=== regfile_sequencer ===
regfile_sequencer/clock_wires.png
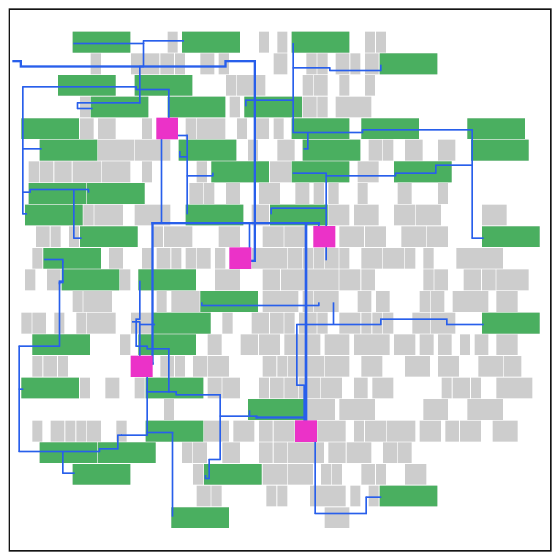

<file path="src/rtl/regfile_pkg.sv">
// Shared definitions for the register-file sequencer slice.
//   - default widths for data, register address and instruction word
//   - instruction field positions (opcode/dest/src1/src2-or-imm)
//   - opcode constants
//   - sequencer FSM state encoding
package regfile_pkg;

  localparam int unsigned DATA_W_DEF  = 8;
  localparam int unsigned ADDR_W_DEF  = 3;
  localparam int unsigned INSTR_W_DEF = 32;

  // Every instruction field is one byte wide.
  localparam int unsigned FIELD_W  = 8;
  localparam int unsigned OPC_LSB  = 24;
  localparam int unsigned DEST_LSB = 16;
  localparam int unsigned SRC1_LSB = 8;
  localparam int unsigned SRC2_LSB = 0;

  localparam logic [FIELD_W-1:0] OP_LOADI = 8'h00;
  localparam logic [FIELD_W-1:0] OP_MOV   = 8'h01;
  localparam logic [FIELD_W-1:0] OP_ADD   = 8'h02;
  localparam logic [FIELD_W-1:0] OP_SUB   = 8'h03;
  localparam logic [FIELD_W-1:0] OP_AND   = 8'h04;
  localparam logic [FIELD_W-1:0] OP_OR    = 8'h05;

  typedef enum logic [1:0] {
    ST_IDLE = 2'd0,
    ST_READ = 2'd1,
    ST_EXEC = 2'd2,
    ST_WB   = 2'd3
  } seq_state_e;

endpackage

</file>
<file path="src/rtl/seq_alu.sv">
// Combinational ALU for the register-file sequencer.
// Ports:
//   i_opcode  - instruction opcode byte
//   i_a, i_b  - operands read from the register file (OUT1, OUT2)
//   i_imm     - immediate operand (used by LOADI)
//   o_result  - result, modulo 2^DATA_W
//   o_illegal - opcode is not one of LOADI/MOV/ADD/SUB/AND/OR
module seq_alu
  import regfile_pkg::*;
#(
  parameter int unsigned DATA_W = DATA_W_DEF
) (
  input  logic [FIELD_W-1:0] i_opcode,
  input  logic [DATA_W-1:0]  i_a,
  input  logic [DATA_W-1:0]  i_b,
  input  logic [DATA_W-1:0]  i_imm,
  output logic [DATA_W-1:0]  o_result,
  output logic               o_illegal
);

  always_comb begin
    o_result  = '0;
    o_illegal = 1'b0;
    case (i_opcode)
      OP_LOADI: o_result = i_imm;
      OP_MOV:   o_result = i_b;
      OP_ADD:   o_result = i_a + i_b;
      OP_SUB:   o_result = i_a - i_b;
      OP_AND:   o_result = i_a & i_b;
      OP_OR:    o_result = i_a | i_b;
      default:  o_illegal = 1'b1;
    endcase
  end

endmodule

</file>
<file path="src/rtl/regfile_sequencer.sv">
// Instruction-side driver of the 8x8 register file.
// One instruction per valid/ready transaction walks IDLE -> READ -> EXEC -> WB.
// Ports:
//   clk, RESET          - clock, synchronous active-high reset
//   instr, instr_valid  - decoded instruction and its valid strobe
//   instr_ready         - high only in IDLE
//   OUT1addr, OUT2addr  - register-file read addresses (src1, src2)
//   OUT1, OUT2          - register-file read data (combinational from addresses)
//   INaddr, IN, WRITE   - register-file write port, WRITE high for one cycle (WB)
//   done, err           - completion pulse; err flags an illegal opcode
module regfile_sequencer
  import regfile_pkg::*;
#(
  parameter int unsigned DATA_W  = DATA_W_DEF,
  parameter int unsigned ADDR_W  = ADDR_W_DEF,
  parameter int unsigned INSTR_W = INSTR_W_DEF
) (
  input  logic               clk,
  input  logic               RESET,
  input  logic [INSTR_W-1:0] instr,
  input  logic               instr_valid,
  output logic               instr_ready,
  output logic [ADDR_W-1:0]  OUT1addr,
  output logic [ADDR_W-1:0]  OUT2addr,
  input  logic [DATA_W-1:0]  OUT1,
  input  logic [DATA_W-1:0]  OUT2,
  output logic [ADDR_W-1:0]  INaddr,
  output logic [DATA_W-1:0]  IN,
  output logic               WRITE,
  output logic               done,
  output logic               err
);

  seq_state_e          r_state,     w_state_nxt;
  logic [FIELD_W-1:0]  r_opcode,    w_opcode_nxt;
  logic [ADDR_W-1:0]   r_dest,      w_dest_nxt;
  logic [ADDR_W-1:0]   r_src1,      w_src1_nxt;
  logic [FIELD_W-1:0]  r_fld2,      w_fld2_nxt;     // src2 address or immediate
  logic [ADDR_W-1:0]   r_out1addr,  w_out1addr_nxt;
  logic [ADDR_W-1:0]   r_out2addr,  w_out2addr_nxt;
  logic [ADDR_W-1:0]   r_inaddr,    w_inaddr_nxt;
  logic [DATA_W-1:0]   r_in,        w_in_nxt;       // result register
  logic                r_write,     w_write_nxt;
  logic                r_done,      w_done_nxt;
  logic                r_err,       w_err_nxt;
  logic                r_ready,     w_ready_nxt;

  logic [DATA_W-1:0]   w_imm;
  logic [DATA_W-1:0]   w_alu_result;
  logic                w_alu_illegal;

  // High bits of the register fields are don't-care.
  logic w_unused_instr;
  assign w_unused_instr = ^{instr[DEST_LSB+FIELD_W-1:DEST_LSB+ADDR_W],
                            instr[SRC1_LSB+FIELD_W-1:SRC1_LSB+ADDR_W]};

  assign w_imm = DATA_W'(r_fld2);

  seq_alu #(
    .DATA_W (DATA_W)
  ) u_alu (
    .i_opcode  (r_opcode),
    .i_a       (OUT1),
    .i_b       (OUT2),
    .i_imm     (w_imm),
    .o_result  (w_alu_result),
    .o_illegal (w_alu_illegal)
  );

  always_comb begin
    w_state_nxt    = r_state;
    w_opcode_nxt   = r_opcode;
    w_dest_nxt     = r_dest;
    w_src1_nxt     = r_src1;
    w_fld2_nxt     = r_fld2;
    w_out1addr_nxt = r_out1addr;
    w_out2addr_nxt = r_out2addr;
    w_inaddr_nxt   = r_inaddr;
    w_in_nxt       = r_in;
    w_write_nxt    = 1'b0;
    w_done_nxt     = 1'b0;
    w_err_nxt      = 1'b0;

    case (r_state)
      ST_IDLE: begin
        if (instr_valid && r_ready) begin
          w_opcode_nxt = instr[OPC_LSB +: FIELD_W];
          w_dest_nxt   = instr[DEST_LSB +: ADDR_W];
          w_src1_nxt   = instr[SRC1_LSB +: ADDR_W];
          w_fld2_nxt   = instr[SRC2_LSB +: FIELD_W];
          w_state_nxt  = ST_READ;
        end
      end
      ST_READ: begin
        w_out1addr_nxt = r_src1;
        w_out2addr_nxt = r_fld2[ADDR_W-1:0];
        w_state_nxt    = ST_EXEC;
      end
      ST_EXEC: begin
        // Write-port outputs are registered here so they are valid for
        // the whole WB cycle.
        w_inaddr_nxt = r_dest;
        if (!w_alu_illegal) begin
          w_in_nxt = w_alu_result;
        end
        w_write_nxt = !w_alu_illegal;
        w_err_nxt   = w_alu_illegal;
        w_done_nxt  = 1'b1;
        w_state_nxt = ST_WB;
      end
      ST_WB: begin
        w_state_nxt = ST_IDLE;
      end
      default: begin
        w_state_nxt = ST_IDLE;
      end
    endcase

    w_ready_nxt = (w_state_nxt == ST_IDLE);
  end

  always_ff @(posedge clk) begin
    if (RESET) begin
      r_state    <= ST_IDLE;
      r_opcode   <= '0;
      r_dest     <= '0;
      r_src1     <= '0;
      r_fld2     <= '0;
      r_out1addr <= '0;
      r_out2addr <= '0;
      r_inaddr   <= '0;
      r_in       <= '0;
      r_write    <= 1'b0;
      r_done     <= 1'b0;
      r_err      <= 1'b0;
      r_ready    <= 1'b1;
    end else begin
      r_state    <= w_state_nxt;
      r_opcode   <= w_opcode_nxt;
      r_dest     <= w_dest_nxt;
      r_src1     <= w_src1_nxt;
      r_fld2     <= w_fld2_nxt;
      r_out1addr <= w_out1addr_nxt;
      r_out2addr <= w_out2addr_nxt;
      r_inaddr   <= w_inaddr_nxt;
      r_in       <= w_in_nxt;
      r_write    <= w_write_nxt;
      r_done     <= w_done_nxt;
      r_err      <= w_err_nxt;
      r_ready    <= w_ready_nxt;
    end
  end

  assign instr_ready = r_ready;
  assign OUT1addr    = r_out1addr;
  assign OUT2addr    = r_out2addr;
  assign INaddr      = r_inaddr;
  assign IN          = r_in;
  assign WRITE       = r_write;
  assign done        = r_done;
  assign err         = r_err;

endmodule
</file>
<file path="config.mk">
export PLATFORM = sky130hd
export DESIGN_NAME = regfile_sequencer
export DESIGN_NICKNAME = d
export VERILOG_FILES = /design/src/rtl/regfile_pkg.sv /design/src/rtl/seq_alu.sv /design/src/rtl/regfile_sequencer.sv
export SDC_FILE = /design/constraint.sdc
export NUM_CORES = 1
export LEC_CHECK = 0
export CORE_UTILIZATION = 55
export CTS_BUF_LIST = sky130_fd_sc_hd__clkbuf_4
export CTS_CLUSTER_DIAMETER = 100
export DETAILED_ROUTE_END_ITERATION = 6
export DONT_BUFFER_PORTS = 1
export PLACE_DENSITY = 0.82
export SKIP_LAST_GASP = 1
export SLEW_MARGIN = 0
export SYNTH_ARGS = -nofsm -noshare
export SYNTH_HDL_FRONTEND = slang
export SYNTH_SLANG_ARGS = --single-unit
</file>
<file path="constraint.sdc">
create_clock -name clk -period 3.3 [get_ports clk]
set_input_delay 0.66 -clock clk [delete_from_list [all_inputs] [get_ports clk]]
set_output_delay 0.66 -clock clk [all_outputs]
set_load 0.02 [all_outputs]
</file>
=== accum_delta_decoder ===
File: src/rtl/accum_delta_decoder.sv
// Recovers per-sample increments from a stream of modular running sums.
// A two-entry output FIFO decouples the input handshake from consumer backpressure.
module accum_delta_decoder #(
    parameter int WIDTH = 4
) (
    input  logic             clk,
    input  logic             reset,
    input  logic             restart,
    input  logic             in_valid,
    input  logic [WIDTH-1:0] in_data,
    output logic             in_ready,
    output logic             out_valid,
    output logic [WIDTH-1:0] out_data,
    output logic             out_wrap,
    input  logic             out_ready,
    output logic [7:0]       out_count
);

    typedef enum logic [1:0] {
        EMPTY = 2'd0,
        ONE   = 2'd1,
        FULL  = 2'd2
    } fifo_state_e;

    fifo_state_e      state_q, state_d;
    logic [WIDTH:0]   head_q, head_d;
    logic [WIDTH:0]   tail_q, tail_d;
    logic [WIDTH-1:0] prev_q, prev_d;
    logic [7:0]       count_q, count_d;

    logic             push;
    logic             pop;
    logic [WIDTH-1:0] base;
    logic [WIDTH:0]   diff;

    assign out_valid = (state_q != EMPTY);
    assign in_ready  = (state_q != FULL) | out_ready;
    assign push      = in_valid & in_ready;
    assign pop       = out_valid & out_ready;

    // Extended subtract: the top bit is the borrow, i.e. the wrap flag.
    assign base      = restart ? '0 : prev_q;
    assign diff      = {1'b0, in_data} - {1'b0, base};

    assign out_data  = out_valid ? head_q[WIDTH-1:0] : '0;
    assign out_wrap  = out_valid ? head_q[WIDTH] : 1'b0;
    assign out_count = count_q;

    always_comb begin
        state_d = state_q;
        head_d  = head_q;
        tail_d  = tail_q;
        prev_d  = push ? in_data : base;
        count_d = pop ? count_q + 8'd1 : count_q;
        case (state_q)
            EMPTY: begin
                if (push) begin
                    head_d  = diff;
                    state_d = ONE;
                end
            end
            ONE: begin
                if (push && pop) begin
                    head_d = diff;
                end else if (push) begin
                    tail_d  = diff;
                    state_d = FULL;
                end else if (pop) begin
                    state_d = EMPTY;
                end
            end
            FULL: begin
                if (push && pop) begin
                    head_d = tail_q;
                    tail_d = diff;
                end else if (pop) begin
                    head_d  = tail_q;
                    state_d = ONE;
                end
            end
            default: state_d = EMPTY;
        endcase
    end

    always_ff @(posedge clk) begin
        if (reset) begin
            state_q <= EMPTY;
            head_q  <= '0;
            tail_q  <= '0;
            prev_q  <= '0;
            count_q <= '0;
        end else begin
            state_q <= state_d;
            head_q  <= head_d;
            tail_q  <= tail_d;
            prev_q  <= prev_d;
            count_q <= count_d;
        end
    end

endmodule

File: config.mk
export PLATFORM = sky130hd
export DESIGN_NAME = accum_delta_decoder
export DESIGN_NICKNAME = d
export VERILOG_FILES = /design/src/rtl/accum_delta_decoder.sv
export SDC_FILE = /design/constraint.sdc
export NUM_CORES = 1
export LEC_CHECK = 0
export ABC_AREA = 0
export CAP_MARGIN = 10
export CORE_MARGIN = 2
export CORE_UTILIZATION = 53
export CTS_BUF_LIST = sky130_fd_sc_hd__clkbuf_8
export CTS_CLUSTER_DIAMETER = 80
export DETAILED_ROUTE_END_ITERATION = 12
export GPL_ROUTABILITY_DRIVEN = 0
export HOLD_SLACK_MARGIN = 0.1
export PLACE_DENSITY_LB_ADDON = 0.05
export RECOVER_POWER = 100
export SLEW_MARGIN = 20
export SYNTH_ARGS = -nofsm -noshare
export SYNTH_HDL_FRONTEND = slang
export SYNTH_SLANG_ARGS = --single-unit
File: constraint.sdc
create_clock -name clk -period 2 [get_ports clk]
set_input_delay 0.3 -clock clk [delete_from_list [all_inputs] [get_ports clk]]
set_output_delay 0.3 -clock clk [all_outputs]
set_load 0.005 [all_outputs]
=== kernel_acc_unit ===
===== config.mk =====
export PLATFORM = sky130hd
export DESIGN_NAME = kernel_acc_unit
export DESIGN_NICKNAME = d
export VERILOG_FILES = /design/src/rtl/kernel_acc_unit.sv
export SDC_FILE = /design/constraint.sdc
export NUM_CORES = 1
export LEC_CHECK = 0
export ABC_AREA = 1
export CORE_MARGIN = 1
export CORE_UTILIZATION = 45
export CTS_BUF_LIST = sky130_fd_sc_hd__clkbuf_8
export DETAILED_ROUTE_END_ITERATION = 7
export PLACE_DENSITY = 0.67
export SYNTH_ARGS = -nofsm -noshare
export SYNTH_HDL_FRONTEND = slang
export SYNTH_SLANG_ARGS = --single-unit

===== constraint.sdc =====
create_clock -name i_clk -period 4.1 [get_ports i_clk]
set_clock_uncertainty 0.2 [all_clocks]
set_input_delay 0.82 -clock i_clk [delete_from_list [all_inputs] [get_ports i_clk]]
set_output_delay 0.82 -clock i_clk [all_outputs]
set_load 0.02 [all_outputs]

===== src/rtl/kernel_acc_unit.sv =====
// Windowed L1-distance accumulator: per-lane |if - w| (exact or one's-complement
// approximation), lane adder tree, and a DEPTH-beat window sum with a stalling result handshake.
module kernel_acc_unit #(
    parameter  int NBIT  = 8,
    parameter  int LANES = 4,
    parameter  int DEPTH = 9,
    localparam int ACCW  = NBIT + $clog2(LANES) + $clog2(DEPTH) + 1
) (
    input  logic                  i_clk,
    input  logic                  i_rst,
    input  logic                  i_valid,
    output logic                  o_ready,
    input  logic [LANES*NBIT-1:0] i_if,
    input  logic [LANES*NBIT-1:0] i_w,
    input  logic                  i_exact,
    output logic                  o_valid,
    input  logic                  i_ready,
    output logic [ACCW-1:0]       o_sum
);

    localparam int            CW       = (DEPTH > 1) ? $clog2(DEPTH) : 1;
    localparam logic [CW-1:0] LAST_CNT = CW'(DEPTH - 1);

    // Approximate mode drops the +1 of the two's-complement negate.
    function automatic logic [NBIT-1:0] lane_mag(input logic [NBIT-1:0] a,
                                                 input logic [NBIT-1:0] b,
                                                 input logic            exact);
        logic [NBIT-1:0] d;
        logic [NBIT-1:0] x;
        d = a - b;
        x = d ^ {NBIT{d[NBIT-1]}};
        if (exact) begin
            lane_mag = x + NBIT'(d[NBIT-1]);
        end else begin
            lane_mag = x;
        end
    endfunction

    logic                  w_accept;
    logic                  w_last_beat;
    logic                  w_load;
    logic [NBIT-1:0]       w_lane [LANES];
    logic [ACCW-1:0]       w_tree;
    logic [ACCW-1:0]       w_total;

    logic [NBIT-1:0]       r_lane [LANES];
    logic                  r_s1_valid;
    logic                  r_s1_last;
    logic [CW-1:0]         r_cnt;
    logic [ACCW-1:0]       r_acc;
    logic [ACCW-1:0]       r_sum;
    logic                  r_valid;

    // A pending, unaccepted result freezes the whole pipeline.
    assign o_ready     = i_rst | ~(r_valid & ~i_ready);
    assign w_accept    = i_valid & o_ready;
    assign w_last_beat = (r_cnt == LAST_CNT);
    assign w_load      = r_s1_valid & r_s1_last;
    assign o_valid     = r_valid;
    assign o_sum       = r_sum;

    // Per-lane magnitude of the incoming beat.
    always_comb begin
        for (int k = 0; k < LANES; k++) begin
            w_lane[k] = lane_mag(i_if[k*NBIT +: NBIT], i_w[k*NBIT +: NBIT], i_exact);
        end
    end

    // Full-width lane sum plus running window total.
    always_comb begin
        w_tree = {ACCW{1'b0}};
        for (int k = 0; k < LANES; k++) begin
            w_tree = w_tree + ACCW'(r_lane[k]);
        end
        w_total = r_acc + w_tree;
    end

    // Stage-1 lane capture, beat counter, stage-2 accumulate and result register.
    always_ff @(posedge i_clk) begin
        if (i_rst) begin
            r_s1_valid <= 1'b0;
            r_s1_last  <= 1'b0;
            r_cnt      <= {CW{1'b0}};
            r_acc      <= {ACCW{1'b0}};
            r_sum      <= {ACCW{1'b0}};
            r_valid    <= 1'b0;
        end else if (o_ready) begin
            r_s1_valid <= w_accept;
            r_s1_last  <= w_accept & w_last_beat;
            if (w_accept) begin
                for (int k = 0; k < LANES; k++) begin
                    r_lane[k] <= w_lane[k];
                end
                r_cnt <= w_last_beat ? {CW{1'b0}} : r_cnt + {{(CW-1){1'b0}}, 1'b1};
            end
            if (r_s1_valid) begin
                if (r_s1_last) begin
                    r_sum <= w_total;
                    r_acc <= {ACCW{1'b0}};
                end else begin
                    r_acc <= w_total;
                end
            end
            // Advancing implies any presented result is being taken this edge.
            r_valid <= w_load;
        end
    end

endmodule


=== icache_refill ===
--- config.mk ---
export PLATFORM = sky130hd
export DESIGN_NAME = icache_refill
export DESIGN_NICKNAME = d
export VERILOG_FILES = /design/src/rtl/icache_refill.sv
export SDC_FILE = /design/constraint.sdc
export NUM_CORES = 1
export LEC_CHECK = 0
export ABC_AREA = 1
export CORE_MARGIN = 3
export CORE_UTILIZATION = 45
export CTS_CLUSTER_DIAMETER = 60
export CTS_CLUSTER_SIZE = 25
export DETAILED_ROUTE_END_ITERATION = 10
export GPL_TIMING_DRIVEN = 0
export MAX_ROUTING_LAYER = met4
export PLACE_DENSITY = 0.79
export SLEW_MARGIN = 20
export SYNTH_ARGS = -nofsm -noshare
export SYNTH_HDL_FRONTEND = slang
export SYNTH_SLANG_ARGS = --single-unit
--- constraint.sdc ---
create_clock -name CLK -period 4.4 [get_ports CLK]
set_input_delay 0.88 -clock CLK [delete_from_list [all_inputs] [get_ports CLK]]
set_output_delay 0.88 -clock CLK [all_outputs]
set_load 0.05 [all_outputs]
--- src/rtl/icache_refill.sv ---
// icache_refill: fetches a missed 32-bit instruction word from a 16-bit
// instruction memory in two half-word beats, returns it with a one-cycle
// fetch strobe and keeps a saturating count of completed refills.
module icache_refill #(
    parameter int ADDR_W = 20,
    parameter int CNT_W  = 16
) (
    input  logic              CLK,
    input  logic              resetn,
    input  logic              read_en,
    input  logic              cache_miss,
    input  logic [ADDR_W-1:0] miss_addr,
    output logic              fetch,
    output logic [31:0]       write_data,
    output logic              mem_req,
    output logic [ADDR_W-1:0] mem_addr,
    input  logic              mem_ack,
    input  logic [15:0]       mem_rdata,
    output logic              busy,
    output logic [CNT_W-1:0]  miss_count
);

    typedef enum logic [2:0] {IDLE, LO, HI, DONE, HOLD} state_t;

    state_t            state, state_nx;
    logic [ADDR_W-1:0] base;
    logic              abort;
    logic              start;
    logic              unused_addr_lsb;

    // Word alignment discards the byte offset inside the word.
    assign unused_addr_lsb = ^miss_addr[1:0];
    assign start           = (state == IDLE) && cache_miss && read_en;

    // State register.
    always_ff @(posedge CLK or negedge resetn) begin
        if (!resetn) state <= IDLE;
        else         state <= state_nx;
    end

    // Next-state and Moore outputs; fetch additionally qualifies on read_en.
    always_comb begin
        state_nx = state;
        mem_req  = 1'b0;
        mem_addr = '0;
        busy     = 1'b1;
        fetch    = 1'b0;
        case (state)
            IDLE: begin
                busy = 1'b0;
                if (cache_miss && read_en) state_nx = LO;
            end
            LO: begin
                mem_req  = 1'b1;
                mem_addr = base;
                // A request once raised is held to its ack, even when aborting.
                if (mem_ack) state_nx = (abort || !read_en) ? IDLE : HI;
            end
            HI: begin
                mem_req  = 1'b1;
                mem_addr = {base[ADDR_W-1:2], 2'b10};
                if (mem_ack) state_nx = (abort || !read_en) ? IDLE : DONE;
            end
            DONE: begin
                fetch    = read_en;
                state_nx = HOLD;
            end
            HOLD:    state_nx = IDLE;
            default: state_nx = IDLE;
        endcase
    end

    // Latch the aligned base on miss acceptance; remember any read_en drop.
    always_ff @(posedge CLK or negedge resetn) begin
        if (!resetn) begin
            base  <= '0;
            abort <= 1'b0;
        end else if (start) begin
            base  <= {miss_addr[ADDR_W-1:2], 2'b00};
            abort <= 1'b0;
        end else if ((state == LO || state == HI) && !read_en) begin
            abort <= 1'b1;
        end
    end

    // Capture each accepted beat into its half of the returned word.
    always_ff @(posedge CLK or negedge resetn) begin
        if (!resetn) begin
            write_data <= '0;
        end else if (mem_ack) begin
            if (state == LO) write_data[15:0]  <= mem_rdata;
            if (state == HI) write_data[31:16] <= mem_rdata;
        end
    end

    // Count delivered refills, sticking at all-ones.
    always_ff @(posedge CLK or negedge resetn) begin
        if (!resetn)
            miss_count <= '0;
        else if (state == DONE && read_en && miss_count != {CNT_W{1'b1}})
            miss_count <= miss_count + {{(CNT_W-1){1'b0}}, 1'b1};
    end

endmodule

=== branch_fetch_sequencer ===
`src/rtl/fetch_pkg.sv`:
```
// Shared fetch definitions: sequencer state encoding, reset PC and the
// branch-class opcode encodings also used by the branch unit.
package fetch_pkg;

  typedef enum logic [1:0] {
    BOOT  = 2'd0,
    REQ   = 2'd1,
    HOLD  = 2'd2,
    DRAIN = 2'd3
  } fetch_state_t;

  localparam logic [18:0] RESET_PC_DEFAULT = 19'd0;

  localparam logic [4:0] OP_BR_EQ  = 5'b01010;
  localparam logic [4:0] OP_BR_NE  = 5'b01011;
  localparam logic [4:0] OP_BR_JMP = 5'b01100;

  function automatic logic is_branch_op(input logic [4:0] op);
    return (op == OP_BR_EQ) || (op == OP_BR_NE) || (op == OP_BR_JMP);
  endfunction

endpackage

```
`src/rtl/sat_counter.sv`:
```
// Up-counter that sticks at all-ones instead of wrapping; used for the
// debug-visible branch statistics.
module sat_counter #(
  parameter int WIDTH = 16
) (
  input  logic             clk,
  input  logic             rst,
  input  logic             inc,
  input  logic             clear,
  output logic [WIDTH-1:0] count
);

  always_ff @(posedge clk or posedge rst) begin
    if (rst) begin
      count <= '0;
    end else if (clear) begin
      count <= '0;
    end else if (inc && (count != '1)) begin
      count <= count + WIDTH'(1);
    end
  end

endmodule

```
`src/rtl/branch_fetch_sequencer.sv`:
```
// Fetch PC owner: sequential predict-not-taken fetch over a req/ack
// instruction memory, taken-branch redirect with a timed flush pulse.
module branch_fetch_sequencer
  import fetch_pkg::*;
#(
  parameter int              PC_W         = 19,
  parameter int              INSTR_W      = 32,
  parameter logic [PC_W-1:0] RESET_PC     = PC_W'(RESET_PC_DEFAULT),
  parameter int              FLUSH_CYCLES = 2,
  parameter int              STAT_W       = 16
) (
  input  logic               clk,
  input  logic               rst,
  input  logic               stall,
  input  logic               br_valid,
  input  logic               branch_taken,
  input  logic [PC_W-1:0]    target_address,
  output logic               imem_req,
  output logic [PC_W-1:0]    imem_addr,
  input  logic               imem_ack,
  input  logic [INSTR_W-1:0] imem_rdata,
  output logic               if_valid,
  output logic [INSTR_W-1:0] if_instr,
  output logic [PC_W-1:0]    if_pc,
  output logic               flush,
  output logic [STAT_W-1:0]  stat_branches,
  output logic [STAT_W-1:0]  stat_taken
);

  localparam logic [1:0] FLUSH_LAST = 2'(FLUSH_CYCLES - 1);

  fetch_state_t    state;
  logic [1:0]      flush_cnt;
  logic [1:0]      flush_cnt_n;
  logic            flush_n;
  logic [PC_W-1:0] drain_target;
  logic            redirect;
  logic            issue;

  assign redirect = br_valid & branch_taken;

  always_comb begin
    flush_n     = flush;
    flush_cnt_n = flush_cnt;
    if (redirect) begin
      flush_n     = 1'b1;
      flush_cnt_n = FLUSH_LAST;
    end else if (flush_cnt != 2'd0) begin
      flush_cnt_n = flush_cnt - 2'd1;
    end else begin
      flush_n = 1'b0;
    end
  end

  // A new request may start only once the next cycle is the last flush
  // cycle, so its data lands after flush drops and if_valid never overlaps it.
  assign issue = (flush_cnt_n == 2'd0);

  always_ff @(posedge clk or posedge rst) begin
    if (rst) begin
      state        <= BOOT;
      imem_req     <= 1'b0;
      imem_addr    <= RESET_PC;
      if_valid     <= 1'b0;
      if_instr     <= '0;
      if_pc        <= '0;
      flush        <= 1'b0;
      flush_cnt    <= 2'd0;
      drain_target <= RESET_PC;
    end else begin
      flush     <= flush_n;
      flush_cnt <= flush_cnt_n;
      case (state)
        BOOT: begin
          state     <= REQ;
          imem_req  <= issue;
          imem_addr <= redirect ? target_address : RESET_PC;
        end
        REQ: begin
          if (redirect) begin
            if_valid <= 1'b0;
            if_instr <= '0;
            if_pc    <= '0;
            if (imem_req && !imem_ack) begin
              drain_target <= target_address;
              state        <= DRAIN;
            end else begin
              imem_addr <= target_address;
              imem_req  <= issue;
            end
          end else if (!imem_req) begin
            imem_req <= issue;
          end else if (imem_ack) begin
            if_valid  <= 1'b1;
            if_instr  <= imem_rdata;
            if_pc     <= imem_addr;
            imem_addr <= imem_addr + PC_W'(1);
            if (stall) begin
              imem_req <= 1'b0;
              state    <= HOLD;
            end
          end else if (!stall) begin
            if_valid <= 1'b0;
          end
        end
        HOLD: begin
          if (redirect) begin
            if_valid  <= 1'b0;
            if_instr  <= '0;
            if_pc     <= '0;
            imem_addr <= target_address;
            imem_req  <= issue;
            state     <= REQ;
          end else if (!stall) begin
            if_valid <= 1'b0;
            imem_req <= issue;
            state    <= REQ;
          end
        end
        DRAIN: begin
          // Address and req stay frozen until the abandoned fetch completes.
          if (redirect) drain_target <= target_address;
          if (imem_ack) begin
            imem_addr <= redirect ? target_address : drain_target;
            imem_req  <= issue;
            state     <= REQ;
          end
        end
        default: begin
          state    <= BOOT;
          imem_req <= 1'b0;
        end
      endcase
    end
  end

  sat_counter #(.WIDTH(STAT_W)) u_stat_branches (
    .clk   (clk),
    .rst   (rst),
    .inc   (br_valid),
    .clear (1'b0),
    .count (stat_branches)
  );

  sat_counter #(.WIDTH(STAT_W)) u_stat_taken (
    .clk   (clk),
    .rst   (rst),
    .inc   (redirect),
    .clear (1'b0),
    .count (stat_taken)
  );

endmodule

```
`config.mk`:
```
export PLATFORM = sky130hd
export DESIGN_NAME = branch_fetch_sequencer
export DESIGN_NICKNAME = d
export VERILOG_FILES = /design/src/rtl/fetch_pkg.sv /design/src/rtl/sat_counter.sv /design/src/rtl/branch_fetch_sequencer.sv
export SDC_FILE = /design/constraint.sdc
export NUM_CORES = 1
export LEC_CHECK = 0
export ABC_AREA = 1
export CORE_MARGIN = 4
export CORE_UTILIZATION = 48
export DETAILED_ROUTE_END_ITERATION = 16
export GPL_TIMING_DRIVEN = 1
export PLACE_DENSITY = 0.75
export SYNTH_ARGS = -nofsm -noshare
export SYNTH_HDL_FRONTEND = slang
export SYNTH_SLANG_ARGS = --single-unit
```
`constraint.sdc`:
```
create_clock -name clk -period 6.9 [get_ports clk]
set_input_delay 1.035 -clock clk [delete_from_list [all_inputs] [get_ports clk]]
set_output_delay 1.035 -clock clk [all_outputs]
set_load 0.01 [all_outputs]
```
accum_delta_decoder/clock_wires.png
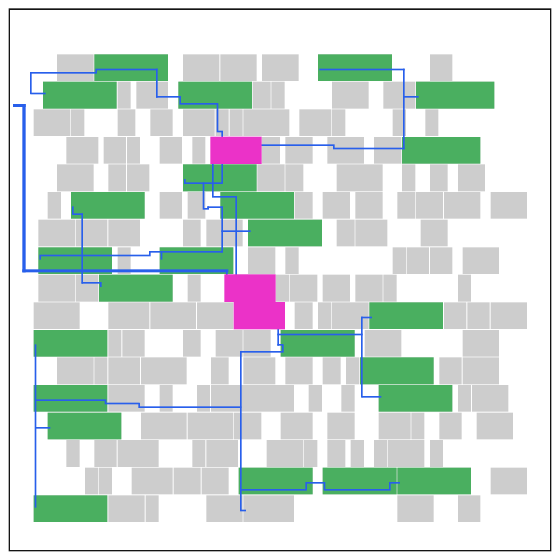
clock-net drivers -> magenta  # count 3
clock wires -> blue  # length 274 µm
flip-flops -> green  # count 24
flops lie = all over the die
Layout Skew: 3.05 ps
P_clk: 0.325 mW
worst skew pair latency: 260 ps
Clock Power Share: 31.9%

==> results_dict.tcl, accum_delta_decoder <==
# place-and-route summary
set metrics [dict create \
    status "finished, final reports clean" \
    first_pass_iters 4 \
    worstSetupEndpoint "out_data[2]" \
    seqCellArea_um2 483 \
    finalHoldViolations 0 \
    highest_layer "met4" \
    p_total_mw 1.02 \
    num_rows 17 \
    worstSetupPathType "reg2out" \
    clock_buffers 4 \
    gr-max-usage-layer "met2" \
    area_growth_pct 24.0 \
    clkCellAreaFrac_pct 3.45 \
    power.switching_mw 0.249 \
    synth-seq-cells 24 \
    topCellsByArea "dfxtp_1, nor2_1, ha_1, mux2i_1, nor2b_1" \
    fp_util_pct 57.1 \
    cts_setup_buffers 0 \
    taps 28 \
    worstMarginPinSlew_ps 540 \
    top_power_group "sequential cells" \
    gr-usage-met2_pct 33.5 \
    fillerInstances 210 \
    comb-cell-share_pct 46.5 \
    syn_avg_cell_area_um2 8.76 \
    r2r-end "head_q[4]$_SDFFE_PP0P_" \
    dp_hpwl_um 1890 \
    inv_count 6 \
    hold_path_end "tail_q[1]$_SDFFE_PP0P_" \
    chipArea_um2 2840 \
    final_cell_count_no_fill 199 \
    ant_nets 0 \
    cp_top_family "buffers and inverters" \
    largest_register_ffs 8 \
    combPwrFrac_pct 17.1 \
    slowest_delay_ps 580 \
    path_max_fanout 12 \
    p_sw_share_pct 24.4 \
    top_logic_kind "simple AND/OR/NAND/NOR gates" \
    aoi_share_pct 12.9 \
    layout_min_cycle_time_ps 1910 \
    logic_gate_count 110 \
    worst-path-buf-inv 1 \
    path_clk_slew_ps 80 \
    ys_warn_count 0 \
    grt_overflow 0 \
    muxShareOfSynthArea_pct 7.29 \
    drive_above_1_share_pct 9.36 \
    synth-simple-area-share_pct 26.2 \
    worstSetupPathDepth 3 \
    warning_count 26 \
]
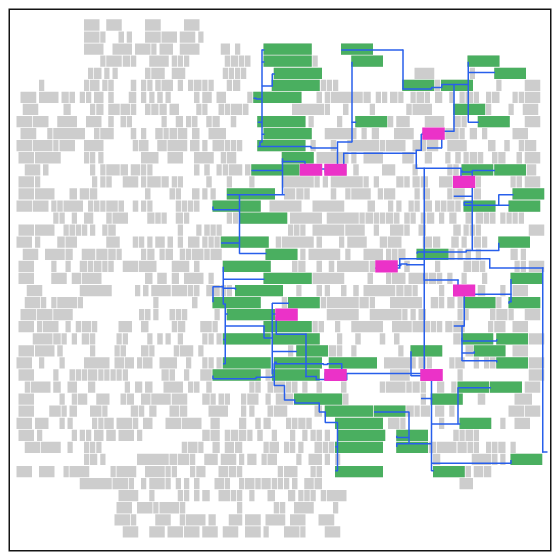
kernel_acc_unit/clock_wires.png
flip-flops -> green  # count 69
clock wires -> blue  # length 873 µm
clock-net drivers -> magenta  # count 9
routed clock nets = 10

==> results_dict.tcl, kernel_acc_unit <==
# place-and-route summary
set metrics [dict create \
    seq_cell_count 69 \
    nNetsFinal 1156 \
    critPathArrivalTime_ps 3850 \
    wl_met2_um 5690 \
    min_from "r_acc[1]$_SDFFE_PP0P_" \
    pin_count 86 \
    clkCellAreaFrac_pct 2.17 \
    place_ws_ps 307 \
    hold_path_end "r_acc[1]$_SDFFE_PP0P_" \
    core_um2 13900 \
    synthTopCellsByCount "nand2_1, inv_1, nand3_1" \
    synth_cell_type_count 38 \
    place_congestion 0.825 \
    area_growth_pct 18.9 \
    ys_warn_count 0 \
    cts_buffers 9 \
    seq_power_share_pct 24.3 \
    synth-edff-count 32 \
    cts-htree-levels 3 \
    top_logic_kind "simple AND/OR/NAND/NOR gates" \
    cts_setup_buffers 0 \
    path_max_fanout 4 \
    inv_count 204 \
    place_area_um2 7500 \
    synth-simple-area-share_pct 32.4 \
    seq_area_frac_synth_pct 26.4 \
    whs_path_depth 2 \
    cp_top_family "adder cells" \
    yosys_area_um2 6450 \
    synth_nets 1067 \
    syn-instance-count 918 \
    grt_usage_pct 17.9 \
    status "finished, final reports clean" \
    p_clk_share_pct 13.5 \
]
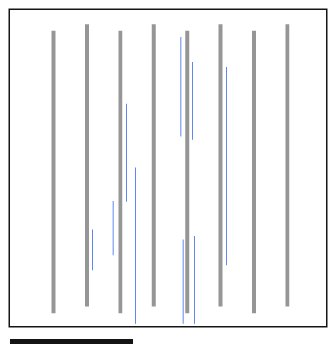
branch_fetch_sequencer/m4.png
The bar under the picture is 50 µm long. Supply wires on this layer in gray.
longest straight run = 80.2 µm
share of all routed wire = 1.9%
nets with wire on the layer = 6
main direction = vertical
wire length on this layer = 362 µm
vias post-DR: 6,654
drt total wl: 19,000 µm

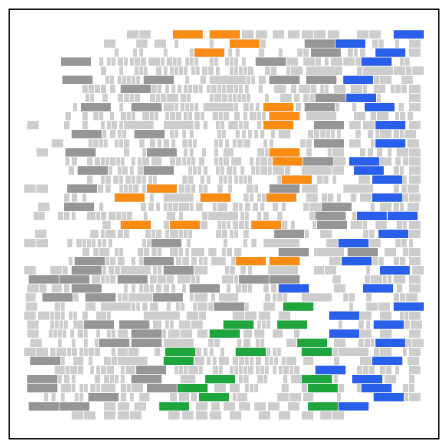
branch_fetch_sequencer/ff_map.png
Other sequential cells in the stronger gray, the rest of the logic in the fainter gray.
imem_addr -> orange  # flops 19
if_instr -> blue  # flops 32, where a vertical strip on the right
u_stat_taken.count -> green  # flops 16, where south
sequential cell area share: 34.6%
seq pwr: 1.33 mW
Util after Layout: 65.9%
FF+latch area: 3200 µm²

==> results_dict.tcl, branch_fetch_sequencer <==
# place-and-route summary
set metrics [dict create \
    core_um2 14000 \
    clock_buffers 21 \
    tns_ps 0 \
    muxShareOfSynthArea_pct 0 \
    xor_share_pct 4.03 \
    largest_register_ffs 32 \
    dp_hpwl_um 13200 \
    first_pass_iters 5 \
    mi_logic_area_um2 3070 \
    met1_length_um 8500 \
    slowest_delay_ps 750 \
    nonClkBufAreaFrac_pct 17.6 \
    worstSetupPathDepth 9 \
    status "finished, final reports clean" \
    syn-instance-count 932 \
    synthArstFlopShare_pct 100 \
    fillerInstances 1218 \
    topCellsByArea "dfrtp_1, nand2_1, nand3_1, o21ai_0, inv_1" \
    place_area_um2 8640 \
    gr-usage-met2_pct 36.1 \
    cts.repair.resized 0 \
    drc 0 \
    critPathArrivalTime_ps 4570 \
    top_area_share_pct 46.0 \
    p_per_area_nw_per_um2 437 \
]
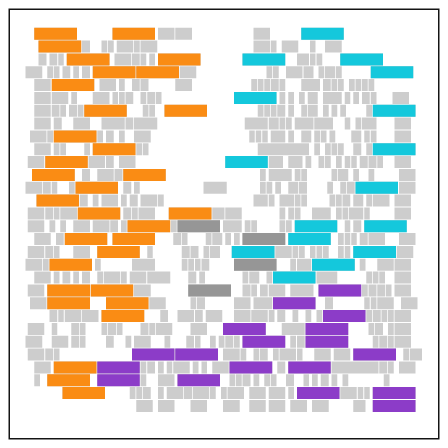
icache_refill/ff_map.png
Other sequential cells in the stronger gray, the rest of the logic in the fainter gray.
write_data -> orange  # flops 32
base -> purple  # flops 18
miss_count -> cyan  # flops 16
not colored = 4

==> results_dict.tcl, icache_refill <==
# place-and-route summary
set metrics [dict create \
    status "finished, final reports clean" \
    synth_nets 440 \
    seq_area_frac_synth_pct 54.2 \
    slew_violations 0 \
    place_area_um2 4460 \
    num_antenna_cells 0 \
    use_met3_pct 8.17 \
    power.switching_mw 1.88 \
    p_clk_share_pct 13.2 \
    grt_pass1_wl_um 14100 \
    comb-cell-share_pct 25.9 \
    worstSetupPathDepth 4 \
    die_y_um 90.7 \
    mi_logic_area_um2 1200 \
    grt_pass1_vias 2976 \
    maxCapViolCount 0 \
    p_per_area_nw_per_um2 800 \
    warning_count 28 \
    die_x_um 90.7 \
    largest_registers "write_data (32), base (18), miss_count (16)" \
    layout_min_cycle_time_ps 3440 \
    muxShareOfSynthArea_pct 0 \
    clock_path_buffers 2 \
]
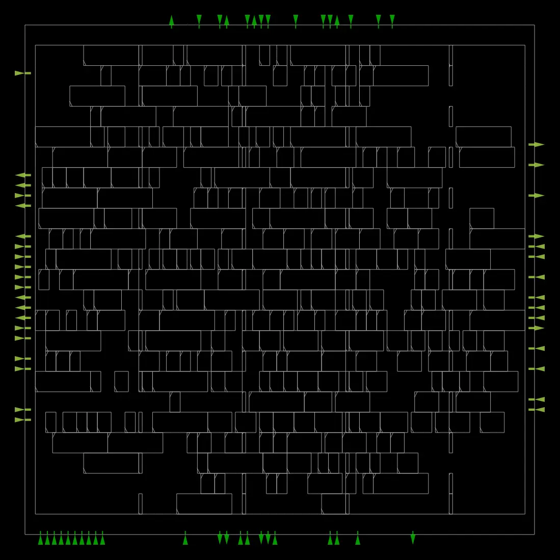
regfile_sequencer/placed.png
sequential cell area share: 36.4%
FP Rows: 23
Tap Cells: 50
Util after Layout: 60.6%
final std cells w/o fill: 341

About regfile_sequencer/clock_wires.png:
clock-net drivers -> magenta  # count 5
flip-flops -> green  # count 45
clock wires -> blue  # length 582 µm
flops lie = all over the die
routed clock nets = 6
Layout Skew: 26.0 ps
Clock Power Share: 17.3%
P_clk: 0.282 mW
worst skew pair latency: 380 ps

==> results_dict.tcl, regfile_sequencer <==
# place-and-route summary
set metrics [dict create \
    syn-cell-area_um2 2390 \
    grt_pass1_vias 1845 \
    power.internal_mw 0.964 \
    whs_path_depth 1 \
    top_logic_kind "simple AND/OR/NAND/NOR gates" \
    mostFrequentLayoutCell "nand2_1" \
    post-place-cells 333 \
    first_pass_iters 4 \
    final_cell_mix "nand2_1, dfxtp_1, a21oi_1" \
    status "finished, final reports clean" \
    power.switching_mw 0.663 \
    cts_root_buffer "clkbuf_4" \
    synthTopCellsByCount "nand2_1, dfxtp_1, a21oi_1" \
    pg_seq_mw 0.777 \
    p_leak_nw 0.922 \
    seqCellArea_um2 901 \
    fp_util_pct 58.6 \
    path_clk_slew_ps 160 \
    ff_type "dfxtp_1" \
    hold_class "in2reg" \
    cts.repair.resized 0 \
    gr-usage-met2_pct 40.6 \
    highest_layer "met4" \
    ant_nets 0 \
    cp-startpoint "r_opcode[4]$_SDFFE_PP0P_" \
    largestClassByArea "combinational gates" \
    path_max_fanout 6 \
    synth-seq-cells 45 \
    slowest_delay_ps 460 \
    grt_pass1_wl_um 8320 \
    place_area_um2 2420 \
    worst-path-buf-inv 1 \
    reg2reg_slack_ps 390 \
    p_comb_mw 0.568 \
]

=== ulpi_ctl_ext ===
ulpi_ctl_ext/clock_wires.png
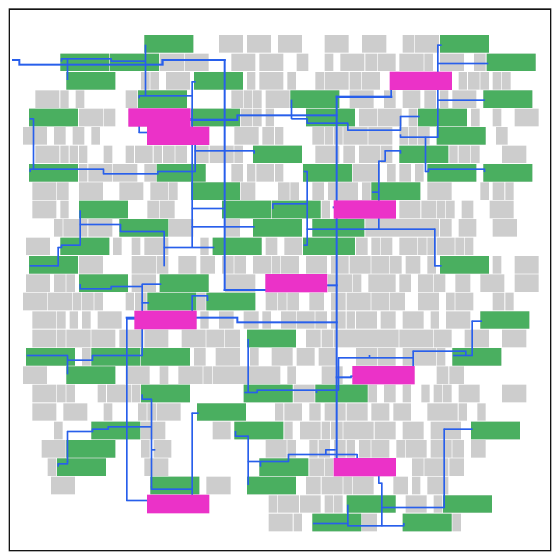

File: src/rtl/ulpi_ctl_ext.sv
// ULPI link-side controller: RX CMD tracking, receive byte stream, and a PHY register
// port with immediate and extended (0x2F) addressing, abort retries and a watchdog.
module ulpi_ctl_ext #(
    parameter bit          EXT_ADDR_EN    = 1'b1,
    parameter int unsigned RETRY_MAX      = 3,
    parameter int unsigned TIMEOUT_CYCLES = 1023
) (
    input  logic       ulpi_clk,
    input  logic       ulpi_rst,
    input  logic       ulpi_dir,
    input  logic       ulpi_nxt,
    output logic       ulpi_stp,
    input  logic [7:0] ulpi_data_in,
    output logic [7:0] ulpi_data_out,
    output logic [1:0] line_state,
    output logic [1:0] vbus_state,
    output logic       rx_active,
    output logic       rx_error,
    output logic       host_disconnect,
    output logic [7:0] rx_data,
    output logic       rx_valid,
    input  logic       reg_en,
    input  logic       reg_we,
    input  logic [7:0] reg_addr,
    input  logic [7:0] reg_din,
    output logic [7:0] reg_dout,
    output logic       reg_rdy,
    output logic       reg_err
);

    localparam int unsigned TW = $clog2(TIMEOUT_CYCLES + 1);
    localparam logic [TW-1:0] TimeoutVal = TW'(TIMEOUT_CYCLES);
    localparam logic [3:0]    RetryMax   = 4'(RETRY_MAX);

    typedef enum logic [2:0] {
        StIdle, StCmd, StExt, StWrData, StRdTurn, StRdData, StDone
    } state_e;

    state_e        state_q, state_d;
    logic          dir_q;
    logic          we_q, we_d;
    logic          ext_q, ext_d;
    logic          illegal_q, illegal_d;
    logic [7:0]    addr_q, addr_d;
    logic [7:0]    din_q, din_d;
    logic [3:0]    retry_q, retry_d;
    logic [TW-1:0] timer_q, timer_d;
    logic          err_q, err_d;
    logic          stp_q, stp_d;
    logic [7:0]    dout_q, dout_d;

    logic [1:0]    line_state_q, vbus_state_q;
    logic          rx_active_q, rx_error_q, host_disc_q;
    logic [7:0]    rx_data_q;
    logic          rx_valid_q;

    logic turnaround;
    logic dir_rise;
    logic abort;
    logic timeout;
    logic [7:0] cmd_byte;

    assign turnaround = ulpi_dir ^ dir_q;
    assign dir_rise   = ulpi_dir & ~dir_q;
    assign cmd_byte   = {(we_q ? 2'b10 : 2'b11), (ext_q ? 6'h2F : addr_q[5:0])};

    // Register-access FSM next state, counters and latched request.
    always_comb begin
        state_d   = state_q;
        we_d      = we_q;
        ext_d     = ext_q;
        illegal_d = illegal_q;
        addr_d    = addr_q;
        din_d     = din_q;
        retry_d   = retry_q;
        timer_d   = timer_q;
        err_d     = err_q;
        stp_d     = 1'b0;
        dout_d    = dout_q;
        abort     = 1'b0;
        timeout   = 1'b0;

        if (state_q != StIdle && state_q != StDone) begin
            timer_d = timer_q + TW'(1);
            timeout = (timer_d == TimeoutVal);
        end

        case (state_q)
            StIdle: begin
                timer_d = '0;
                if (reg_en) begin
                    we_d      = reg_we;
                    addr_d    = reg_addr;
                    din_d     = reg_din;
                    ext_d     = EXT_ADDR_EN && (reg_addr > 8'h2E);
                    illegal_d = !EXT_ADDR_EN && (reg_addr > 8'h3F);
                    retry_d   = '0;
                    err_d     = 1'b0;
                    state_d   = StCmd;
                end
            end
            StCmd: begin
                if (illegal_q) begin
                    // No bus activity for an address this build cannot reach.
                    err_d   = 1'b1;
                    state_d = StDone;
                end else if (dir_rise) begin
                    abort = 1'b1;
                end else if (!turnaround && !ulpi_dir && ulpi_nxt) begin
                    state_d = ext_q ? StExt : (we_q ? StWrData : StRdTurn);
                end
            end
            StExt: begin
                if (dir_rise) begin
                    abort = 1'b1;
                end else if (!ulpi_dir && ulpi_nxt) begin
                    state_d = we_q ? StWrData : StRdTurn;
                end
            end
            StWrData: begin
                if (dir_rise) begin
                    abort = 1'b1;
                end else if (!ulpi_dir && ulpi_nxt) begin
                    stp_d   = 1'b1;
                    state_d = StDone;
                end
            end
            StRdTurn: begin
                if (turnaround && ulpi_dir) begin
                    // nxt with the turnaround means the PHY started a receive instead.
                    if (ulpi_nxt) abort = 1'b1;
                    else          state_d = StRdData;
                end
            end
            StRdData: begin
                if (rx_active_q || ulpi_nxt) begin
                    abort = 1'b1;
                end else begin
                    dout_d  = ulpi_data_in;
                    state_d = StDone;
                end
            end
            StDone:  state_d = StIdle;
            default: state_d = StIdle;
        endcase

        // After an abort CMD waits out dir before re-driving the command byte.
        if (abort) begin
            if (retry_q < RetryMax) begin
                retry_d = retry_q + 4'd1;
                state_d = StCmd;
            end else begin
                err_d   = 1'b1;
                state_d = StDone;
            end
        end

        if (timeout) begin
            state_d = StDone;
            err_d   = 1'b1;
            stp_d   = 1'b0;
            dout_d  = dout_q;
        end
    end

    // Register-access state and request registers.
    always_ff @(posedge ulpi_clk) begin
        if (ulpi_rst) begin
            state_q   <= StIdle;
            dir_q     <= 1'b0;
            we_q      <= 1'b0;
            ext_q     <= 1'b0;
            illegal_q <= 1'b0;
            addr_q    <= 8'h00;
            din_q     <= 8'h00;
            retry_q   <= '0;
            timer_q   <= '0;
            err_q     <= 1'b0;
            stp_q     <= 1'b0;
            dout_q    <= 8'h00;
        end else begin
            state_q   <= state_d;
            dir_q     <= ulpi_dir;
            we_q      <= we_d;
            ext_q     <= ext_d;
            illegal_q <= illegal_d;
            addr_q    <= addr_d;
            din_q     <= din_d;
            retry_q   <= retry_d;
            timer_q   <= timer_d;
            err_q     <= err_d;
            stp_q     <= stp_d;
            dout_q    <= dout_d;
        end
    end

    // RX CMD status and receive byte stream.
    always_ff @(posedge ulpi_clk) begin
        if (ulpi_rst) begin
            line_state_q <= 2'b00;
            vbus_state_q <= 2'b00;
            rx_active_q  <= 1'b0;
            rx_error_q   <= 1'b0;
            host_disc_q  <= 1'b0;
            rx_data_q    <= 8'h00;
            rx_valid_q   <= 1'b0;
        end else begin
            rx_valid_q <= !turnaround && ulpi_dir && ulpi_nxt && rx_active_q;
            if (!turnaround && ulpi_dir && ulpi_nxt && rx_active_q) begin
                rx_data_q <= ulpi_data_in;
            end
            if (turnaround && !ulpi_dir) begin
                rx_active_q <= 1'b0;
            end else if (turnaround && ulpi_dir && ulpi_nxt) begin
                rx_active_q <= 1'b1;
            end else if (!turnaround && ulpi_dir && !ulpi_nxt && state_q != StRdData) begin
                line_state_q <= ulpi_data_in[1:0];
                vbus_state_q <= ulpi_data_in[3:2];
                rx_active_q  <= ulpi_data_in[4];
                rx_error_q   <= (ulpi_data_in[5:4] == 2'b11);
                host_disc_q  <= (ulpi_data_in[5:4] == 2'b10);
            end
        end
    end

    // Link data bus: released to 0x00 whenever the PHY owns it.
    always_comb begin
        ulpi_data_out = 8'h00;
        if (!ulpi_dir) begin
            case (state_q)
                StCmd:    ulpi_data_out = illegal_q ? 8'h00 : cmd_byte;
                StExt:    ulpi_data_out = addr_q;
                StWrData: ulpi_data_out = din_q;
                default:  ulpi_data_out = 8'h00;
            endcase
        end
    end

    assign ulpi_stp        = stp_q;
    assign line_state      = line_state_q;
    assign vbus_state      = vbus_state_q;
    assign rx_active       = rx_active_q;
    assign rx_error        = rx_error_q;
    assign host_disconnect = host_disc_q;
    assign rx_data         = rx_data_q;
    assign rx_valid        = rx_valid_q;
    assign reg_dout        = dout_q;
    assign reg_rdy         = (state_q == StDone);
    assign reg_err         = (state_q == StDone) && err_q;

endmodule

File: config.mk
export PLATFORM = sky130hd
export DESIGN_NAME = ulpi_ctl_ext
export DESIGN_NICKNAME = d
export VERILOG_FILES = /design/src/rtl/ulpi_ctl_ext.sv
export SDC_FILE = /design/constraint.sdc
export NUM_CORES = 1
export LEC_CHECK = 0
export CAP_MARGIN = 20
export CORE_MARGIN = 1.5
export CORE_UTILIZATION = 50
export CTS_BUF_LIST = sky130_fd_sc_hd__clkbuf_16
export DETAILED_ROUTE_END_ITERATION = 8
export HOLD_SLACK_MARGIN = 0.06
export PLACE_DENSITY = 0.81
export SYNTH_ARGS = -nofsm -noshare
export SYNTH_HDL_FRONTEND = slang
export SYNTH_SLANG_ARGS = --single-unit
File: constraint.sdc
create_clock -name ulpi_clk -period 2.64 [get_ports ulpi_clk]
set_clock_uncertainty 0.15 [all_clocks]
set_input_delay 0.264 -clock ulpi_clk [delete_from_list [all_inputs] [get_ports ulpi_clk]]
set_output_delay 0.264 -clock ulpi_clk [all_outputs]
set_load 0.005 [all_outputs]
=== hazard_ctrl_flat ===
==> src/rtl/hazard_ctrl_if.sv <==
// Hazard controller bundle: detection inputs from ID/EX/MEM and stage enable/flush controls.
// The controller binds the slave modport and the pipeline binds the master modport.
interface hazard_ctrl_if;
  logic [4:0] IF_ID_RegisterRs_i;
  logic [4:0] IF_ID_RegisterRt_i;
  logic       ID_EX_MemRead_i;
  logic [4:0] ID_EX_RegisterRt_i;
  logic       Branch_taken_i;
  logic       Mem_req_i;
  logic       Mem_ready_i;
  logic       PC_Write_o;
  logic       IF_ID_Write_o;
  logic       IF_ID_Flush_o;
  logic       ID_EX_Flush_o;
  logic       EX_MEM_Flush_o;
  logic       Pipe_Stall_o;
  logic       Mem_timeout_o;
  logic [1:0] State_o;

  modport master (
    output IF_ID_RegisterRs_i, IF_ID_RegisterRt_i, ID_EX_MemRead_i, ID_EX_RegisterRt_i,
           Branch_taken_i, Mem_req_i, Mem_ready_i,
    input  PC_Write_o, IF_ID_Write_o, IF_ID_Flush_o, ID_EX_Flush_o, EX_MEM_Flush_o,
           Pipe_Stall_o, Mem_timeout_o, State_o
  );

  modport slave (
    input  IF_ID_RegisterRs_i, IF_ID_RegisterRt_i, ID_EX_MemRead_i, ID_EX_RegisterRt_i,
           Branch_taken_i, Mem_req_i, Mem_ready_i,
    output PC_Write_o, IF_ID_Write_o, IF_ID_Flush_o, ID_EX_Flush_o, EX_MEM_Flush_o,
           Pipe_Stall_o, Mem_timeout_o, State_o
  );
endinterface

==> src/rtl/hazard_ctrl.sv <==
// 5-stage MIPS hazard controller: load-use stalls, branch flushes and memory-wait freezes.
// Optional HAZARD_PERF_CNT_EN adds saturating stall/flush/freeze cycle counters.
module hazard_ctrl #(
  parameter int unsigned LOAD_STALL_CYCLES = 1,
  parameter int unsigned MEM_TIMEOUT       = 255
) (
  input  logic        clk_i,
  input  logic        rst_i,
`ifdef HAZARD_PERF_CNT_EN
  output logic [31:0] Stall_cnt_o,
  output logic [31:0] Flush_cnt_o,
  output logic [31:0] Wait_cnt_o,
`endif
  hazard_ctrl_if.slave hz
);

  typedef enum logic [1:0] {
    StRun       = 2'd0,
    StLoadStall = 2'd1,
    StMemWait   = 2'd2
  } state_e;

  localparam logic [3:0] StallInit  = 4'(LOAD_STALL_CYCLES - 1);
  localparam logic [7:0] TimeoutVal = 8'(MEM_TIMEOUT);

  state_e     state_q, state_d;
  state_e     ret_q, ret_d;
  logic [3:0] stall_cnt_q, stall_cnt_d;
  logic [7:0] wait_cnt_q, wait_cnt_d;
  logic       timeout_q, timeout_d;

  logic lu, mw, br, rdy;
  logic pc_write, if_id_write, if_id_flush, id_ex_flush, ex_mem_flush, pipe_stall;

  assign lu  = hz.ID_EX_MemRead_i && (hz.ID_EX_RegisterRt_i != 5'd0) &&
               ((hz.ID_EX_RegisterRt_i == hz.IF_ID_RegisterRs_i) ||
                (hz.ID_EX_RegisterRt_i == hz.IF_ID_RegisterRt_i));
  assign mw  = hz.Mem_req_i && !hz.Mem_ready_i;
  assign br  = hz.Branch_taken_i;
  assign rdy = hz.Mem_ready_i;

  always_ff @(posedge clk_i) begin
    if (rst_i) begin
      state_q     <= StRun;
      ret_q       <= StRun;
      stall_cnt_q <= 4'd0;
      wait_cnt_q  <= 8'd0;
      timeout_q   <= 1'b0;
    end else begin
      state_q     <= state_d;
      ret_q       <= ret_d;
      stall_cnt_q <= stall_cnt_d;
      wait_cnt_q  <= wait_cnt_d;
      timeout_q   <= timeout_d;
    end
  end

  always_comb begin
    state_d     = state_q;
    ret_d       = ret_q;
    stall_cnt_d = stall_cnt_q;
    wait_cnt_d  = wait_cnt_q;
    timeout_d   = timeout_q;
    case (state_q)
      StRun: begin
        if (mw) begin
          ret_d      = StRun;
          wait_cnt_d = 8'd1;
          state_d    = StMemWait;
        end else if (!br && lu && (LOAD_STALL_CYCLES != 1)) begin
          stall_cnt_d = StallInit;
          state_d     = StLoadStall;
        end
      end
      StLoadStall: begin
        if (mw) begin
          // Stall counter is held so the remaining bubbles resume after the freeze.
          ret_d      = StLoadStall;
          wait_cnt_d = 8'd1;
          state_d    = StMemWait;
        end else if (br) begin
          stall_cnt_d = 4'd0;
          state_d     = StRun;
        end else begin
          stall_cnt_d = stall_cnt_q - 4'd1;
          if (stall_cnt_q == 4'd1) state_d = StRun;
        end
      end
      StMemWait: begin
        if (rdy) begin
          state_d    = ret_q;
          wait_cnt_d = 8'd0;
        end else if (wait_cnt_q != 8'hFF) begin
          wait_cnt_d = wait_cnt_q + 8'd1;
        end
      end
      default: state_d = StRun;
    endcase
    // wait_cnt_d is zero outside a wait, and TimeoutVal is never zero.
    if (wait_cnt_d == TimeoutVal) timeout_d = 1'b1;
  end

  always_comb begin
    pc_write     = 1'b1;
    if_id_write  = 1'b1;
    if_id_flush  = 1'b0;
    id_ex_flush  = 1'b0;
    ex_mem_flush = 1'b0;
    pipe_stall   = 1'b0;
    if (rst_i) begin
      pc_write     = 1'b0;
      if_id_write  = 1'b0;
      if_id_flush  = 1'b1;
      id_ex_flush  = 1'b1;
      ex_mem_flush = 1'b1;
    end else begin
      case (state_q)
        StRun, StLoadStall: begin
          if (mw) begin
            pc_write    = 1'b0;
            if_id_write = 1'b0;
            pipe_stall  = 1'b1;
          end else if (br) begin
            if_id_flush  = 1'b1;
            id_ex_flush  = 1'b1;
            ex_mem_flush = 1'b1;
          end else if (lu || (state_q == StLoadStall)) begin
            pc_write    = 1'b0;
            if_id_write = 1'b0;
            id_ex_flush = 1'b1;
          end
        end
        StMemWait: begin
          if (!rdy) begin
            pc_write    = 1'b0;
            if_id_write = 1'b0;
            pipe_stall  = 1'b1;
          end else if (ret_q == StLoadStall) begin
            pc_write    = 1'b0;
            if_id_write = 1'b0;
            id_ex_flush = 1'b1;
          end
        end
        default: ;
      endcase
    end
  end

  assign hz.PC_Write_o     = pc_write;
  assign hz.IF_ID_Write_o  = if_id_write;
  assign hz.IF_ID_Flush_o  = if_id_flush;
  assign hz.ID_EX_Flush_o  = id_ex_flush;
  assign hz.EX_MEM_Flush_o = ex_mem_flush;
  assign hz.Pipe_Stall_o   = pipe_stall;
  assign hz.Mem_timeout_o  = timeout_q;
  assign hz.State_o        = state_q;

`ifdef HAZARD_PERF_CNT_EN
  logic [31:0] stall_perf_q, flush_perf_q, wait_perf_q;
  logic        stall_ev, flush_ev, freeze_ev;

  // A flush also raises ID_EX_Flush, so stall cycles exclude flush cycles.
  assign stall_ev  = !rst_i && id_ex_flush && !ex_mem_flush;
  assign flush_ev  = !rst_i && ex_mem_flush;
  assign freeze_ev = pipe_stall;

  always_ff @(posedge clk_i) begin
    if (rst_i) begin
      stall_perf_q <= 32'd0;
      flush_perf_q <= 32'd0;
      wait_perf_q  <= 32'd0;
    end else begin
      if (stall_ev && (stall_perf_q != 32'hFFFF_FFFF)) stall_perf_q <= stall_perf_q + 32'd1;
      if (flush_ev && (flush_perf_q != 32'hFFFF_FFFF)) flush_perf_q <= flush_perf_q + 32'd1;
      if (freeze_ev && (wait_perf_q != 32'hFFFF_FFFF)) wait_perf_q <= wait_perf_q + 32'd1;
    end
  end

  assign Stall_cnt_o = stall_perf_q;
  assign Flush_cnt_o = flush_perf_q;
  assign Wait_cnt_o  = wait_perf_q;
`endif

endmodule

==> src/flat_wrapper.sv <==
// flat-port wrapper written by rule: the top's interface ports become plain ports
module hazard_ctrl_flat 
#(
  parameter int unsigned LOAD_STALL_CYCLES = 1,
  parameter int unsigned MEM_TIMEOUT       = 255
)
  (clk_i, rst_i, hz_IF_ID_RegisterRs_i, hz_IF_ID_RegisterRt_i, hz_ID_EX_MemRead_i, hz_ID_EX_RegisterRt_i, hz_Branch_taken_i, hz_Mem_req_i, hz_Mem_ready_i, hz_PC_Write_o, hz_IF_ID_Write_o, hz_IF_ID_Flush_o, hz_ID_EX_Flush_o, hz_EX_MEM_Flush_o, hz_Pipe_Stall_o, hz_Mem_timeout_o, hz_State_o);
  hazard_ctrl_if hz_i ();
  input  logic clk_i;
  input  logic rst_i;
  input wire logic [$bits(hz_i.IF_ID_RegisterRs_i)-1:0] hz_IF_ID_RegisterRs_i;
  input wire logic [$bits(hz_i.IF_ID_RegisterRt_i)-1:0] hz_IF_ID_RegisterRt_i;
  input wire logic [$bits(hz_i.ID_EX_MemRead_i)-1:0] hz_ID_EX_MemRead_i;
  input wire logic [$bits(hz_i.ID_EX_RegisterRt_i)-1:0] hz_ID_EX_RegisterRt_i;
  input wire logic [$bits(hz_i.Branch_taken_i)-1:0] hz_Branch_taken_i;
  input wire logic [$bits(hz_i.Mem_req_i)-1:0] hz_Mem_req_i;
  input wire logic [$bits(hz_i.Mem_ready_i)-1:0] hz_Mem_ready_i;
  output wire logic [$bits(hz_i.PC_Write_o)-1:0] hz_PC_Write_o;
  output wire logic [$bits(hz_i.IF_ID_Write_o)-1:0] hz_IF_ID_Write_o;
  output wire logic [$bits(hz_i.IF_ID_Flush_o)-1:0] hz_IF_ID_Flush_o;
  output wire logic [$bits(hz_i.ID_EX_Flush_o)-1:0] hz_ID_EX_Flush_o;
  output wire logic [$bits(hz_i.EX_MEM_Flush_o)-1:0] hz_EX_MEM_Flush_o;
  output wire logic [$bits(hz_i.Pipe_Stall_o)-1:0] hz_Pipe_Stall_o;
  output wire logic [$bits(hz_i.Mem_timeout_o)-1:0] hz_Mem_timeout_o;
  output wire logic [$bits(hz_i.State_o)-1:0] hz_State_o;
  assign hz_i.IF_ID_RegisterRs_i = hz_IF_ID_RegisterRs_i;
  assign hz_i.IF_ID_RegisterRt_i = hz_IF_ID_RegisterRt_i;
  assign hz_i.ID_EX_MemRead_i = hz_ID_EX_MemRead_i;
  assign hz_i.ID_EX_RegisterRt_i = hz_ID_EX_RegisterRt_i;
  assign hz_i.Branch_taken_i = hz_Branch_taken_i;
  assign hz_i.Mem_req_i = hz_Mem_req_i;
  assign hz_i.Mem_ready_i = hz_Mem_ready_i;
  assign hz_PC_Write_o = hz_i.PC_Write_o;
  assign hz_IF_ID_Write_o = hz_i.IF_ID_Write_o;
  assign hz_IF_ID_Flush_o = hz_i.IF_ID_Flush_o;
  assign hz_ID_EX_Flush_o = hz_i.ID_EX_Flush_o;
  assign hz_EX_MEM_Flush_o = hz_i.EX_MEM_Flush_o;
  assign hz_Pipe_Stall_o = hz_i.Pipe_Stall_o;
  assign hz_Mem_timeout_o = hz_i.Mem_timeout_o;
  assign hz_State_o = hz_i.State_o;
  hazard_ctrl #(.LOAD_STALL_CYCLES(LOAD_STALL_CYCLES), .MEM_TIMEOUT(MEM_TIMEOUT)) u_core (.clk_i(clk_i), .rst_i(rst_i), .hz(hz_i));
endmodule
==> config.mk <==
export PLATFORM = sky130hd
export DESIGN_NAME = hazard_ctrl_flat
export DESIGN_NICKNAME = d
export VERILOG_FILES = /design/src/rtl/hazard_ctrl_if.sv /design/src/rtl/hazard_ctrl.sv /design/src/flat_wrapper.sv
export SDC_FILE = /design/constraint.sdc
export NUM_CORES = 1
export LEC_CHECK = 0
export ABC_AREA = 1
export ABC_CLOCK_PERIOD_IN_PS = 5200
export CORE_AREA = 3 3 59 61
export CTS_BUF_LIST = sky130_fd_sc_hd__clkbuf_4
export DETAILED_ROUTE_END_ITERATION = 8
export DIE_AREA = 0 0 62 64
export PLACE_DENSITY_LB_ADDON = 0.1
export SLEW_MARGIN = 5
export SYNTH_ARGS = -nofsm -noshare
export SYNTH_HDL_FRONTEND = slang
export SYNTH_SLANG_ARGS = --single-unit
==> constraint.sdc <==
create_clock -name clk_i -period 5.2 [get_ports clk_i]
set_clock_uncertainty 0.2 [all_clocks]
set_input_delay 1.04 -clock clk_i [delete_from_list [all_inputs] [get_ports clk_i]]
set_output_delay 1.04 -clock clk_i [all_outputs]
set_load 0.03 [all_outputs]
=== bnn_mem_loader_flat ===
$ cat src/rtl/bnn_pkg.sv
`default_nettype none
// ============================================================================
// bnn_pkg : shared BNN constants, segment indices and loader state encoding
// Revision: 1.0
// ============================================================================
package bnn_pkg;

    localparam int W_ADDR_LEN_DEF = 20;
    localparam int X_ADDR_LEN_DEF = 10;

    // Layer lengths in bits, shared with the compute engine
    localparam int LEN_W1 = 802816;
    localparam int LEN_W2 = 1048576;
    localparam int LEN_W3 = 1048576;
    localparam int LEN_W4 = 10240;
    localparam int LEN_X1 = 784;

    localparam logic [2:0] SEG_W1 = 3'd0;
    localparam logic [2:0] SEG_W2 = 3'd1;
    localparam logic [2:0] SEG_W3 = 3'd2;
    localparam logic [2:0] SEG_W4 = 3'd3;
    localparam logic [2:0] SEG_X1 = 3'd4;

    typedef enum logic [2:0] {
        ST_IDLE    = 3'd0,
        ST_ACCEPT  = 3'd1,
        ST_PRESET  = 3'd2,
        ST_WRITE   = 3'd3,
        ST_FINISH  = 3'd4,
        ST_ADVANCE = 3'd5,
        ST_RUN     = 3'd6,
        ST_DONE    = 3'd7
    } state_t;

endpackage
`default_nettype wire

$ cat src/rtl/bnn_mem_loader_if.sv
`default_nettype none
// ============================================================================
// bnn_mem_loader_if : bit stream handshake plus W/X bank write buses
// Revision: 1.0
// ============================================================================
interface bnn_mem_loader_if
    import bnn_pkg::*;
#(
    parameter int W_ADDR_LEN = W_ADDR_LEN_DEF,
    parameter int X_ADDR_LEN = X_ADDR_LEN_DEF
) ();

    logic                  in_valid;
    logic                  in_ready;
    logic                  in_bit;

    logic [W_ADDR_LEN-1:0] w_addr;
    logic [1:0]            w_sel;
    logic                  w_wdata;
    logic                  w_wq;

    logic [X_ADDR_LEN-1:0] x_addr;
    logic [1:0]            x_sel;
    logic                  x_wdata;
    logic                  x_wq;

    // master = the loader; slave = stream source and memory banks
    modport master (
        input  in_valid, in_bit,
        output in_ready,
        output w_addr, w_sel, w_wdata, w_wq,
        output x_addr, x_sel, x_wdata, x_wq
    );

    modport slave (
        output in_valid, in_bit,
        input  in_ready,
        input  w_addr, w_sel, w_wdata, w_wq,
        input  x_addr, x_sel, x_wdata, x_wq
    );

endinterface
`default_nettype wire

$ cat src/rtl/bnn_seg_len_rom.sv
`default_nettype none
// ============================================================================
// bnn_seg_len_rom : combinational map from segment index to its last address
// Revision: 1.0
// ============================================================================
module bnn_seg_len_rom
    import bnn_pkg::*;
#(
    parameter int W_ADDR_LEN = W_ADDR_LEN_DEF,
    parameter int W1_LEN     = LEN_W1,
    parameter int W2_LEN     = LEN_W2,
    parameter int W3_LEN     = LEN_W3,
    parameter int W4_LEN     = LEN_W4,
    parameter int X1_LEN     = LEN_X1
) (
    input  logic [2:0]            seg,
    output logic [W_ADDR_LEN-1:0] last_addr
);

    always_comb begin
        last_addr = '0;
        case (seg)
            SEG_W1:  last_addr = W_ADDR_LEN'(W1_LEN - 1);
            SEG_W2:  last_addr = W_ADDR_LEN'(W2_LEN - 1);
            SEG_W3:  last_addr = W_ADDR_LEN'(W3_LEN - 1);
            SEG_W4:  last_addr = W_ADDR_LEN'(W4_LEN - 1);
            SEG_X1:  last_addr = W_ADDR_LEN'(X1_LEN - 1);
            default: last_addr = '0;
        endcase
    end

endmodule
`default_nettype wire

$ cat src/rtl/bnn_mem_loader.sv
`default_nettype none
// ============================================================================
// bnn_mem_loader : streams bits into W1..W4/X1 banks, then runs the compute engine
// Revision: 1.0
// ============================================================================
module bnn_mem_loader
    import bnn_pkg::*;
#(
    parameter int W_ADDR_LEN = W_ADDR_LEN_DEF,
    parameter int X_ADDR_LEN = X_ADDR_LEN_DEF,
    parameter int W1_LEN     = LEN_W1,
    parameter int W2_LEN     = LEN_W2,
    parameter int W3_LEN     = LEN_W3,
    parameter int W4_LEN     = LEN_W4,
    parameter int X1_LEN     = LEN_X1
) (
    input  logic              clk,
    input  logic              rst_n,
    input  logic              start,
    bnn_mem_loader_if.master  bus,
    output logic              mem_grant,
    output logic              compute_en,
    input  logic              compute_finish,
    input  logic [3:0]        result_in,
    output logic              busy,
    output logic              done,
    output logic [3:0]        result
);

    state_t                state, state_nxt;
    logic [2:0]            seg, seg_nxt;
    logic [W_ADDR_LEN-1:0] addr, addr_nxt, seg_last;

    logic                  in_ready_nxt;
    logic [W_ADDR_LEN-1:0] w_addr_nxt;
    logic [1:0]            w_sel_nxt;
    logic                  w_wdata_nxt, w_wq_nxt;
    logic [X_ADDR_LEN-1:0] x_addr_nxt;
    logic                  x_wdata_nxt, x_wq_nxt;
    logic                  compute_en_nxt, mem_grant_nxt, busy_nxt, done_nxt;
    logic [3:0]            result_nxt;

    bnn_seg_len_rom #(
        .W_ADDR_LEN (W_ADDR_LEN),
        .W1_LEN     (W1_LEN),
        .W2_LEN     (W2_LEN),
        .W3_LEN     (W3_LEN),
        .W4_LEN     (W4_LEN),
        .X1_LEN     (X1_LEN)
    ) u_seg_len_rom (
        .seg       (seg),
        .last_addr (seg_last)
    );

    assign bus.x_sel = 2'b00;

    always_comb begin
        state_nxt   = state;
        seg_nxt     = seg;
        addr_nxt    = addr;
        w_addr_nxt  = bus.w_addr;
        w_sel_nxt   = bus.w_sel;
        w_wdata_nxt = bus.w_wdata;
        x_addr_nxt  = bus.x_addr;
        x_wdata_nxt = bus.x_wdata;
        done_nxt    = done;
        result_nxt  = result;

        case (state)
            ST_IDLE, ST_DONE: begin
                if (start) begin
                    state_nxt = ST_ACCEPT;
                    seg_nxt   = SEG_W1;
                    addr_nxt  = '0;
                    done_nxt  = 1'b0;
                end
            end
            ST_ACCEPT: begin
                // The bank bus is loaded on acceptance so it is already stable in PRESET
                if (bus.in_valid) begin
                    state_nxt = ST_PRESET;
                    if (seg == SEG_X1) begin
                        x_addr_nxt  = addr[X_ADDR_LEN-1:0];
                        x_wdata_nxt = bus.in_bit;
                    end else begin
                        w_addr_nxt  = addr;
                        w_sel_nxt   = seg[1:0];
                        w_wdata_nxt = bus.in_bit;
                    end
                end
            end
            ST_PRESET: state_nxt = ST_WRITE;
            ST_WRITE:  state_nxt = ST_FINISH;
            ST_FINISH: state_nxt = ST_ADVANCE;
            ST_ADVANCE: begin
                if (addr == seg_last) begin
                    addr_nxt  = '0;
                    seg_nxt   = seg + 3'd1;
                    state_nxt = (seg == SEG_X1) ? ST_RUN : ST_ACCEPT;
                end else begin
                    addr_nxt  = addr + 1'b1;
                    state_nxt = ST_ACCEPT;
                end
            end
            ST_RUN: begin
                if (compute_finish) begin
                    result_nxt = result_in;
                    done_nxt   = 1'b1;
                    state_nxt  = ST_DONE;
                end
            end
            default: state_nxt = ST_IDLE;
        endcase

        // Outputs are decoded from the next state so every port comes straight from a flop
        in_ready_nxt   = (state_nxt == ST_ACCEPT);
        w_wq_nxt       = (state_nxt == ST_WRITE) && (seg != SEG_X1);
        x_wq_nxt       = (state_nxt == ST_WRITE) && (seg == SEG_X1);
        compute_en_nxt = (state_nxt == ST_RUN);
        mem_grant_nxt  = (state_nxt != ST_RUN);
        busy_nxt       = (state_nxt != ST_IDLE) && (state_nxt != ST_DONE);
    end

    always_ff @(posedge clk or negedge rst_n) begin
        if (!rst_n) begin
            state       <= ST_IDLE;
            seg         <= '0;
            addr        <= '0;
            bus.in_ready <= 1'b0;
            bus.w_addr  <= '0;
            bus.w_sel   <= '0;
            bus.w_wdata <= 1'b0;
            bus.w_wq    <= 1'b0;
            bus.x_addr  <= '0;
            bus.x_wdata <= 1'b0;
            bus.x_wq    <= 1'b0;
            compute_en  <= 1'b0;
            mem_grant   <= 1'b1;
            busy        <= 1'b0;
            done        <= 1'b0;
            result      <= '0;
        end else begin
            state       <= state_nxt;
            seg         <= seg_nxt;
            addr        <= addr_nxt;
            bus.in_ready <= in_ready_nxt;
            bus.w_addr  <= w_addr_nxt;
            bus.w_sel   <= w_sel_nxt;
            bus.w_wdata <= w_wdata_nxt;
            bus.w_wq    <= w_wq_nxt;
            bus.x_addr  <= x_addr_nxt;
            bus.x_wdata <= x_wdata_nxt;
            bus.x_wq    <= x_wq_nxt;
            compute_en  <= compute_en_nxt;
            mem_grant   <= mem_grant_nxt;
            busy        <= busy_nxt;
            done        <= done_nxt;
            result      <= result_nxt;
        end
    end

endmodule
`default_nettype wire
$ cat src/flat_wrapper.sv
// flat-port wrapper written by rule: the top's interface ports become plain ports
module bnn_mem_loader_flat import bnn_pkg::*;
#(
    parameter int W_ADDR_LEN = W_ADDR_LEN_DEF,
    parameter int X_ADDR_LEN = X_ADDR_LEN_DEF,
    parameter int W1_LEN     = LEN_W1,
    parameter int W2_LEN     = LEN_W2,
    parameter int W3_LEN     = LEN_W3,
    parameter int W4_LEN     = LEN_W4,
    parameter int X1_LEN     = LEN_X1
)
  (clk, rst_n, start, mem_grant, compute_en, compute_finish, result_in, busy, done, result, bus_in_valid, bus_in_bit, bus_in_ready, bus_w_addr, bus_w_sel, bus_w_wdata, bus_w_wq, bus_x_addr, bus_x_sel, bus_x_wdata, bus_x_wq);
  bnn_mem_loader_if #(.W_ADDR_LEN(W_ADDR_LEN), .X_ADDR_LEN(X_ADDR_LEN)) bus_i ();
  input  logic clk;
  input  logic rst_n;
  input  logic start;
  output logic mem_grant;
  output logic compute_en;
  input  logic compute_finish;
  input  logic [3:0] result_in;
  output logic busy;
  output logic done;
  output logic [3:0] result;
  input wire logic [$bits(bus_i.in_valid)-1:0] bus_in_valid;
  input wire logic [$bits(bus_i.in_bit)-1:0] bus_in_bit;
  output wire logic [$bits(bus_i.in_ready)-1:0] bus_in_ready;
  output wire logic [$bits(bus_i.w_addr)-1:0] bus_w_addr;
  output wire logic [$bits(bus_i.w_sel)-1:0] bus_w_sel;
  output wire logic [$bits(bus_i.w_wdata)-1:0] bus_w_wdata;
  output wire logic [$bits(bus_i.w_wq)-1:0] bus_w_wq;
  output wire logic [$bits(bus_i.x_addr)-1:0] bus_x_addr;
  output wire logic [$bits(bus_i.x_sel)-1:0] bus_x_sel;
  output wire logic [$bits(bus_i.x_wdata)-1:0] bus_x_wdata;
  output wire logic [$bits(bus_i.x_wq)-1:0] bus_x_wq;
  assign bus_i.in_valid = bus_in_valid;
  assign bus_i.in_bit = bus_in_bit;
  assign bus_in_ready = bus_i.in_ready;
  assign bus_w_addr = bus_i.w_addr;
  assign bus_w_sel = bus_i.w_sel;
  assign bus_w_wdata = bus_i.w_wdata;
  assign bus_w_wq = bus_i.w_wq;
  assign bus_x_addr = bus_i.x_addr;
  assign bus_x_sel = bus_i.x_sel;
  assign bus_x_wdata = bus_i.x_wdata;
  assign bus_x_wq = bus_i.x_wq;
  bnn_mem_loader #(.W_ADDR_LEN(W_ADDR_LEN), .X_ADDR_LEN(X_ADDR_LEN), .W1_LEN(W1_LEN), .W2_LEN(W2_LEN), .W3_LEN(W3_LEN), .W4_LEN(W4_LEN), .X1_LEN(X1_LEN)) u_core (.clk(clk), .rst_n(rst_n), .start(start), .bus(bus_i), .mem_grant(mem_grant), .compute_en(compute_en), .compute_finish(compute_finish), .result_in(result_in), .busy(busy), .done(done), .result(result));
endmodule
$ cat config.mk
export PLATFORM = sky130hd
export DESIGN_NAME = bnn_mem_loader_flat
export DESIGN_NICKNAME = d
export VERILOG_FILES = /design/src/rtl/bnn_pkg.sv /design/src/rtl/bnn_mem_loader_if.sv /design/src/rtl/bnn_seg_len_rom.sv /design/src/rtl/bnn_mem_loader.sv /design/src/flat_wrapper.sv
export SDC_FILE = /design/constraint.sdc
export NUM_CORES = 1
export LEC_CHECK = 0
export CAP_MARGIN = 20
export CORE_MARGIN = 1
export CORE_UTILIZATION = 53
export DETAILED_ROUTE_END_ITERATION = 7
export PLACE_DENSITY = 0.79
export SLEW_MARGIN = 20
export SYNTH_ARGS = -nofsm -noshare
export SYNTH_HDL_FRONTEND = slang
export SYNTH_SLANG_ARGS = --single-unit
$ cat constraint.sdc
create_clock -name clk -period 2.7 [get_ports clk]
set_input_delay 0.54 -clock clk [delete_from_list [all_inputs] [get_ports clk]]
set_output_delay 0.54 -clock clk [all_outputs]
set_load 0.02 [all_outputs]
bnn_mem_loader_flat/clock_wires.png
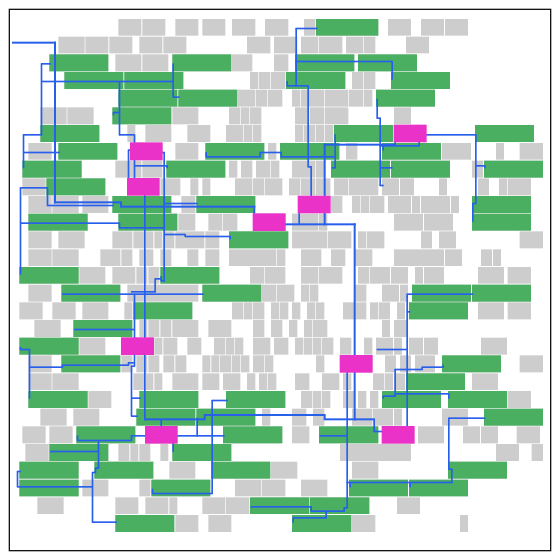
flip-flops -> green  # count 71
clock-net drivers -> magenta  # count 9
clock wires -> blue  # length 852 µm
routed clock nets = 10
flops lie = all over the die

==> results_dict.tcl, bnn_mem_loader_flat <==
# place-and-route summary
set metrics [dict create \
    p_leak_nw 1.80 \
    area_growth_pct 22.4 \
    p_total_mw 4.41 \
    vias 2665 \
    reg2reg_depth 8 \
    yosys.area.top_type "dfrtp_1" \
    status "finished, final reports clean" \
    syn_avg_cell_area_um2 10.4 \
    seq_power_share_pct 40.6 \
    cp_top_family "AND-OR/OR-AND gates" \
    ys_cells 334 \
    aoi_share_pct 12.3 \
    gr-max-usage-layer "met2" \
    timing.fmax_mhz 427 \
    p_clk_mw 0.912 \
    dp_hpwl_um 4770 \
    xor_share_pct 1.26 \
    drt-initial-drc-count 174 \
    first_pass_iters 5 \
    required_ps 2930 \
    highest_layer "met4" \
    grt_start_max_net_pins 46 \
    mi_logic_area_um2 1560 \
    critPathArrivalTime_ps 2570 \
]
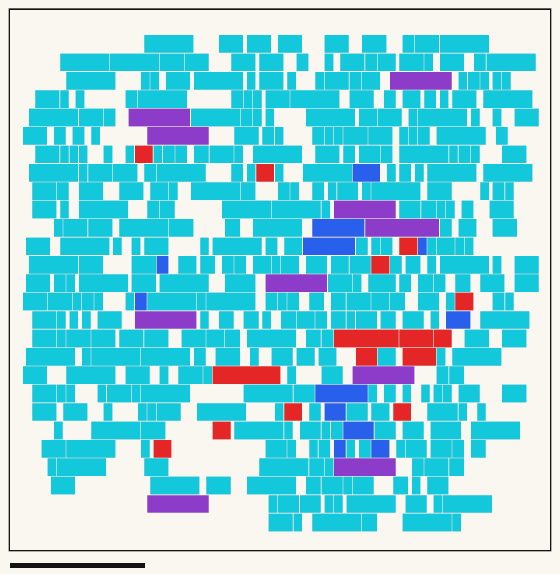
ulpi_ctl_ext/sizing.png
The bar under the picture is 20 µm long.
x1 and smaller -> cyan  # cells 391, share 91%
x3 and x4 -> red  # cells 15, share 3.5%
x6 and larger -> purple  # cells 10, share 2.3%
x2 -> blue  # cells 12, share 2.8%

Notes on ulpi_ctl_ext/clock_wires.png above:
flip-flops -> green  # count 62
clock wires -> blue  # length 794 µm
clock-net drivers -> magenta  # count 9
routed clock nets = 10
flops lie = all over the die
worst skew pair latency: 330 ps
P_clk: 1.14 mW
Clock Power Share: 34.5%

==> results_dict.tcl, ulpi_ctl_ext <==
# place-and-route summary
set metrics [dict create \
    die_x_um 79.8 \
    timing.final.crit_share_pct 94.1 \
    mostFrequentLayoutCell "nand2_1" \
    area_growth_pct 34.1 \
    ys_warn_count 0 \
    largest_register_ffs 10 \
    reg2reg_slack_ps 440 \
    seq_share_pct 31.5 \
    drt-initial-drc-count 234 \
    whs_path_depth 2 \
    aoi_share_pct 17.9 \
    rsz0062_at_grt "no" \
    status "finished, final reports clean" \
    core_um2 5610 \
    layout_min_cycle_time_ps 2480 \
    p_sw_share_pct 33.5 \
]
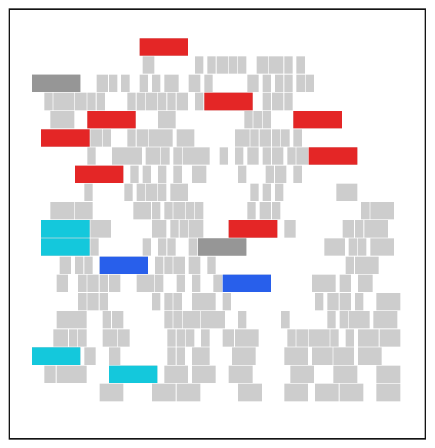
hazard_ctrl_flat/ff_map.png
Other sequential cells in the stronger gray, the rest of the logic in the fainter gray.
u_core.wait_cnt_q -> red  # flops 8
u_core.stall_cnt_q -> cyan  # flops 4
u_core.hz.State_o -> blue  # flops 2

==> results_dict.tcl, hazard_ctrl_flat <==
# place-and-route summary
set metrics [dict create \
    status "finished, final reports clean" \
    synth_nets 223 \
    syn-cell-area_um2 1190 \
    reg2reg_depth 11 \
    die_x_um 62 \
    synth-seq-cells 16 \
    grt_start_max_net_pins 17 \
    highest_layer "met4" \
    ys_warn_count 0 \
    synthArstFlopShare_pct 0 \
    reg2reg_from "u_core.wait_cnt_q[1]$_SDFF_PP0_" \
    taps 44 \
    p_total_mw 0.256 \
    logic_gate_count 153 \
    place_area_um2 1520 \
    use_met3_pct 2.63 \
    synthTopCellsByCount "nand2_1, nor2_1, inv_1" \
    r2r-end "u_core.hz.Mem_timeout_o$_SDFFE_PP0N_" \
    seq_cell_count 16 \
    vias_per_cell 4.63 \
    cts_sinks 16 \
    wl_per_cell_um 10.7 \
    top_logic_kind "simple AND/OR/NAND/NOR gates" \
    use_met1_pct 18.7 \
    wl_met3_um 98 \
]


## Gallery

Cells by drive strength.
The bar under the picture is 20 µm long.
shot_01.png
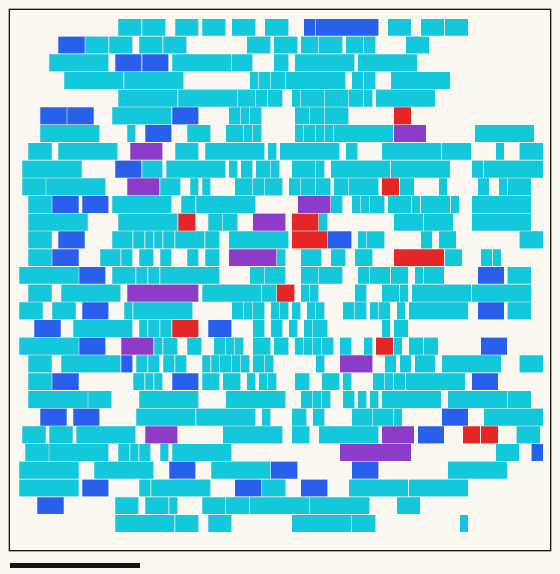
shot_02.png
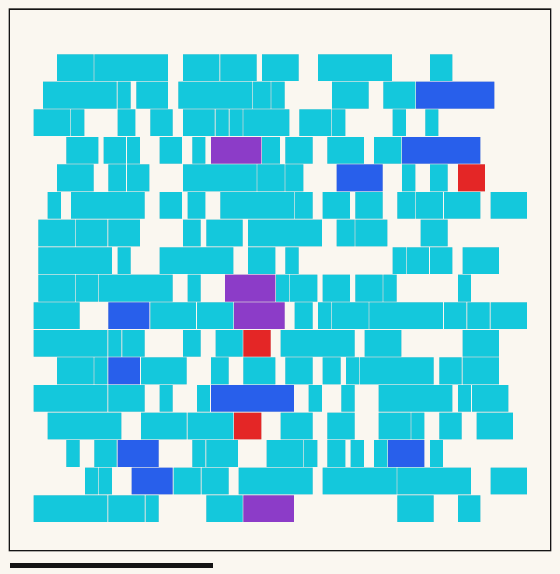
shot_03.png
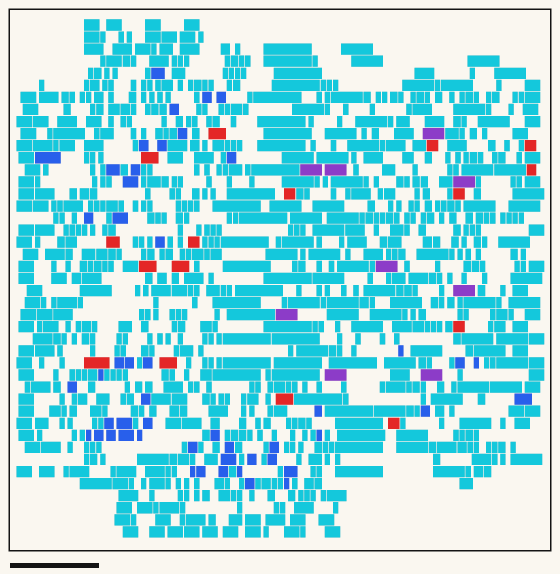
shot_04.png
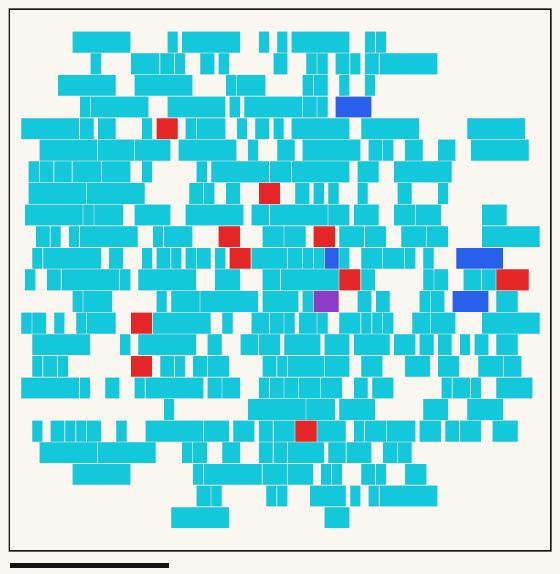
shot_05.png
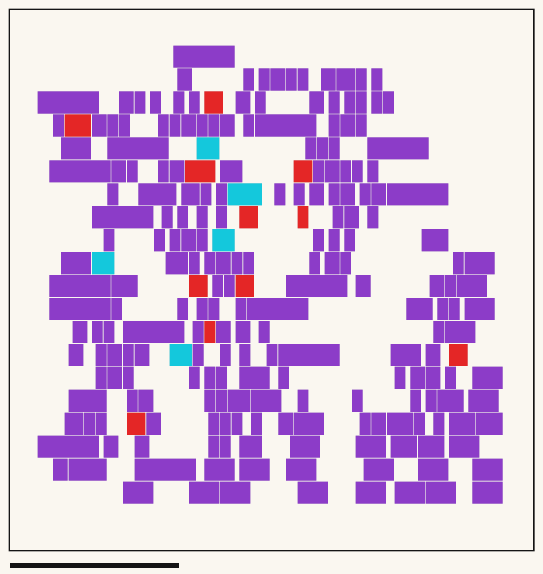
shot_06.png
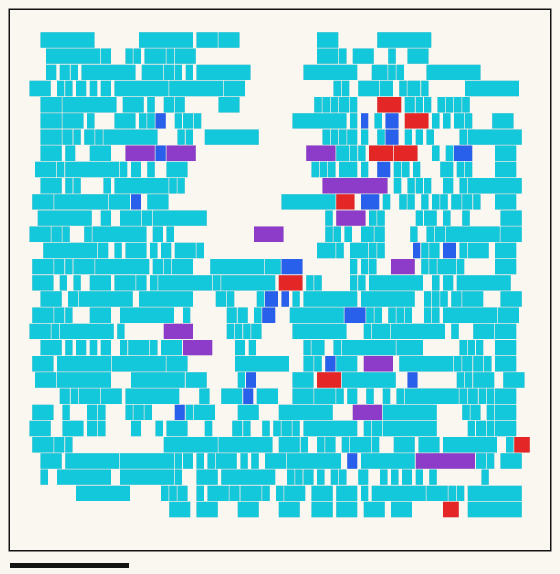
shot_03.png -> kernel_acc_unit
shot_06.png -> icache_refill
shot_02.png -> accum_delta_decoder
shot_01.png -> bnn_mem_loader_flat
shot_04.png -> regfile_sequencer
shot_05.png -> hazard_ctrl_flat

Key to shot_06.png:
x6 and larger -> purple  # cells 12, share 2.3%
x3 and x4 -> red  # cells 9, share 1.7%
x2 -> blue  # cells 22, share 4.2%
x1 and smaller -> cyan  # cells 479, share 92%


## Gallery

Routed metal per tile.
(a)
The bar under the picture is 20 µm long. 16 x 16 tiles, from dark purple (low) to yellow (high), scaled to the fullest tile. Values are wire area over tile area, all layers added.
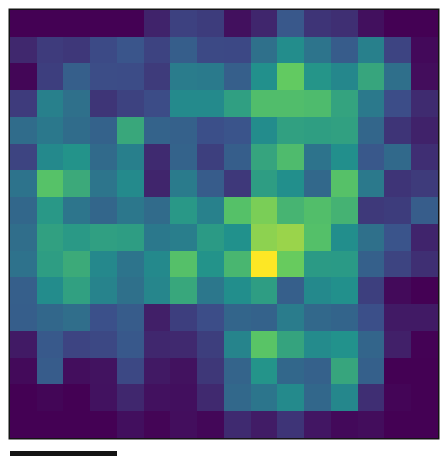
(b)
The bar under the picture is 20 µm long. 11 x 11 tiles, from dark purple (low) to yellow (high), scaled to the fullest tile. Values are wire area over tile area, all layers added.
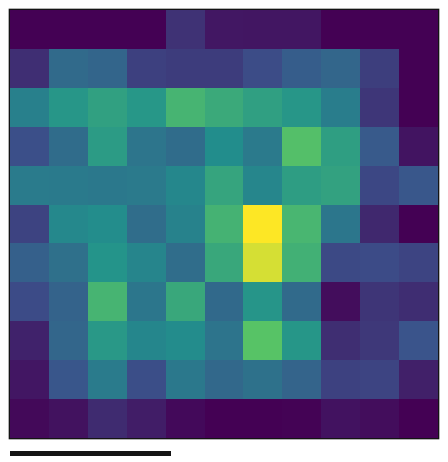
(c)
The bar under the picture is 20 µm long. 12 x 13 tiles, from dark purple (low) to yellow (high), scaled to the fullest tile. Values are wire area over tile area, all layers added.
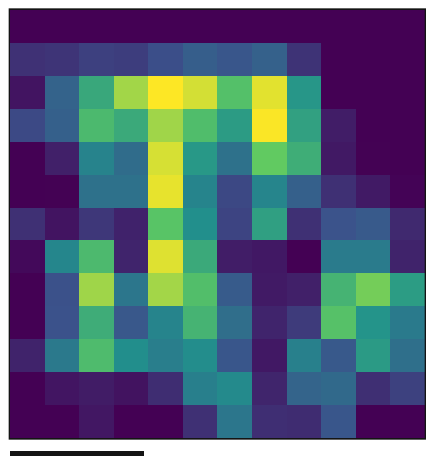
(d)
The bar under the picture is 20 µm long. 18 x 18 tiles, from dark purple (low) to yellow (high), scaled to the fullest tile. Values are wire area over tile area, all layers added.
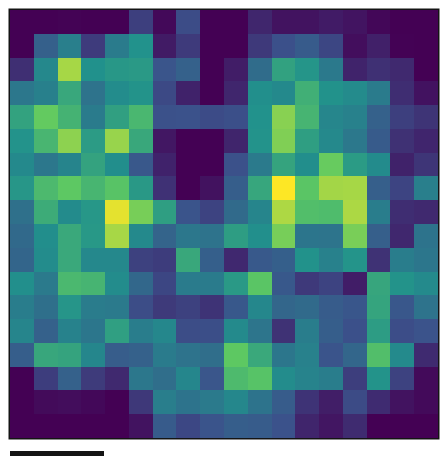
(e)
The bar under the picture is 20 µm long. 14 x 14 tiles, from dark purple (low) to yellow (high), scaled to the fullest tile. Values are wire area over tile area, all layers added.
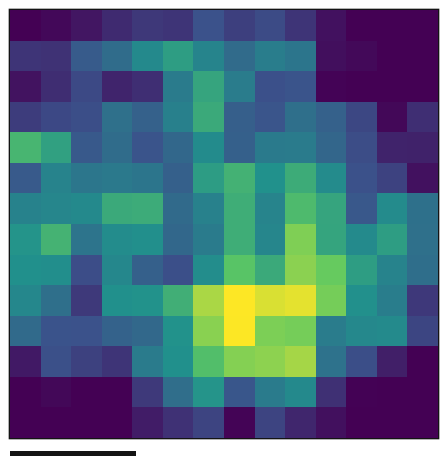
(f)
The bar under the picture is 50 µm long. 26 x 26 tiles, from dark purple (low) to yellow (high), scaled to the fullest tile. Values are wire area over tile area, all layers added.
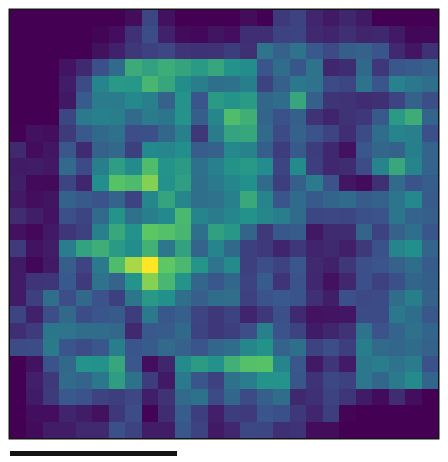
ulpi_ctl_ext is (a).
regfile_sequencer is (e).
accum_delta_decoder is (b).
icache_refill is (d).
branch_fetch_sequencer is (f).
hazard_ctrl_flat is (c).
Of these, smallest die: (b)

Power is estimated from default activity; no workload was simulated.
